######## block 1 ########
Block 1, I/O nets highlighted:
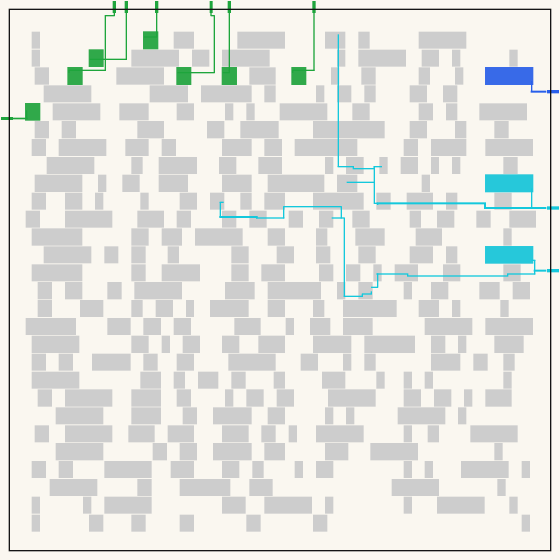

--- src/rtl/seg7_rotation_decoder.sv ---
// Loopback monitor for the character-rotation display: decodes four 7-segment buses and locks onto the rotation.
// Optional saturating seq_err counter is built only when SEG7_ROT_ERRCNT_EN is defined.
module seg7_rotation_decoder #(
    parameter int unsigned STABLE_CYCLES = 4
) (
    input  logic       clk,
    input  logic       reset,
    input  logic [6:0] code1,
    input  logic [6:0] code2,
    input  logic [6:0] code3,
    input  logic [6:0] code4,
    output logic [1:0] char1,
    output logic [1:0] char2,
    output logic [1:0] char3,
    output logic [1:0] char4,
    output logic       char_ok,
    output logic [1:0] rot,
    output logic       locked,
    output logic       step,
    output logic       seq_err,
    output logic [7:0] err_count
);

    localparam logic [8:0] STABLE_W = 9'(STABLE_CYCLES);
    localparam logic [7:0] BASE_WORD = 8'h1B;  // {d, E, 1, blank}, leftmost display in the top bits

    typedef enum logic [1:0] {
        S_IDLE,
        S_SETTLE,
        S_LOCKED
    } state_t;

    // Raw segment image; primed_reg masks char_ok until a real sample has been taken.
    logic [27:0] code_reg;
    logic        primed_reg;
    logic [27:0] code_in;
    logic [7:0]  char_word;
    logic [3:0]  glyph_ok;
    logic [3:0]  rot_match;
    logic [1:0]  pat_r;
    logic        legal;
    logic        single_cycle_lock;

    state_t      state_reg, state_next;
    logic [7:0]  cnt_reg, cnt_next;
    logic [1:0]  cand_reg, cand_next;
    logic [1:0]  rot_reg, rot_next;
    logic        locked_reg, locked_next;
    logic        step_reg, step_next;
    logic        seq_err_reg, seq_err_next;

    assign code_in = {code4, code3, code2, code1};

    always_ff @(posedge clk) begin
        if (reset) begin
            code_reg   <= '1;
            primed_reg <= 1'b0;
        end else begin
            code_reg   <= code_in;
            primed_reg <= 1'b1;
        end
    end

    generate
        for (genvar gi = 0; gi < 4; gi++) begin : g_glyph
            logic [6:0] seg;
            assign seg = code_reg[gi*7 +: 7];
            always_comb begin
                char_word[gi*2 +: 2] = 2'b11;
                glyph_ok[gi]         = 1'b1;
                case (seg)
                    7'b0100001: char_word[gi*2 +: 2] = 2'b00;
                    7'b0000110: char_word[gi*2 +: 2] = 2'b01;
                    7'b1111001: char_word[gi*2 +: 2] = 2'b10;
                    7'b1111111: char_word[gi*2 +: 2] = 2'b11;
                    default:    glyph_ok[gi]         = 1'b0;
                endcase
            end
        end

        // Rotation gi is the base word rotated left by gi character positions.
        for (genvar gi = 0; gi < 4; gi++) begin : g_rot
            localparam logic [7:0] ROT_WORD =
                8'((BASE_WORD << (2 * gi)) | (BASE_WORD >> ((8 - 2 * gi) % 8)));
            assign rot_match[gi] = (char_word == ROT_WORD);
        end
    endgenerate

    always_comb begin
        pat_r = 2'd0;
        for (int i = 0; i < 4; i++) begin
            if (rot_match[i]) begin
                pat_r = 2'(i);
            end
        end
    end

    assign char_ok           = primed_reg & (&glyph_ok);
    assign legal             = char_ok & (|rot_match);
    assign single_cycle_lock = (STABLE_W <= 9'd1);

    always_ff @(posedge clk) begin
        if (reset) begin
            state_reg   <= S_IDLE;
            cnt_reg     <= 8'd0;
            cand_reg    <= 2'd0;
            rot_reg     <= 2'd0;
            locked_reg  <= 1'b0;
            step_reg    <= 1'b0;
            seq_err_reg <= 1'b0;
        end else begin
            state_reg   <= state_next;
            cnt_reg     <= cnt_next;
            cand_reg    <= cand_next;
            rot_reg     <= rot_next;
            locked_reg  <= locked_next;
            step_reg    <= step_next;
            seq_err_reg <= seq_err_next;
        end
    end

    always_comb begin
        state_next   = state_reg;
        cnt_next     = cnt_reg;
        cand_next    = cand_reg;
        rot_next     = rot_reg;
        locked_next  = locked_reg;
        step_next    = 1'b0;
        seq_err_next = 1'b0;
        case (state_reg)
            S_IDLE: begin
                if (legal) begin
                    cand_next = pat_r;
                    cnt_next  = 8'd1;
                    if (single_cycle_lock) begin
                        state_next  = S_LOCKED;
                        rot_next    = pat_r;
                        locked_next = 1'b1;
                    end else begin
                        state_next = S_SETTLE;
                    end
                end
            end
            S_SETTLE: begin
                if (!legal) begin
                    state_next  = S_IDLE;
                    locked_next = 1'b0;
                end else if (pat_r == cand_reg) begin
                    if (({1'b0, cnt_reg} + 9'd1) >= STABLE_W) begin
                        state_next  = S_LOCKED;
                        rot_next    = cand_reg;
                        locked_next = 1'b1;
                    end else begin
                        cnt_next = cnt_reg + 8'd1;
                    end
                end else begin
                    cand_next = pat_r;
                    cnt_next  = 8'd1;
                    if (single_cycle_lock) begin
                        state_next  = S_LOCKED;
                        rot_next    = pat_r;
                        locked_next = 1'b1;
                    end
                end
            end
            S_LOCKED: begin
                if (!legal) begin
                    seq_err_next = 1'b1;
                    locked_next  = 1'b0;
                    state_next   = S_IDLE;
                end else if (pat_r != rot_reg) begin
                    // A +1 step keeps the old lock visible while the new rotation settles.
                    if (pat_r == 2'(rot_reg + 2'd1)) begin
                        step_next = 1'b1;
                    end else begin
                        seq_err_next = 1'b1;
                        locked_next  = 1'b0;
                    end
                    cand_next = pat_r;
                    cnt_next  = 8'd1;
                    if (single_cycle_lock) begin
                        state_next  = S_LOCKED;
                        rot_next    = pat_r;
                        locked_next = 1'b1;
                    end else begin
                        state_next = S_SETTLE;
                    end
                end
            end
            default: begin
                state_next  = S_IDLE;
                locked_next = 1'b0;
            end
        endcase
    end

`ifdef SEG7_ROT_ERRCNT_EN
    logic [7:0] err_count_reg;

    always_ff @(posedge clk) begin
        if (reset) begin
            err_count_reg <= 8'd0;
        end else if (seq_err_next && (err_count_reg != 8'hFF)) begin
            err_count_reg <= err_count_reg + 8'd1;
        end
    end

    assign err_count = err_count_reg;
`else
    assign err_count = 8'd0;
`endif

    assign char1   = char_word[1:0];
    assign char2   = char_word[3:2];
    assign char3   = char_word[5:4];
    assign char4   = char_word[7:6];
    assign rot     = rot_reg;
    assign locked  = locked_reg;
    assign step    = step_reg;
    assign seq_err = seq_err_reg;

endmodule
--- config.mk ---
export PLATFORM = sky130hd
export DESIGN_NAME = seg7_rotation_decoder
export DESIGN_NICKNAME = d
export VERILOG_FILES = /design/src/rtl/seg7_rotation_decoder.sv
export SDC_FILE = /design/constraint.sdc
export NUM_CORES = 1
export LEC_CHECK = 0
export CAP_MARGIN = 20
export CELL_PAD_IN_SITES_DETAIL_PLACEMENT = 2
export CELL_PAD_IN_SITES_GLOBAL_PLACEMENT = 2
export CORE_MARGIN = 2
export CORE_UTILIZATION = 40
export CTS_BUF_LIST = sky130_fd_sc_hd__clkbuf_4
export DETAILED_ROUTE_END_ITERATION = 8
export DONT_BUFFER_PORTS = 1
export PLACE_DENSITY_LB_ADDON = 0.1
export SLEW_MARGIN = 20
export SYNTH_ARGS = -nofsm -noshare
export SYNTH_HDL_FRONTEND = slang
export SYNTH_SLANG_ARGS = --single-unit
--- constraint.sdc ---
create_clock -name clk -period 2.6 [get_ports clk]
set_input_delay 0.52 -clock clk [delete_from_list [all_inputs] [get_ports clk]]
set_output_delay 0.52 -clock clk [all_outputs]
set_load 0.02 [all_outputs]
######## block 2 ########
--- src/rtl/multicycle_control.sv ---
// Multicycle MIPS main control unit.
// Sequences fetch / decode / execute / memory / writeback over several cycles
// and drives the shared-ALU, single-memory datapath control lines as a Moore
// function of the current state (Op_i refines a few states). Also provides a
// memory wait-state handshake, an illegal-opcode pulse and a retired-
// instruction counter.
module multicycle_control #(
  parameter int ALUOP_W       = 2,
  parameter int USE_MEM_READY = 1,
  parameter int SUPPORT_EXT   = 1,
  parameter int RETIRE_W      = 32
) (
  input  logic                clk_i,
  input  logic                rst_i,
  input  logic                start_i,
  input  logic [5:0]          Op_i,
  input  logic                mem_ready_i,
  output logic                PCWrite_o,
  output logic                PCWriteCond_o,
  output logic                BranchNe_o,
  output logic                IorD_o,
  output logic                MemRead_o,
  output logic                MemWrite_o,
  output logic                IRWrite_o,
  output logic                MemtoReg_o,
  output logic                RegDst_o,
  output logic                RegWrite_o,
  output logic                ALUSrcA_o,
  output logic [1:0]          ALUSrcB_o,
  output logic [ALUOP_W-1:0]  ALUOp_o,
  output logic                AndI_o,
  output logic                ExtOp_o,
  output logic [1:0]          PCSource_o,
  output logic                illegal_o,
  output logic [3:0]          state_o,
  output logic [RETIRE_W-1:0] retired_o
);

  typedef enum logic [3:0] {
    S_IDLE = 4'd0,
    S_IF   = 4'd1,
    S_ID   = 4'd2,
    S_MADR = 4'd3,
    S_MRD  = 4'd4,
    S_MWB  = 4'd5,
    S_MWR  = 4'd6,
    S_REX  = 4'd7,
    S_RWB  = 4'd8,
    S_BR   = 4'd9,
    S_JMP  = 4'd10,
    S_IEX  = 4'd11,
    S_IWB  = 4'd12
  } state_t;

  // Opcodes understood by the decoder.
  localparam logic [5:0] OP_RTYPE = 6'b000000;
  localparam logic [5:0] OP_LW    = 6'b100011;
  localparam logic [5:0] OP_SW    = 6'b101011;
  localparam logic [5:0] OP_BEQ   = 6'b000100;
  localparam logic [5:0] OP_BNE   = 6'b000101;
  localparam logic [5:0] OP_J     = 6'b000010;
  localparam logic [5:0] OP_ORI   = 6'b001101;
  localparam logic [5:0] OP_ADDI  = 6'b001000;
  localparam logic [5:0] OP_ANDI  = 6'b001100;

  // Base ALUOp encodings, zero-extended onto ALUOp_o.
  localparam logic [1:0] ALU_OR    = 2'b00;
  localparam logic [1:0] ALU_ADD   = 2'b01;
  localparam logic [1:0] ALU_SUB   = 2'b10;
  localparam logic [1:0] ALU_FUNCT = 2'b11;

  localparam logic EXT_EN = (SUPPORT_EXT != 0);

  state_t              r_state;
  state_t              w_state_next;
  logic [RETIRE_W-1:0] r_retired;
  logic                w_retire;
  logic                w_ready;
  logic [1:0]          w_aluop;

  // With single-cycle memory every access completes immediately.
  assign w_ready = (USE_MEM_READY != 0) ? mem_ready_i : 1'b1;

  assign ALUOp_o   = ALUOP_W'(w_aluop);
  assign state_o   = r_state;
  assign retired_o = r_retired;

  // State register; reset wins over any in-progress access.
  always_ff @(posedge clk_i) begin
    if (rst_i) begin
      r_state <= S_IDLE;
    end else begin
      r_state <= w_state_next;
    end
  end

  // Retired-instruction counter, wraps freely at 2^RETIRE_W.
  always_ff @(posedge clk_i) begin
    if (rst_i) begin
      r_retired <= '0;
    end else if (w_retire) begin
      r_retired <= r_retired + RETIRE_W'(1);
    end
  end

  // Next-state logic and per-state control line decode.
  always_comb begin
    w_state_next  = r_state;
    w_retire      = 1'b0;
    w_aluop       = ALU_OR;
    PCWrite_o     = 1'b0;
    PCWriteCond_o = 1'b0;
    BranchNe_o    = 1'b0;
    IorD_o        = 1'b0;
    MemRead_o     = 1'b0;
    MemWrite_o    = 1'b0;
    IRWrite_o     = 1'b0;
    MemtoReg_o    = 1'b0;
    RegDst_o      = 1'b0;
    RegWrite_o    = 1'b0;
    ALUSrcA_o     = 1'b0;
    ALUSrcB_o     = 2'b00;
    AndI_o        = 1'b0;
    ExtOp_o       = 1'b0;
    PCSource_o    = 2'b00;
    illegal_o     = 1'b0;

    case (r_state)
      S_IDLE: begin
        if (start_i) begin
          w_state_next = S_IF;
        end
      end

      S_IF: begin
        // PC+4 computed every cycle, but IR and PC only load once the
        // instruction word is actually back from memory.
        MemRead_o = 1'b1;
        ALUSrcB_o = 2'b01;
        w_aluop   = ALU_ADD;
        if (w_ready) begin
          IRWrite_o    = 1'b1;
          PCWrite_o    = 1'b1;
          w_state_next = S_ID;
        end
      end

      S_ID: begin
        // Speculatively compute the branch target into ALUOut.
        ALUSrcB_o = 2'b11;
        w_aluop   = ALU_ADD;
        ExtOp_o   = 1'b1;
        case (Op_i)
          OP_RTYPE:      w_state_next = S_REX;
          OP_LW, OP_SW:  w_state_next = S_MADR;
          OP_BEQ:        w_state_next = S_BR;
          OP_J:          w_state_next = S_JMP;
          OP_ORI:        w_state_next = S_IEX;
          OP_ADDI, OP_ANDI: begin
            if (EXT_EN) begin
              w_state_next = S_IEX;
            end else begin
              illegal_o    = 1'b1;
              w_state_next = S_IF;
            end
          end
          OP_BNE: begin
            if (EXT_EN) begin
              w_state_next = S_BR;
            end else begin
              illegal_o    = 1'b1;
              w_state_next = S_IF;
            end
          end
          default: begin
            illegal_o    = 1'b1;
            w_state_next = S_IF;
          end
        endcase
      end

      S_MADR: begin
        ALUSrcA_o    = 1'b1;
        ALUSrcB_o    = 2'b10;
        ExtOp_o      = 1'b1;
        w_aluop      = ALU_ADD;
        w_state_next = (Op_i == OP_SW) ? S_MWR : S_MRD;
      end

      S_MRD: begin
        MemRead_o = 1'b1;
        IorD_o    = 1'b1;
        if (w_ready) begin
          w_state_next = S_MWB;
        end
      end

      S_MWB: begin
        RegWrite_o   = 1'b1;
        MemtoReg_o   = 1'b1;
        w_retire     = 1'b1;
        w_state_next = S_IF;
      end

      S_MWR: begin
        // Write strobe stays up until the memory accepts it.
        MemWrite_o = 1'b1;
        IorD_o     = 1'b1;
        if (w_ready) begin
          w_retire     = 1'b1;
          w_state_next = S_IF;
        end
      end

      S_REX: begin
        ALUSrcA_o    = 1'b1;
        w_aluop      = ALU_FUNCT;
        w_state_next = S_RWB;
      end

      S_RWB: begin
        RegWrite_o   = 1'b1;
        RegDst_o     = 1'b1;
        w_retire     = 1'b1;
        w_state_next = S_IF;
      end

      S_IEX: begin
        ALUSrcA_o = 1'b1;
        ALUSrcB_o = 2'b10;
        case (Op_i)
          OP_ADDI: begin
            ExtOp_o = 1'b1;
            w_aluop = ALU_ADD;
          end
          OP_ANDI: begin
            // AND rides the funct path, forced by AndI_o.
            w_aluop = ALU_FUNCT;
            AndI_o  = 1'b1;
          end
          default: begin
            w_aluop = ALU_OR;
          end
        endcase
        w_state_next = S_IWB;
      end

      S_IWB: begin
        RegWrite_o   = 1'b1;
        w_retire     = 1'b1;
        w_state_next = S_IF;
      end

      S_BR: begin
        // Datapath qualifies the PC write with Zero xor BranchNe_o.
        ALUSrcA_o     = 1'b1;
        w_aluop       = ALU_SUB;
        PCWriteCond_o = 1'b1;
        PCSource_o    = 2'b01;
        BranchNe_o    = (Op_i == OP_BNE);
        w_retire      = 1'b1;
        w_state_next  = S_IF;
      end

      S_JMP: begin
        PCWrite_o    = 1'b1;
        PCSource_o   = 2'b10;
        w_retire     = 1'b1;
        w_state_next = S_IF;
      end

      default: begin
        // Unused encodings fall back to IDLE.
        w_state_next = S_IDLE;
      end
    endcase
  end

endmodule
--- config.mk ---
export PLATFORM = sky130hd
export DESIGN_NAME = multicycle_control
export DESIGN_NICKNAME = d
export VERILOG_FILES = /design/src/rtl/multicycle_control.sv
export SDC_FILE = /design/constraint.sdc
export NUM_CORES = 1
export LEC_CHECK = 0
export ABC_CLOCK_PERIOD_IN_PS = 2900
export CAP_MARGIN = 10
export CORE_MARGIN = 2
export CORE_UTILIZATION = 45
export CTS_CLUSTER_SIZE = 28
export DETAILED_ROUTE_END_ITERATION = 7
export PLACE_DENSITY_LB_ADDON = 0.3
export SLEW_MARGIN = 20
export SYNTH_ARGS = -nofsm -noshare
export SYNTH_HDL_FRONTEND = slang
export SYNTH_SLANG_ARGS = --single-unit
--- constraint.sdc ---
create_clock -name clk_i -period 2.9 [get_ports clk_i]
set_input_delay 0.29 -clock clk_i [delete_from_list [all_inputs] [get_ports clk_i]]
set_output_delay 0.29 -clock clk_i [all_outputs]
set_load 0.02 [all_outputs]
######## block 3 ########
==> src/rtl/tile_pingpong_sched.sv <==
// Job scheduler for the double-buffered tile loader: ping-pong DMA loads overlapped with compute.
// Define TILE_SCHED_PERF_EN to build the DMA/compute stall performance counters.
module tile_pingpong_sched #(
  parameter int unsigned NUM_TILES = 16,
  localparam int unsigned CW = $clog2(NUM_TILES + 1)
) (
  input  logic          clk,
  input  logic          rst_n,
  input  logic          job_start,
  output logic          job_busy,
  output logic          job_done,
  output logic          dma_start,
  input  logic          dma_done,
  output logic          wr_ptr,
  output logic          comp_start,
  output logic          comp_buf,
  input  logic          comp_done,
  output logic [1:0]    buf_full,
  output logic [CW-1:0] tiles_loaded,
  output logic [CW-1:0] tiles_computed,
  output logic [31:0]   dma_stall_cycles,
  output logic [31:0]   comp_stall_cycles
);
  localparam logic [CW-1:0] TILES_MAX  = CW'(NUM_TILES);
  localparam logic [CW-1:0] TILES_LAST = CW'(NUM_TILES - 1);

  typedef enum logic {J_IDLE, J_RUN}  job_state_e;
  typedef enum logic {L_IDLE, L_WAIT} load_state_e;
  typedef enum logic {C_IDLE, C_RUN}  comp_state_e;

  job_state_e    job_q, job_d;
  load_state_e   load_q, load_d;
  comp_state_e   comp_q, comp_d;
  logic          wr_ptr_q, wr_ptr_d;
  logic          rd_ptr_q, rd_ptr_d;
  logic [1:0]    buf_full_q, buf_full_d;
  logic [1:0]    load_view_c;
  logic [CW-1:0] loaded_q, loaded_d;
  logic [CW-1:0] computed_q, computed_d;
  logic [CW-1:0] issued_q, issued_d;
  logic          dma_start_q, dma_start_d;
  logic          comp_start_q, comp_start_d;

  logic run_c, accept_c, dma_ack_c, comp_ack_c, job_done_c;

  assign run_c      = (job_q == J_RUN);
  assign accept_c   = (job_q == J_IDLE) && job_start;
  assign dma_ack_c  = (load_q == L_WAIT) && dma_done;
  assign comp_ack_c = (comp_q == C_RUN) && comp_done;
  assign job_done_c = run_c && comp_ack_c && (computed_q == TILES_LAST);

  // Job, load and compute next-state; load decisions ignore same-cycle frees, compute sees same-cycle fills
  always_comb begin
    job_d        = job_q;
    load_d       = load_q;
    comp_d       = comp_q;
    wr_ptr_d     = wr_ptr_q;
    rd_ptr_d     = rd_ptr_q;
    buf_full_d   = buf_full_q;
    load_view_c  = buf_full_q;
    loaded_d     = loaded_q;
    computed_d   = computed_q;
    issued_d     = issued_q;
    dma_start_d  = 1'b0;
    comp_start_d = 1'b0;

    if (accept_c) begin
      job_d       = J_RUN;
      wr_ptr_d    = 1'b0;
      rd_ptr_d    = 1'b0;
      buf_full_d  = 2'b00;
      load_view_c = 2'b00;
      loaded_d    = '0;
      computed_d  = '0;
      issued_d    = '0;
    end else if (job_done_c) begin
      job_d = J_IDLE;
    end

    if (dma_ack_c) begin
      buf_full_d[wr_ptr_q] = 1'b1;
      wr_ptr_d             = ~wr_ptr_q;
      load_d               = L_IDLE;
      if (loaded_q != TILES_MAX) loaded_d = loaded_q + CW'(1);
    end

    if ((run_c || accept_c) && ((load_q == L_IDLE) || dma_ack_c) &&
        (issued_d < TILES_MAX) && !load_view_c[wr_ptr_d]) begin
      dma_start_d = 1'b1;
      load_d      = L_WAIT;
      issued_d    = issued_d + CW'(1);
    end

    if (comp_ack_c) begin
      buf_full_d[rd_ptr_q] = 1'b0;
      rd_ptr_d             = ~rd_ptr_q;
      comp_d               = C_IDLE;
      if (computed_q != TILES_MAX) computed_d = computed_q + CW'(1);
    end else if (run_c && (comp_q == C_IDLE) && buf_full_d[rd_ptr_q]) begin
      comp_start_d = 1'b1;
      comp_d       = C_RUN;
    end
  end

  always_ff @(posedge clk) begin
    if (!rst_n) begin
      job_q        <= J_IDLE;
      load_q       <= L_IDLE;
      comp_q       <= C_IDLE;
      wr_ptr_q     <= 1'b0;
      rd_ptr_q     <= 1'b0;
      buf_full_q   <= 2'b00;
      loaded_q     <= '0;
      computed_q   <= '0;
      issued_q     <= '0;
      dma_start_q  <= 1'b0;
      comp_start_q <= 1'b0;
    end else begin
      job_q        <= job_d;
      load_q       <= load_d;
      comp_q       <= comp_d;
      wr_ptr_q     <= wr_ptr_d;
      rd_ptr_q     <= rd_ptr_d;
      buf_full_q   <= buf_full_d;
      loaded_q     <= loaded_d;
      computed_q   <= computed_d;
      issued_q     <= issued_d;
      dma_start_q  <= dma_start_d;
      comp_start_q <= comp_start_d;
    end
  end

`ifdef TILE_SCHED_PERF_EN
  logic [31:0] dma_stall_q, comp_stall_q;
  logic        dma_stall_inc_c, comp_stall_inc_c;

  assign dma_stall_inc_c  = run_c && (load_q == L_IDLE) && (issued_q < TILES_MAX) &&
                            buf_full_q[wr_ptr_q];
  assign comp_stall_inc_c = run_c && (comp_q == C_IDLE) && !buf_full_q[rd_ptr_q];

  // Saturating stall counters, cleared by an accepted job and held between jobs
  always_ff @(posedge clk) begin
    if (!rst_n) begin
      dma_stall_q  <= 32'd0;
      comp_stall_q <= 32'd0;
    end else if (accept_c) begin
      dma_stall_q  <= 32'd0;
      comp_stall_q <= 32'd0;
    end else begin
      if (dma_stall_inc_c && (dma_stall_q != 32'hFFFF_FFFF))
        dma_stall_q <= dma_stall_q + 32'd1;
      if (comp_stall_inc_c && (comp_stall_q != 32'hFFFF_FFFF))
        comp_stall_q <= comp_stall_q + 32'd1;
    end
  end

  assign dma_stall_cycles  = dma_stall_q;
  assign comp_stall_cycles = comp_stall_q;
`else
  assign dma_stall_cycles  = 32'd0;
  assign comp_stall_cycles = 32'd0;
`endif

  assign job_busy       = run_c;
  assign job_done       = job_done_c;
  assign dma_start      = dma_start_q;
  assign wr_ptr         = wr_ptr_q;
  assign comp_start     = comp_start_q;
  assign comp_buf       = rd_ptr_q;
  assign buf_full       = buf_full_q;
  assign tiles_loaded   = loaded_q;
  assign tiles_computed = computed_q;

endmodule

==> config.mk <==
export PLATFORM = sky130hd
export DESIGN_NAME = tile_pingpong_sched
export DESIGN_NICKNAME = d
export VERILOG_FILES = /design/src/rtl/tile_pingpong_sched.sv
export SDC_FILE = /design/constraint.sdc
export NUM_CORES = 1
export LEC_CHECK = 0
export CELL_PAD_IN_SITES_DETAIL_PLACEMENT = 1
export CELL_PAD_IN_SITES_GLOBAL_PLACEMENT = 2
export CORE_UTILIZATION = 19
export CTS_BUF_LIST = sky130_fd_sc_hd__clkbuf_16
export DETAILED_ROUTE_END_ITERATION = 8
export GPL_TIMING_DRIVEN = 1
export PLACE_DENSITY = 0.81
export RECOVER_POWER = 50
export SETUP_SLACK_MARGIN = 0.15
export SLEW_MARGIN = 20
export SYNTH_ARGS = -nofsm -noshare
export SYNTH_HDL_FRONTEND = slang
export SYNTH_SLANG_ARGS = --single-unit
==> constraint.sdc <==
create_clock -name clk -period 1.9 [get_ports clk]
set_clock_uncertainty 0.15 [all_clocks]
set_input_delay 0.19 -clock clk [delete_from_list [all_inputs] [get_ports clk]]
set_output_delay 0.19 -clock clk [all_outputs]
set_load 0.05 [all_outputs]
######## block 4 ########
==> src/rtl/mem_copy_engine.sv <==
// mem_copy_engine: block copy / block fill initiator that owns one port of a
// synchronous-write, asynchronous-read RW memory while an operation runs.
// Copy alternates READ (capture source word) and WRITE (store it at the
// destination), so it takes two cycles per word. Fill writes one word per cycle.
module mem_copy_engine #(
  parameter int DATA_WIDTH = 32,
  parameter int ADDR_WIDTH = 32
) (
  input  logic                  i_Clock,
  input  logic                  i_Reset,
  input  logic                  i_Start,
  input  logic                  i_Mode,
  input  logic [ADDR_WIDTH-1:0] i_SrcAddr,
  input  logic [ADDR_WIDTH-1:0] i_DstAddr,
  input  logic [ADDR_WIDTH-1:0] i_Length,
  input  logic [DATA_WIDTH-1:0] i_FillData,
  output logic                  o_Busy,
  output logic                  o_Done,
  output logic [ADDR_WIDTH-1:0] o_MemAddr,
  output logic                  o_MemWrEnable,
  output logic [DATA_WIDTH-1:0] o_MemWrData,
  input  logic [DATA_WIDTH-1:0] i_MemRdData
);

  typedef enum logic [1:0] {
    IDLE  = 2'd0,
    READ  = 2'd1,
    WRITE = 2'd2,
    DONE  = 2'd3
  } state_t;

  // Command fields that stay fixed for the whole operation.
  typedef struct packed {
    logic                  mode;  // 0 = copy, 1 = fill
    logic [DATA_WIDTH-1:0] fill;
  } cmd_t;

  state_t                state, state_nxt;
  cmd_t                  cmd;
  logic [ADDR_WIDTH-1:0] src_ptr;
  logic [ADDR_WIDTH-1:0] dst_ptr;
  logic [ADDR_WIDTH-1:0] remaining;
  logic [DATA_WIDTH-1:0] data_reg;

  logic accept;     // start taken this edge (only honoured in IDLE)
  logic last_word;  // current WRITE stores the final word

  assign accept    = (state == IDLE) && i_Start;
  assign last_word = (remaining == ADDR_WIDTH'(1));

  // State register; reset drops straight to IDLE so the write enable
  // (decoded from state) falls without waiting for a clock edge.
  always_ff @(posedge i_Clock or posedge i_Reset) begin
    if (i_Reset) state <= IDLE;
    else         state <= state_nxt;
  end

  // Next-state decode.
  always_comb begin
    state_nxt = state;
    case (state)
      IDLE: begin
        if (i_Start) begin
          if (i_Length == '0) state_nxt = DONE;
          else if (i_Mode)    state_nxt = WRITE;
          else                state_nxt = READ;
        end
      end
      READ:    state_nxt = WRITE;
      WRITE: begin
        if (last_word)     state_nxt = DONE;
        else if (cmd.mode) state_nxt = WRITE;
        else               state_nxt = READ;
      end
      DONE:    state_nxt = IDLE;
      default: state_nxt = IDLE;
    endcase
  end

  // Command latch: captured only on an accepted start so later input
  // changes (and starts while busy) cannot disturb a running operation.
  always_ff @(posedge i_Clock or posedge i_Reset) begin
    if (i_Reset) begin
      cmd <= '0;
    end else if (accept) begin
      cmd.mode <= i_Mode;
      cmd.fill <= i_FillData;
    end
  end

  // Source pointer and read capture. Wraps modulo 2^ADDR_WIDTH.
  always_ff @(posedge i_Clock or posedge i_Reset) begin
    if (i_Reset) begin
      src_ptr  <= '0;
      data_reg <= '0;
    end else if (accept) begin
      src_ptr  <= i_SrcAddr;
    end else if (state == READ) begin
      data_reg <= i_MemRdData;
      src_ptr  <= src_ptr + ADDR_WIDTH'(1);
    end
  end

  // Destination pointer and word counter, advanced once per write.
  // Overlapping regions fall out naturally: each read sees every earlier write.
  always_ff @(posedge i_Clock or posedge i_Reset) begin
    if (i_Reset) begin
      dst_ptr   <= '0;
      remaining <= '0;
    end else if (accept) begin
      dst_ptr   <= i_DstAddr;
      remaining <= i_Length;
    end else if (state == WRITE) begin
      dst_ptr   <= dst_ptr + ADDR_WIDTH'(1);
      remaining <= remaining - ADDR_WIDTH'(1);
    end
  end

  // Output decode: memory port is driven to zero outside READ/WRITE, and
  // write enable only ever pairs with the destination pointer.
  always_comb begin
    o_Busy        = 1'b0;
    o_Done        = 1'b0;
    o_MemAddr     = '0;
    o_MemWrEnable = 1'b0;
    o_MemWrData   = '0;
    case (state)
      READ: begin
        o_Busy    = 1'b1;
        o_MemAddr = src_ptr;
      end
      WRITE: begin
        o_Busy        = 1'b1;
        o_MemAddr     = dst_ptr;
        o_MemWrEnable = 1'b1;
        o_MemWrData   = cmd.mode ? cmd.fill : data_reg;
      end
      DONE:    o_Done = 1'b1;
      default: ;
    endcase
  end

endmodule

==> config.mk <==
export PLATFORM = sky130hd
export DESIGN_NAME = mem_copy_engine
export DESIGN_NICKNAME = d
export VERILOG_FILES = /design/src/rtl/mem_copy_engine.sv
export SDC_FILE = /design/constraint.sdc
export NUM_CORES = 1
export LEC_CHECK = 0
export ABC_AREA = 1
export CAP_MARGIN = 20
export CORE_MARGIN = 4
export CORE_UTILIZATION = 52
export DETAILED_ROUTE_END_ITERATION = 12
export GPL_ROUTABILITY_DRIVEN = 0
export PLACE_DENSITY = 0.88
export SYNTH_ARGS = -nofsm -noshare
export SYNTH_HDL_FRONTEND = slang
export SYNTH_SLANG_ARGS = --single-unit
==> constraint.sdc <==
create_clock -name i_Clock -period 6.4 [get_ports i_Clock]
set_clock_uncertainty 0.05 [all_clocks]
set_input_delay 0.64 -clock i_Clock [delete_from_list [all_inputs] [get_ports i_Clock]]
set_output_delay 0.64 -clock i_Clock [all_outputs]
set_load 0.02 [all_outputs]

==> notes/layouts.md <==
Pictures saved along the way, in no particular order.

I/O nets highlighted.
Plate I
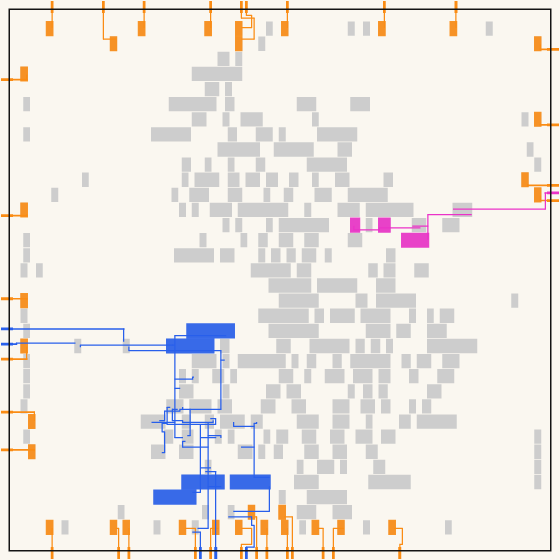
Plate II
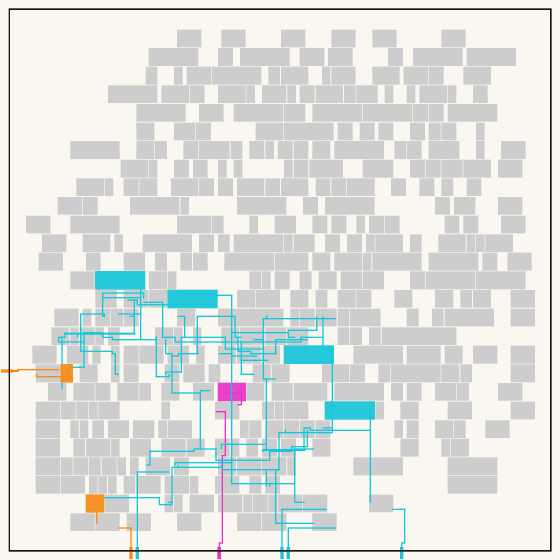
Plate III
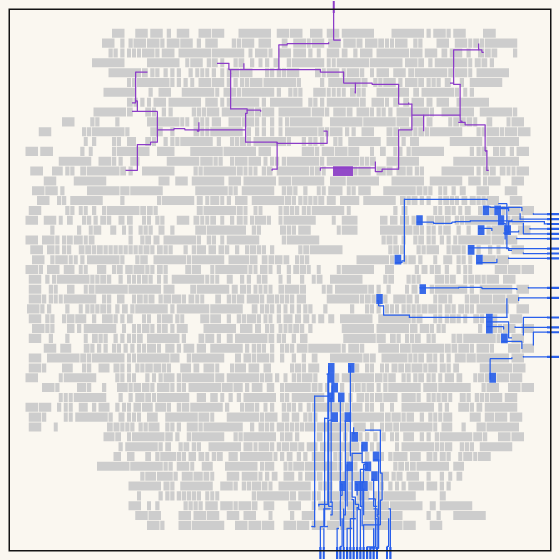
Block 3 is Plate I.
Block 2 is Plate II.
Block 4 is Plate III.

Key to Plate III:
Purple stands for `o_MemWrEnable`, bits 1, direction output, edge north, end cells 1, buffers 1, wire 364 µm. Blue stands for `o_MemAddr`, bits 32, direction output, edge 17 south, 15 east, end cells 32, buffers 32, wire 972 µm.

Block 4, sizing map:
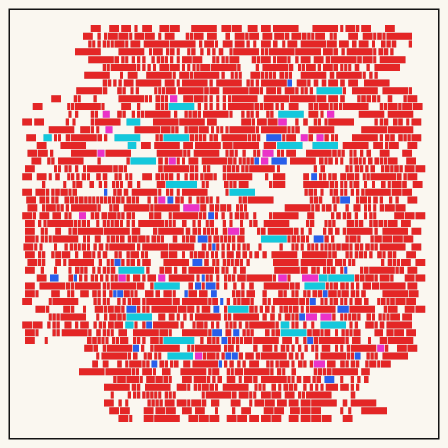
Blue stands for _2 cells, cells 43, most used nor2_2. Cyan stands for _6 and larger, cells 27, most used clkbuf_16. Magenta stands for _3 and _4 cells, cells 24, most used buf_4. Red stands for _0 and _1 cells, cells 1,663, most used nand2_1.
PnR worst setup slack: 2.54 ns
nonclk buf count: 241
design area: 13,400 µm²
area growth from synthesis to layout: 29.6%

==> impl_metrics.tcl, block 4 <==
# yosys + openroad results
set metrics [dict create \
    period_used_pct 60.3 \
    power.internal_uw 3310 \
    wl_met3_um 3010 \
    largest_reg_flops 33 \
    fin_crit_ns 3.86 \
    hold_viol 0 \
    r2r_slack_ns 3.24 \
    grt_pass1_vias 10700 \
    cts_root_buf "clkbuf_16" \
    hpwl_um 23400 \
    timing.fmax_mhz 259 \
    io_pins 231 \
    post-place-ws_ns 2.80 \
    bufAreaShareNonClock_pct 17.7 \
    yosys.area_share.simple_pct 36.2 \
    layout_top_cell "nand2_1" \
    clock_path_buffers 2 \
    irDropWorstVdd_mv 0.216 \
    via_per_inst 5.48 \
    status "finished clean" \
    cts_buffers 17 \
    fin_setup_tns_ns 0 \
    drcViolationCount 0 \
    insertion_delay_ns 0.43 \
    setup_viol 0 \
]
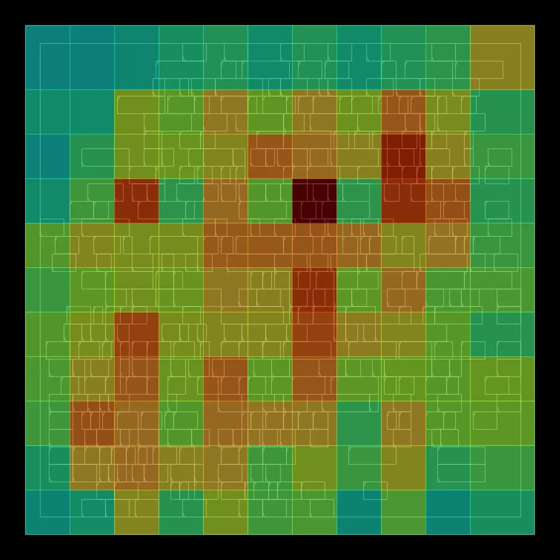
Block 2: routing congestion
per-cell routed wire length: 14.8 µm
gr busiest metal: met2
Global Route met2 Usage: 34.6%

==> impl_metrics.tcl, block 2 <==
# yosys + openroad results
set metrics [dict create \
    status "finished clean" \
    fin_cells 451 \
    gr-usage-met1_pct 28.6 \
    yosys_area_um2 2530 \
    arrival_ns 2.45 \
    synth_flops 36 \
    hp-start "retired_o[7]" \
    ff_latch_area_um2 721 \
    cts_tree "built" \
    clock_buffers 5 \
    comb_power_share_pct 13.5 \
    gr-usage-met3_pct 4.20 \
    worstHoldEndpoint "retired_o[7]" \
    grt_pass1_wl_um 10900 \
    most_common_cell "nor2_1" \
    design_area_um2 3340 \
    cts_resized 0 \
    crit_chain "buf_4, and2_1, nand4b_1, nor2_1, a21o_1, clkdlybuf4s50_1" \
]
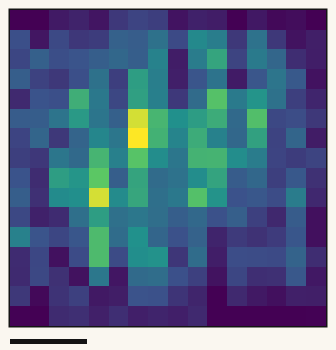
Block 1: signal metal coverage by tile
Bar = 20 µm. 16 x 16 tiles, from dark purple (low) to yellow (high), scaled to the fullest tile. Values are wire area over tile area, all layers added.
5.1% of the tiles are nearly empty. 13% of the tiles are over half the peak. The densest ninth of the die: center.
DRT Wirelength: 7070 µm
per-cell routed wire length: 19.5 µm
vias: 2,087
Total GRT Usage: 21.5%

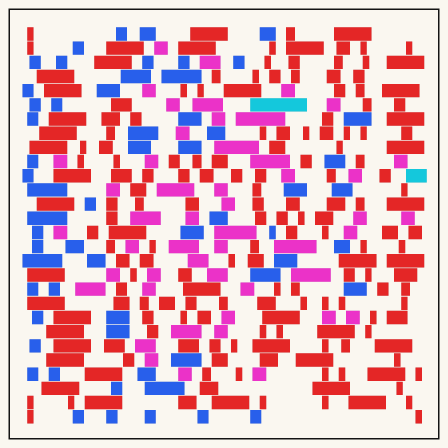
Block 1: sizing map
Blue stands for _2 cells, cells 59, most used or2_2. Cyan stands for _6 and larger, cells 2. Red stands for _0 and _1 cells, cells 178, most used dfxtp_1. Magenta stands for _3 and _4 cells, cells 49, most used buf_4.
nonclk buf count: 27
PnR worst setup slack: -0.0456 ns

## Picture notes: 'I/O nets highlighted' of block 1
Cyan stands for `rot`, bits 2, direction output, edge east, end cells 2, buffers 0, wire 142 µm. Blue stands for `step`, bits 1, direction output, edge east, end cells 1, buffers 0, wire 3.60 µm. Green stands for `code2`, bits 7, direction input, edge 6 north, 1 west, end cells 7, buffers 0, wire 76.3 µm.
PortBufs: 0
IO Count: 52

==> impl_metrics.tcl, block 1 <==
# yosys + openroad results
set metrics [dict create \
    status "finished with violations" \
    failed_checks "negative setup slack" \
    ys_sh_aoi_pct 17.9 \
    grt_overflow 0 \
    setup_viol 1 \
    die_area_um2 6740 \
    taps 75 \
    critPathBufInv 2 \
    bufAreaShareNonClock_pct 7.19 \
    nMultiInputCombCells 190 \
    clock_path_buffers 2 \
    p_leak_uw 0.000992 \
    yosys.area_share.simple_pct 34.6 \
    hpwl_um 5160 \
    synth_area_um2 2440 \
    crit_chain "or3_4, o22ai_2, a2bb2o_4, nor4b_4, buf_4, buf_6" \
    grt_pass1_vias 2201 \
    worst_slack_ns -0.0456 \
    insertion_delay_ns 0.36 \
    r2r_slack_ns 0.05 \
    largest_reg_flops 28 \
    period_used_pct 102 \
    rr_worst_depth 8 \
]
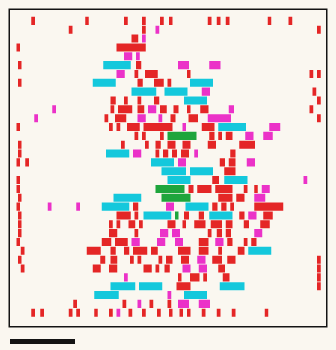
Block 3: cells colored by class
Bar = 20 µm.
Green stands for clock drivers and dummy loads, cells 4, share of their area 4.0%. Magenta stands for remaining buffers and delay cells, cells 46, share of their area 16%. Red stands for combinational and other logic, cells 183, share of their area 54%. Cyan stands for sequential cells, cells 24, share of their area 26%.
Core Region: 8760 µm²
standard-cell rows: 34

==> impl_metrics.tcl, block 3 <==
# yosys + openroad results
set metrics [dict create \
    status "finished clean" \
    grt_pass1_vias 1281 \
    rr_worst_depth 7 \
    clk_share_pct 3.76 \
    p_clk_share_pct 30.5 \
    powerClk_uw 459 \
    vias 1401 \
    antenna_found_initial 0 \
    syn2layout_area_growth_pct 21.7 \
    critPathMaxStageDelay_ns 0.37 \
    combGateArea_um2 1030 \
    fin_cells 365 \
    crit_end "job_done" \
    ys_sh_adder_pct 4.36 \
    insertion_delay_ns 0.25 \
]

######## block 5 ########
Block 5, signal metal coverage by tile:
Bar = 50 µm. 26 x 26 tiles, from dark purple (low) to yellow (high), scaled to the fullest tile. Values are wire area over tile area, all layers added.
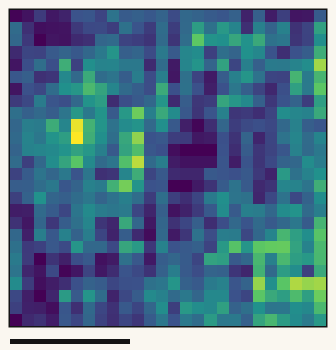

## config.mk

```make
export PLATFORM = sky130hd
export DESIGN_NAME = dsp_conv_loader
export DESIGN_NICKNAME = d
export VERILOG_FILES = /design/src/rtl/dsp_conv_loader.sv
export SDC_FILE = /design/constraint.sdc
export NUM_CORES = 1
export LEC_CHECK = 0
export ABC_CLOCK_PERIOD_IN_PS = 4600
export CORE_MARGIN = 2
export CORE_UTILIZATION = 47
export CTS_BUF_LIST = sky130_fd_sc_hd__clkbuf_2 sky130_fd_sc_hd__clkbuf_4 sky130_fd_sc_hd__clkbuf_8
export CTS_CLUSTER_DIAMETER = 200
export DETAILED_ROUTE_END_ITERATION = 8
export GPL_TIMING_DRIVEN = 0
export PLACE_DENSITY_LB_ADDON = 0.2
export SLEW_MARGIN = 0
export SYNTH_ARGS = -nofsm -noshare
export SYNTH_HDL_FRONTEND = slang
export SYNTH_SLANG_ARGS = --single-unit
```

## constraint.sdc

```tcl
create_clock -name clk -period 4.6 [get_ports clk]
set_input_delay 0.46 -clock clk [delete_from_list [all_inputs] [get_ports clk]]
set_output_delay 0.46 -clock clk [all_outputs]
set_load 0.02 [all_outputs]
```

## src/rtl/dsp_conv_loader.sv

```systemverilog
// Stream-to-tile loader: turns valid/ready beats into image-URAM writes or double-buffered kernel-BRAM writes.
// Define DSP_CONV_LOADER_CHKSUM_EN to build the running XOR checksum; otherwise chksum is tied to zero.
module dsp_conv_loader #(
    parameter int unsigned KERN_SZ  = 3,
    parameter int unsigned IMG_W    = 4,
    parameter int unsigned IMG_D    = 6,
    parameter int unsigned A_W      = 14,
    parameter int unsigned M_W      = 18,
    parameter int unsigned URAM_D_W = 72,
    parameter int unsigned URAM_A_W = 23
) (
    input  logic                clk,
    input  logic                rst,
    input  logic                cmd_start,
    input  logic                cmd_kernel,
    input  logic [URAM_A_W-1:0] cmd_base,
    input  logic [URAM_D_W-1:0] s_data,
    input  logic                s_valid,
    input  logic                s_last,
    output logic                s_ready,
    output logic [URAM_A_W-1:0] uram1_wr_addr,
    output logic [URAM_D_W-1:0] uram1_wr_data,
    output logic                uram1_wr_en,
    output logic [A_W-1:0]      krnl_bram1_wraddr,
    output logic [M_W-1:0]      krnl_bram1_wrdata,
    output logic                krnl_bram1_wren,
    output logic [A_W-1:0]      krnl_bram2_wraddr,
    output logic [M_W-1:0]      krnl_bram2_wrdata,
    output logic                krnl_bram2_wren,
    output logic                ld_new_kernel,
    output logic                busy,
    output logic                done,
    output logic                err,
    output logic [URAM_D_W-1:0] chksum
);

    localparam int unsigned KRN_N = KERN_SZ * KERN_SZ;
    localparam int unsigned IMG_N = IMG_W * IMG_W * IMG_D;
    localparam int unsigned MAX_N = (IMG_N > KRN_N) ? IMG_N : KRN_N;
    localparam int unsigned CNT_W = $clog2(MAX_N + 1);

    typedef enum logic [2:0] {
        S_IDLE,
        S_LOAD_IMG,
        S_LOAD_KRN,
        S_DRAIN,
        S_FIN
    } state_e;

    state_e              state_q, state_d;
    logic                is_krn_q, is_krn_d;
    logic [URAM_A_W-1:0] base_q, base_d;
    logic [CNT_W-1:0]    cnt_q, cnt_d;
    logic                err_q, err_d;
    logic                bank_q, bank_d;       // 0 = bank 1 active, 1 = bank 2 active
    logic                s_ready_q, s_ready_d;
    logic                busy_q, busy_d;
    logic                done_q, done_d;
    logic                ld_new_kernel_q, ld_new_kernel_d;
    logic                uram_en_q, uram_en_d;
    logic [URAM_A_W-1:0] uram_addr_q, uram_addr_d;
    logic [URAM_D_W-1:0] uram_data_q, uram_data_d;
    logic                k1_en_q, k1_en_d;
    logic [A_W-1:0]      k1_addr_q, k1_addr_d;
    logic [M_W-1:0]      k1_data_q, k1_data_d;
    logic                k2_en_q, k2_en_d;
    logic [A_W-1:0]      k2_addr_q, k2_addr_d;
    logic [M_W-1:0]      k2_data_q, k2_data_d;
`ifdef DSP_CONV_LOADER_CHKSUM_EN
    logic [URAM_D_W-1:0] csum_q, csum_d;
    logic [URAM_D_W-1:0] chksum_q, chksum_d;
`endif

    logic             beat_acc;
    logic [CNT_W-1:0] last_idx;

    assign beat_acc = s_valid && s_ready_q;
    assign last_idx = is_krn_q ? CNT_W'(KRN_N - 1) : CNT_W'(IMG_N - 1);

    // Next-state, write-port and status computation
    always_comb begin
        state_d         = state_q;
        is_krn_d        = is_krn_q;
        base_d          = base_q;
        cnt_d           = cnt_q;
        err_d           = err_q;
        bank_d          = bank_q;
        s_ready_d       = 1'b0;
        busy_d          = 1'b0;
        done_d          = 1'b0;
        ld_new_kernel_d = 1'b0;
        uram_en_d       = 1'b0;
        uram_addr_d     = '0;
        uram_data_d     = '0;
        k1_en_d         = 1'b0;
        k1_addr_d       = '0;
        k1_data_d       = '0;
        k2_en_d         = 1'b0;
        k2_addr_d       = '0;
        k2_data_d       = '0;
`ifdef DSP_CONV_LOADER_CHKSUM_EN
        csum_d          = csum_q;
        chksum_d        = chksum_q;
`endif

        case (state_q)
            S_IDLE: begin
                if (cmd_start) begin
                    is_krn_d = cmd_kernel;
                    base_d   = cmd_base;
                    cnt_d    = '0;
                    err_d    = 1'b0;
`ifdef DSP_CONV_LOADER_CHKSUM_EN
                    csum_d   = '0;
`endif
                    state_d  = cmd_kernel ? S_LOAD_KRN : S_LOAD_IMG;
                end
            end
            S_LOAD_IMG, S_LOAD_KRN: begin
                if (beat_acc) begin
                    if (state_q == S_LOAD_KRN) begin
                        if (!bank_q) begin
                            k1_en_d   = 1'b1;
                            k1_addr_d = A_W'(cnt_q);
                            k1_data_d = s_data[M_W-1:0];
                        end else begin
                            k2_en_d   = 1'b1;
                            k2_addr_d = A_W'(cnt_q);
                            k2_data_d = s_data[M_W-1:0];
                        end
                    end else begin
                        uram_en_d   = 1'b1;
                        uram_addr_d = base_q + URAM_A_W'(cnt_q);
                        uram_data_d = s_data;
                    end
`ifdef DSP_CONV_LOADER_CHKSUM_EN
                    csum_d = csum_q ^ s_data;
`endif
                    cnt_d = cnt_q + CNT_W'(1);
                    // Full-length beat decides between clean finish and overrun drain
                    if (cnt_q == last_idx) begin
                        if (s_last) begin
                            state_d = S_FIN;
                        end else begin
                            err_d   = 1'b1;
                            state_d = S_DRAIN;
                        end
                    end else if (s_last) begin
                        err_d   = 1'b1;
                        state_d = S_FIN;
                    end
                end
            end
            S_DRAIN: begin
                if (beat_acc) begin
`ifdef DSP_CONV_LOADER_CHKSUM_EN
                    csum_d = csum_q ^ s_data;
`endif
                    if (s_last) begin
                        state_d = S_FIN;
                    end
                end
            end
            S_FIN: begin
                state_d = S_IDLE;
            end
            default: begin
                state_d = S_IDLE;
            end
        endcase

        // FIN-cycle pulses are registered on entry so they coincide with the last write
        if (state_d == S_FIN) begin
            done_d = 1'b1;
            if (is_krn_q && !err_d) begin
                ld_new_kernel_d = 1'b1;
                bank_d          = ~bank_q;
            end
`ifdef DSP_CONV_LOADER_CHKSUM_EN
            chksum_d = csum_d;
`endif
        end

        s_ready_d = (state_d == S_LOAD_IMG) || (state_d == S_LOAD_KRN) || (state_d == S_DRAIN);
        busy_d    = (state_d != S_IDLE);
    end

    // State and output registers
    always_ff @(posedge clk or negedge rst) begin
        if (!rst) begin
            state_q         <= S_IDLE;
            is_krn_q        <= 1'b0;
            base_q          <= '0;
            cnt_q           <= '0;
            err_q           <= 1'b0;
            bank_q          <= 1'b0;
            s_ready_q       <= 1'b0;
            busy_q          <= 1'b0;
            done_q          <= 1'b0;
            ld_new_kernel_q <= 1'b0;
            uram_en_q       <= 1'b0;
            uram_addr_q     <= '0;
            uram_data_q     <= '0;
            k1_en_q         <= 1'b0;
            k1_addr_q       <= '0;
            k1_data_q       <= '0;
            k2_en_q         <= 1'b0;
            k2_addr_q       <= '0;
            k2_data_q       <= '0;
`ifdef DSP_CONV_LOADER_CHKSUM_EN
            csum_q          <= '0;
            chksum_q        <= '0;
`endif
        end else begin
            state_q         <= state_d;
            is_krn_q        <= is_krn_d;
            base_q          <= base_d;
            cnt_q           <= cnt_d;
            err_q           <= err_d;
            bank_q          <= bank_d;
            s_ready_q       <= s_ready_d;
            busy_q          <= busy_d;
            done_q          <= done_d;
            ld_new_kernel_q <= ld_new_kernel_d;
            uram_en_q       <= uram_en_d;
            uram_addr_q     <= uram_addr_d;
            uram_data_q     <= uram_data_d;
            k1_en_q         <= k1_en_d;
            k1_addr_q       <= k1_addr_d;
            k1_data_q       <= k1_data_d;
            k2_en_q         <= k2_en_d;
            k2_addr_q       <= k2_addr_d;
            k2_data_q       <= k2_data_d;
`ifdef DSP_CONV_LOADER_CHKSUM_EN
            csum_q          <= csum_d;
            chksum_q        <= chksum_d;
`endif
        end
    end

    assign s_ready           = s_ready_q;
    assign busy              = busy_q;
    assign done              = done_q;
    assign err               = err_q;
    assign ld_new_kernel     = ld_new_kernel_q;
    assign uram1_wr_en       = uram_en_q;
    assign uram1_wr_addr     = uram_addr_q;
    assign uram1_wr_data     = uram_data_q;
    assign krnl_bram1_wren   = k1_en_q;
    assign krnl_bram1_wraddr = k1_addr_q;
    assign krnl_bram1_wrdata = k1_data_q;
    assign krnl_bram2_wren   = k2_en_q;
    assign krnl_bram2_wraddr = k2_addr_q;
    assign krnl_bram2_wrdata = k2_data_q;
`ifdef DSP_CONV_LOADER_CHKSUM_EN
    assign chksum            = chksum_q;
`else
    assign chksum            = '0;
`endif

endmodule

```

######## block 6 ########
[src/rtl/rst_msg_ctrl.sv]
// rst_msg_ctrl: message-level sequencer for one rotating-substitution cipher core.
//   Key path  : key_in/key_valid/key_ready install a 12-char key by pulsing
//               core_rst_n, then sampling core_err_invalid_key; the result is
//               reported on the sticky key_ok / key_err flags.
//   Input     : s_char/s_valid/s_last/s_ready plaintext stream, one char per
//               core strobe.
//   Output    : m_ctxt/m_valid/m_last/m_err/m_ready single-entry beat register.
//   Status    : msg_err (char dropped in current message), char_count
//               (saturating beat count for current message).
//   Core side : registered core_rst_n/core_key/core_ptxt_char/core_ptxt_valid,
//               and the core's registered ciphertext and error flags.
module rst_msg_ctrl #(
    parameter int CNT_W = 8
) (
    input  logic             clk,
    input  logic             rst_n,
    input  logic [95:0]      key_in,
    input  logic             key_valid,
    output logic             key_ready,
    output logic             key_ok,
    output logic             key_err,
    input  logic [7:0]       s_char,
    input  logic             s_valid,
    input  logic             s_last,
    output logic             s_ready,
    output logic [15:0]      m_ctxt,
    output logic             m_valid,
    output logic             m_last,
    output logic             m_err,
    input  logic             m_ready,
    output logic             msg_err,
    output logic [CNT_W-1:0] char_count,
    output logic             core_rst_n,
    output logic [95:0]      core_key,
    output logic [7:0]       core_ptxt_char,
    output logic             core_ptxt_valid,
    input  logic [15:0]      core_ctxt_str,
    input  logic             core_ctxt_ready,
    input  logic             core_err_invalid_key,
    input  logic             core_err_invalid_ptxt,
    input  logic             core_err_key_not_installed
);

    typedef enum logic [2:0] {
        NO_KEY,
        KEY_RST,
        KEY_CHK,
        KEY_EVAL,
        IDLE,
        ISSUE,
        CAPTURE
    } state_t;

    state_t state, state_nxt;
    logic   in_msg;
    logic   last_q;
    logic   key_acc;
    logic   char_acc;

    // State register
    always_ff @(posedge clk or negedge rst_n) begin
        if (!rst_n) begin
            state <= NO_KEY;
        end else begin
            state <= state_nxt;
        end
    end

    // Next-state logic
    always_comb begin
        state_nxt = state;
        case (state)
            NO_KEY:   if (key_acc) state_nxt = KEY_RST;
            KEY_RST:  state_nxt = KEY_CHK;
            KEY_CHK:  state_nxt = KEY_EVAL;
            KEY_EVAL: state_nxt = core_err_invalid_key ? NO_KEY : IDLE;
            IDLE: begin
                if (key_acc) begin
                    state_nxt = KEY_RST;
                end else if (char_acc) begin
                    state_nxt = ISSUE;
                end
            end
            ISSUE:    state_nxt = CAPTURE;
            CAPTURE:  state_nxt = IDLE;
            default:  state_nxt = NO_KEY;
        endcase
    end

    // Handshake outputs; a key request takes priority over plaintext in IDLE.
    always_comb begin
        key_ready = (state == NO_KEY) || ((state == IDLE) && !in_msg && !m_valid);
        key_acc   = key_valid && key_ready;
        s_ready   = (state == IDLE) && !m_valid && !key_acc;
        char_acc  = s_valid && s_ready;
    end

    // Registered datapath, flags and core drive
    always_ff @(posedge clk or negedge rst_n) begin
        if (!rst_n) begin
            key_ok          <= 1'b0;
            key_err         <= 1'b0;
            m_ctxt          <= '0;
            m_valid         <= 1'b0;
            m_last          <= 1'b0;
            m_err           <= 1'b0;
            msg_err         <= 1'b0;
            char_count      <= '0;
            core_rst_n      <= 1'b0;
            core_key        <= '0;
            core_ptxt_char  <= '0;
            core_ptxt_valid <= 1'b0;
            in_msg          <= 1'b0;
            last_q          <= 1'b0;
        end else begin
            // Core reset is low exactly while the FSM sits in KEY_RST.
            core_rst_n      <= (state_nxt != KEY_RST);
            // One-cycle strobe: the core rotates its table on every strobe.
            core_ptxt_valid <= char_acc;

            if (key_acc) begin
                core_key <= key_in;
                key_ok   <= 1'b0;
                key_err  <= 1'b0;
            end

            if (state == KEY_EVAL) begin
                if (core_err_invalid_key) begin
                    key_err <= 1'b1;
                end else begin
                    key_ok  <= 1'b1;
                end
            end

            if (char_acc) begin
                core_ptxt_char <= s_char;
                last_q         <= s_last;
                if (!in_msg) begin
                    msg_err    <= 1'b0;
                    char_count <= '0;
                    in_msg     <= 1'b1;
                end
            end

            if (m_valid && m_ready) begin
                m_valid <= 1'b0;
            end

            // m_valid is always clear here: a char is only accepted with an empty output register.
            if (state == CAPTURE) begin
                if (core_ctxt_ready) begin
                    m_ctxt  <= core_ctxt_str;
                    m_valid <= 1'b1;
                    m_last  <= last_q;
                    m_err   <= 1'b0;
                    if (char_count != '1) begin
                        char_count <= char_count + 1'b1;
                    end
                end else begin
                    msg_err <= 1'b1;
                    if (last_q) begin
                        m_ctxt  <= '0;
                        m_valid <= 1'b1;
                        m_last  <= 1'b1;
                        m_err   <= 1'b1;
                    end
                end
                if (last_q) begin
                    in_msg <= 1'b0;
                end
            end
        end
    end

    // Not-installed is handled identically to an invalid character.
    logic unused_core_flags;
    assign unused_core_flags = core_err_invalid_ptxt ^ core_err_key_not_installed;

endmodule

[config.mk]
export PLATFORM = sky130hd
export DESIGN_NAME = rst_msg_ctrl
export DESIGN_NICKNAME = d
export VERILOG_FILES = /design/src/rtl/rst_msg_ctrl.sv
export SDC_FILE = /design/constraint.sdc
export NUM_CORES = 1
export LEC_CHECK = 0
export CAP_MARGIN = 20
export CORE_ASPECT_RATIO = 0.5
export CORE_UTILIZATION = 44
export CTS_BUF_LIST = sky130_fd_sc_hd__clkbuf_16
export DETAILED_ROUTE_END_ITERATION = 7
export PLACE_DENSITY = 0.86
export SYNTH_ARGS = -nofsm -noshare
export SYNTH_HDL_FRONTEND = slang
export SYNTH_SLANG_ARGS = --single-unit
[constraint.sdc]
create_clock -name clk -period 4.4 [get_ports clk]
set_input_delay 1.1 -clock clk [delete_from_list [all_inputs] [get_ports clk]]
set_output_delay 1.1 -clock clk [all_outputs]
set_load 0.05 [all_outputs]
######## block 7 ########
`config.mk`:
```
export PLATFORM = sky130hd
export DESIGN_NAME = spi_cmd_dispatch
export DESIGN_NICKNAME = d
export VERILOG_FILES = /design/src/rtl/spi_cmd_dispatch.sv
export SDC_FILE = /design/constraint.sdc
export NUM_CORES = 1
export LEC_CHECK = 0
export CAP_MARGIN = 10
export CELL_PAD_IN_SITES_DETAIL_PLACEMENT = 2
export CELL_PAD_IN_SITES_GLOBAL_PLACEMENT = 2
export CORE_MARGIN = 2
export CORE_UTILIZATION = 43
export DETAILED_ROUTE_END_ITERATION = 10
export GPL_ROUTABILITY_DRIVEN = 0
export MAX_ROUTING_LAYER = met4
export PLACE_DENSITY = 0.84
export SLEW_MARGIN = 10
export SYNTH_ARGS = -nofsm -noshare
export SYNTH_HDL_FRONTEND = slang
export SYNTH_SLANG_ARGS = --single-unit
```
`constraint.sdc`:
```
create_clock -name spi_clk_i -period 3.2 [get_ports spi_clk_i]
set_clock_uncertainty 0.2 [all_clocks]
set_input_delay 0.64 -clock spi_clk_i [delete_from_list [all_inputs] [get_ports spi_clk_i]]
set_output_delay 0.64 -clock spi_clk_i [all_outputs]
set_load 0.01 [all_outputs]
```
`src/rtl/spi_cmd_dispatch.sv`:
```
// Command dispatcher behind the SPI capture controller: queues captured words,
// decodes the target and drives one start pulse at a time to the ALU or MAC.
module spi_cmd_dispatch #(
  parameter int DEPTH = 4,
  parameter int TMO   = 255
) (
  input  logic        spi_clk_i,
  input  logic        rst_i,
  input  logic        cap_en_i,
  input  logic [23:0] spi_out_i,
  input  logic        alu_done_i,
  input  logic        mac_done_i,
  output logic        aluop_st_o,
  output logic        macop_st_o,
  output logic        mac_clr_o,
  output logic [5:0]  op_code_o,
  output logic [7:0]  op_a_o,
  output logic [7:0]  op_b_o,
  output logic        busy_o,
  output logic        fifo_full_o,
  output logic        fifo_empty_o,
  output logic        overflow_o,
  output logic        timeout_o,
  output logic [3:0]  illegal_cnt_o
);

  localparam int PW = (DEPTH > 1) ? $clog2(DEPTH) : 1;
  localparam int CW = $clog2(DEPTH + 1);
  localparam int TW = (TMO > 1) ? $clog2(TMO + 1) : 1;

  typedef enum logic [1:0] {S_IDLE, S_ISSUE, S_WAIT} state_e;

  state_e          state_q, state_d;
  logic            cap_q;
  logic [23:0]     mem_q [DEPTH];
  logic [PW-1:0]   wr_ptr_q, wr_ptr_d, rd_ptr_q, rd_ptr_d;
  logic [CW-1:0]   count_q, count_d;
  logic [1:0]      tgt_q, tgt_d;
  logic [5:0]      op_code_q, op_code_d;
  logic [7:0]      op_a_q, op_a_d, op_b_q, op_b_d;
  logic            aluop_q, aluop_d, macop_q, macop_d, mclr_q, mclr_d;
  logic            overflow_q, overflow_d, timeout_q, timeout_d;
  logic [3:0]      illegal_q, illegal_d;
  logic [TW-1:0]   tmo_cnt_q, tmo_cnt_d;

  logic            push, pop, full, push_ok, done;
  logic [23:0]     head;

  assign push    = cap_en_i & ~cap_q;
  assign full    = (count_q == CW'(DEPTH));
  assign pop     = (state_q == S_IDLE) && (count_q != '0);
  // A push into a full FIFO still lands when the same cycle frees a slot.
  assign push_ok = push && (!full || pop);
  assign head    = mem_q[rd_ptr_q];
  assign done    = (tgt_q == 2'b00) ? alu_done_i : mac_done_i;

  always_ff @(posedge spi_clk_i) begin
    if (push_ok) mem_q[wr_ptr_q] <= spi_out_i;
  end

  always_comb begin
    state_d    = state_q;
    wr_ptr_d   = wr_ptr_q;
    rd_ptr_d   = rd_ptr_q;
    count_d    = count_q;
    tgt_d      = tgt_q;
    op_code_d  = op_code_q;
    op_a_d     = op_a_q;
    op_b_d     = op_b_q;
    aluop_d    = 1'b0;
    macop_d    = 1'b0;
    mclr_d     = 1'b0;
    overflow_d = overflow_q | (push & ~push_ok);
    timeout_d  = timeout_q;
    illegal_d  = illegal_q;
    tmo_cnt_d  = tmo_cnt_q;

    if (push_ok) wr_ptr_d = wr_ptr_q + PW'(1);
    if (pop)     rd_ptr_d = rd_ptr_q + PW'(1);
    if (push_ok && !pop)      count_d = count_q + CW'(1);
    else if (!push_ok && pop) count_d = count_q - CW'(1);

    unique case (state_q)
      S_IDLE: begin
        if (pop) begin
          if (head[23:22] == 2'b11) begin
            if (illegal_q != 4'hF) illegal_d = illegal_q + 4'd1;
          end else begin
            tgt_d     = head[23:22];
            op_code_d = head[21:16];
            op_a_d    = head[15:8];
            op_b_d    = head[7:0];
            aluop_d   = (head[23:22] == 2'b00);
            macop_d   = (head[23:22] != 2'b00);
            mclr_d    = (head[23:22] == 2'b10);
            state_d   = S_ISSUE;
          end
        end
      end
      S_ISSUE: begin
        tmo_cnt_d = '0;
        state_d   = S_WAIT;
      end
      S_WAIT: begin
        if (done) begin
          state_d = S_IDLE;
        end else if (tmo_cnt_q == TW'(TMO - 1)) begin
          timeout_d = 1'b1;
          state_d   = S_IDLE;
        end else begin
          tmo_cnt_d = tmo_cnt_q + TW'(1);
        end
      end
      default: state_d = S_IDLE;
    endcase
  end

  always_ff @(posedge spi_clk_i or posedge rst_i) begin
    if (rst_i) begin
      state_q    <= S_IDLE;
      cap_q      <= 1'b0;
      wr_ptr_q   <= '0;
      rd_ptr_q   <= '0;
      count_q    <= '0;
      tgt_q      <= 2'b00;
      op_code_q  <= '0;
      op_a_q     <= '0;
      op_b_q     <= '0;
      aluop_q    <= 1'b0;
      macop_q    <= 1'b0;
      mclr_q     <= 1'b0;
      overflow_q <= 1'b0;
      timeout_q  <= 1'b0;
      illegal_q  <= '0;
      tmo_cnt_q  <= '0;
    end else begin
      state_q    <= state_d;
      cap_q      <= cap_en_i;
      wr_ptr_q   <= wr_ptr_d;
      rd_ptr_q   <= rd_ptr_d;
      count_q    <= count_d;
      tgt_q      <= tgt_d;
      op_code_q  <= op_code_d;
      op_a_q     <= op_a_d;
      op_b_q     <= op_b_d;
      aluop_q    <= aluop_d;
      macop_q    <= macop_d;
      mclr_q     <= mclr_d;
      overflow_q <= overflow_d;
      timeout_q  <= timeout_d;
      illegal_q  <= illegal_d;
      tmo_cnt_q  <= tmo_cnt_d;
    end
  end

  assign aluop_st_o    = aluop_q;
  assign macop_st_o    = macop_q;
  assign mac_clr_o     = mclr_q;
  assign op_code_o     = op_code_q;
  assign op_a_o        = op_a_q;
  assign op_b_o        = op_b_q;
  assign busy_o        = (state_q == S_ISSUE) || (state_q == S_WAIT);
  assign fifo_full_o   = full;
  assign fifo_empty_o  = (count_q == '0);
  assign overflow_o    = overflow_q;
  assign timeout_o     = timeout_q;
  assign illegal_cnt_o = illegal_q;

endmodule
```

==> notes/layouts.md <==
Pictures saved along the way, in no particular order.

Routing congestion.
(a)
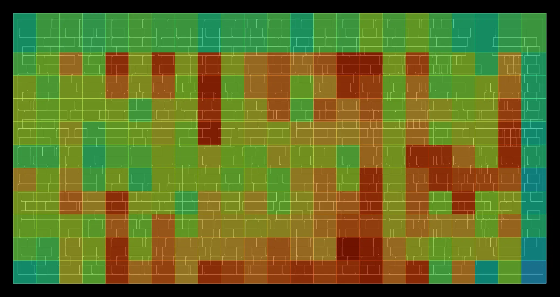
(b)
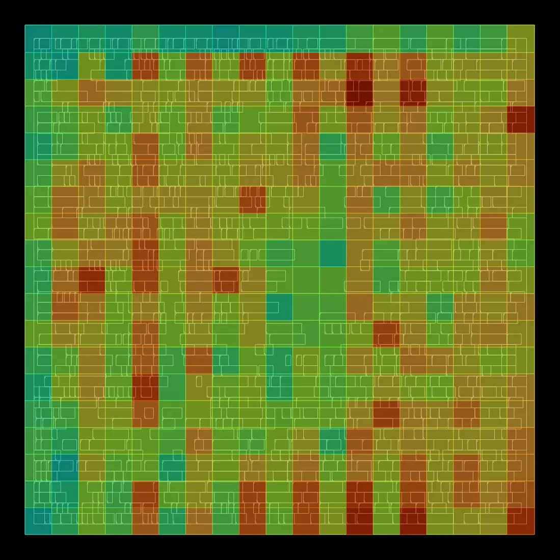
(c)
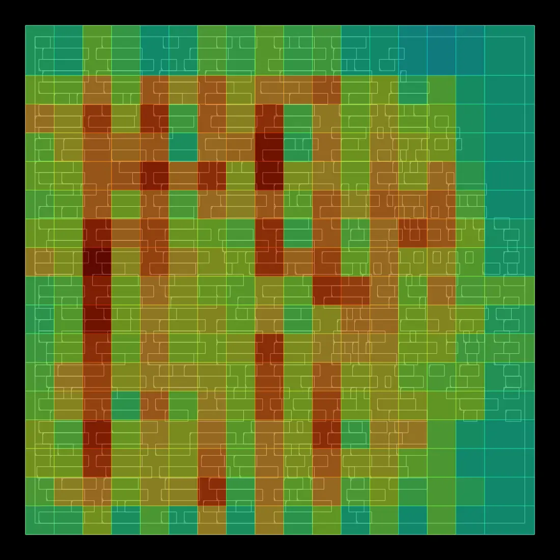
block 7: (c)
block 5: (b)
block 6: (a)
The one with the least wire per cell is (b).
The one with the lowest utilization is (c).

Block 6, sizing map:
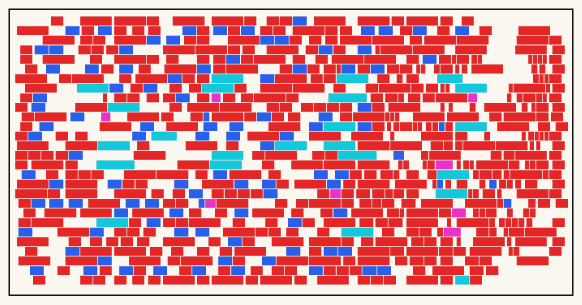
Magenta stands for _3 and _4 cells, cells 8. Cyan stands for _6 and larger, cells 23, most used clkbuf_16. Blue stands for _2 cells, cells 103, most used mux2_2. Red stands for _0 and _1 cells, cells 530, most used clkdlybuf4s50_1.

==> impl_metrics.tcl, block 6 <==
# yosys + openroad results
set metrics [dict create \
    wl_met2_um 8100 \
    clock_path_buffers 2 \
    dp_cells 798 \
    die_area_um2 12800 \
    synth_flops 141 \
    slowest_stage "clkdlybuf4s50_1" \
    crit_chain "clkdlybuf4s50_1, a21oi_1, clkdlybuf4s50_1" \
    setup_viol 0 \
    critPathBufInv 2 \
    yosys.area_share.simple_pct 8.00 \
    crit_end "s_ready" \
    reg2reg_to "core_key[53]" \
    ctsHtreeMaxLevel 4 \
    final_util_pct 74.0 \
    power.internal_uw 4420 \
    top_area_cell "dfrtp_1" \
    busiest_layer "met2" \
    ys_top_logic_family "multiplexers" \
    status "finished clean" \
    yosysTopAreaCellShare_pct 64.8 \
    required_ns 3.30 \
    hold_buffers 0 \
    num_antenna_cells 0 \
    rr_worst_depth 5 \
    critPathMaxStageDelay_ns 0.84 \
    power_leader "combinational logic" \
]
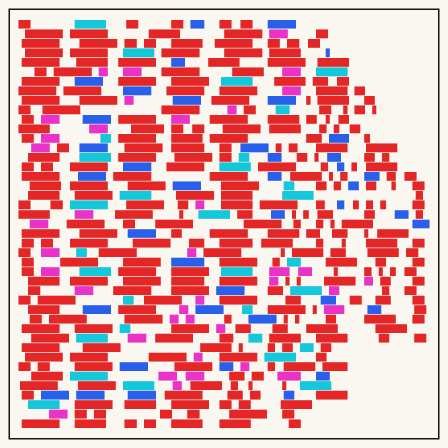
Block 7: sizing map
Cyan stands for _6 and larger, cells 30, most used clkbuf_16. Blue stands for _2 cells, cells 40, most used mux4_2. Magenta stands for _3 and _4 cells, cells 38, most used mux2_4. Red stands for _0 and _1 cells, cells 304, most used edfxtp_1.
design area: 7490 µm²
nonclk buf count: 75

==> impl_metrics.tcl, block 7 <==
# yosys + openroad results
set metrics [dict create \
    synth_area_um2 6030 \
    combGateArea_um2 1740 \
    netlist-cell-type-count 52 \
    ys_cells 314 \
    synth_flops 147 \
    powerClk_uw 2040 \
    gr-usage-met1_pct 24.6 \
    drive_gt1_share_pct 26.2 \
    status "finished clean" \
    gr-usage-met3_pct 5.39 \
    worst_r2r_startpoint "state_q[0]" \
    synth-warning-count 0 \
    crit_path_max_fanout 7 \
    hold_viol 0 \
    routed.top_layer "met4" \
    largest_reg_flops 96 \
    irDropWorstVdd_mv 0.585 \
    fin_setup_tns_ns 0 \
    cts_root_buf "clkbuf_16" \
    hp-class "register to register" \
    io_pins 63 \
    wl_met2_um 8010 \
    ant_nets 0 \
    yosysSeqAreaShare_pct 69.0 \
    avgSynthCellArea_um2 19.2 \
    port_buffers 62 \
    power_leader "sequential cells" \
    final_util_pct 54.4 \
    dpl_cell_area_um2 6890 \
]
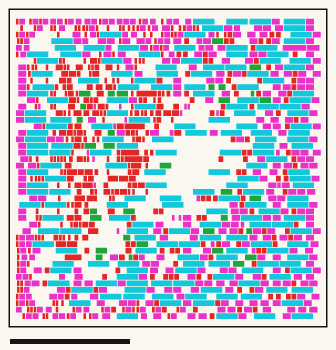
Block 5: cells colored by class
Bar = 50 µm.
Magenta stands for remaining buffers and delay cells, cells 364, share of their area 31%. Red stands for combinational and other logic, cells 439, share of their area 23%. Cyan stands for sequential cells, cells 188, share of their area 43%. Green stands for clock drivers and dummy loads, cells 32, share of their area 3.3%.
final core utilization: 70.1%
Seq/total area: 42.2%
design area: 11,100 µm²

Notes on 'signal metal coverage by tile' of block 5 above:
The densest ninth of the die: south-east. The fullest tile reaches 0.52. 17% of the tiles are over half the peak. The mean over all tiles is 0.17. The emptiest ninth of the die: south-west.
DRT Wirelength: 18,300 µm
per-cell routed wire length: 14.8 µm
vias: 5,363

==> impl_metrics.tcl, block 5 <==
# yosys + openroad results
set metrics [dict create \
    wl_met3_um 1340 \
    skew_ns 0.0122 \
    ff_latch_area_um2 4700 \
    status "finished clean" \
    relSlewSlack_pct 37.7 \
    core_um2 15900 \
    nNetsFinal 1120 \
    hp-class "register to register" \
    setup.worst_path.start "cnt_q[0]" \
    post_cts_buffers 0 \
    ys_sh_adder_pct 1.58 \
    crit_chain "ha_1, fa_1, a211oi_1, o21ai_1, nor2b_1, xnor2_1, nor2_1" \
    rows 46 \
    top_area_cell "dfrtp_1" \
    via_per_inst 4.33 \
    layout_top_cell "clkdlybuf4s50_1" \
    port_buffers 253 \
    powerComb_uw 1690 \
    grt_overflow 0 \
    drive_gt1_share_pct 13.8 \
    ant_nets 0 \
]


==> notes/layouts.md <==
Pictures saved along the way, in no particular order.

I/O nets highlighted.
image #1
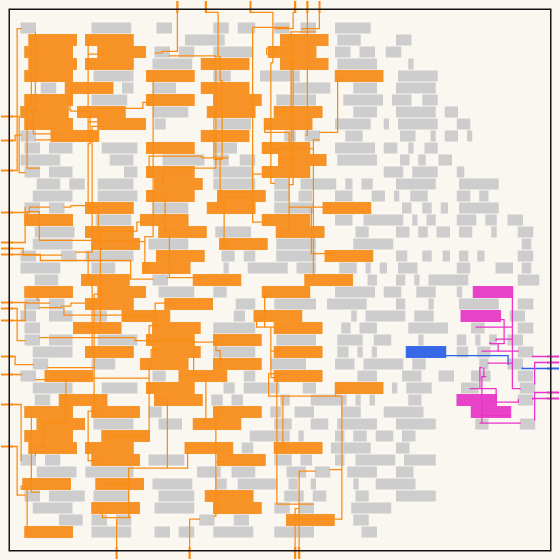
image #2
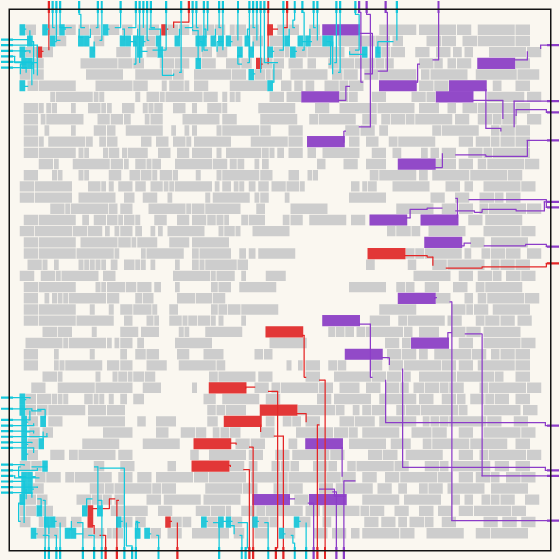
image #3
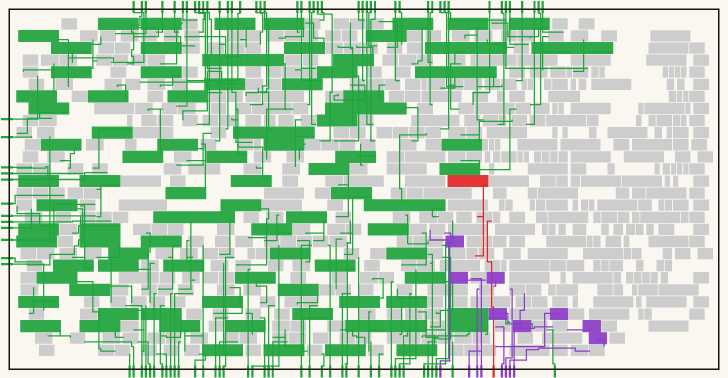
For block 6, see image #3.
For block 5, see image #2.
For block 7, see image #1.
The one with the most cells is image #2.

Key to image #2:
Purple stands for `krnl_bram2_wrdata`, bits 18, direction output, edge 11 east, 4 north, 3 south, end cells 18, buffers 18, wire 615 µm. Cyan stands for `chksum`, bits 72, direction output, edge 35 north, 20 west, 17 south, end cells 72, buffers 72, wire 749 µm. Red stands for `krnl_bram2_wraddr`, bits 14, direction output, edge 9 south, 4 north, 1 east, end cells 14, buffers 14, wire 319 µm.


## Gallery

Signal metal coverage by tile.
panel A
Bar = 20 µm. 19 x 19 tiles, from dark purple (low) to yellow (high), scaled to the fullest tile. Values are wire area over tile area, all layers added.
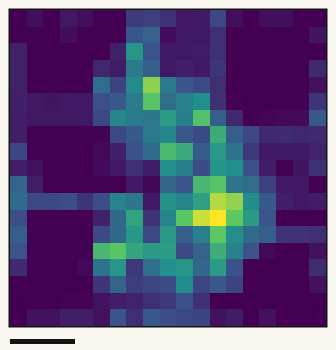
panel B
Bar = 20 µm. 16 x 16 tiles, from dark purple (low) to yellow (high), scaled to the fullest tile. Values are wire area over tile area, all layers added.
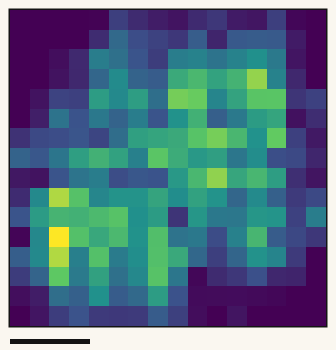
panel C
Bar = 50 µm. 30 x 30 tiles, from dark purple (low) to yellow (high), scaled to the fullest tile. Values are wire area over tile area, all layers added.
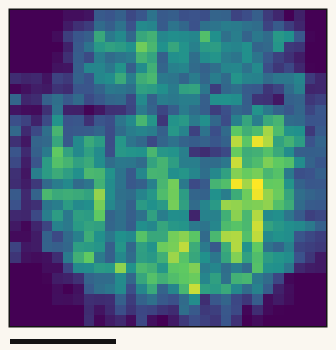
panel D
Bar = 20 µm. 24 x 24 tiles, from dark purple (low) to yellow (high), scaled to the fullest tile. Values are wire area over tile area, all layers added.
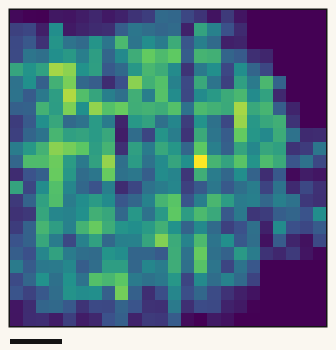
panel E
Bar = 50 µm. 32 x 16 tiles, from dark purple (low) to yellow (high), scaled to the fullest tile. Values are wire area over tile area, all layers added.
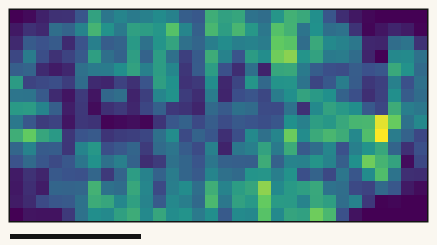
The one with the smallest die is panel B.
- block 2 = panel B
- block 4 = panel C
- block 3 = panel A
- block 6 = panel E
- block 7 = panel D

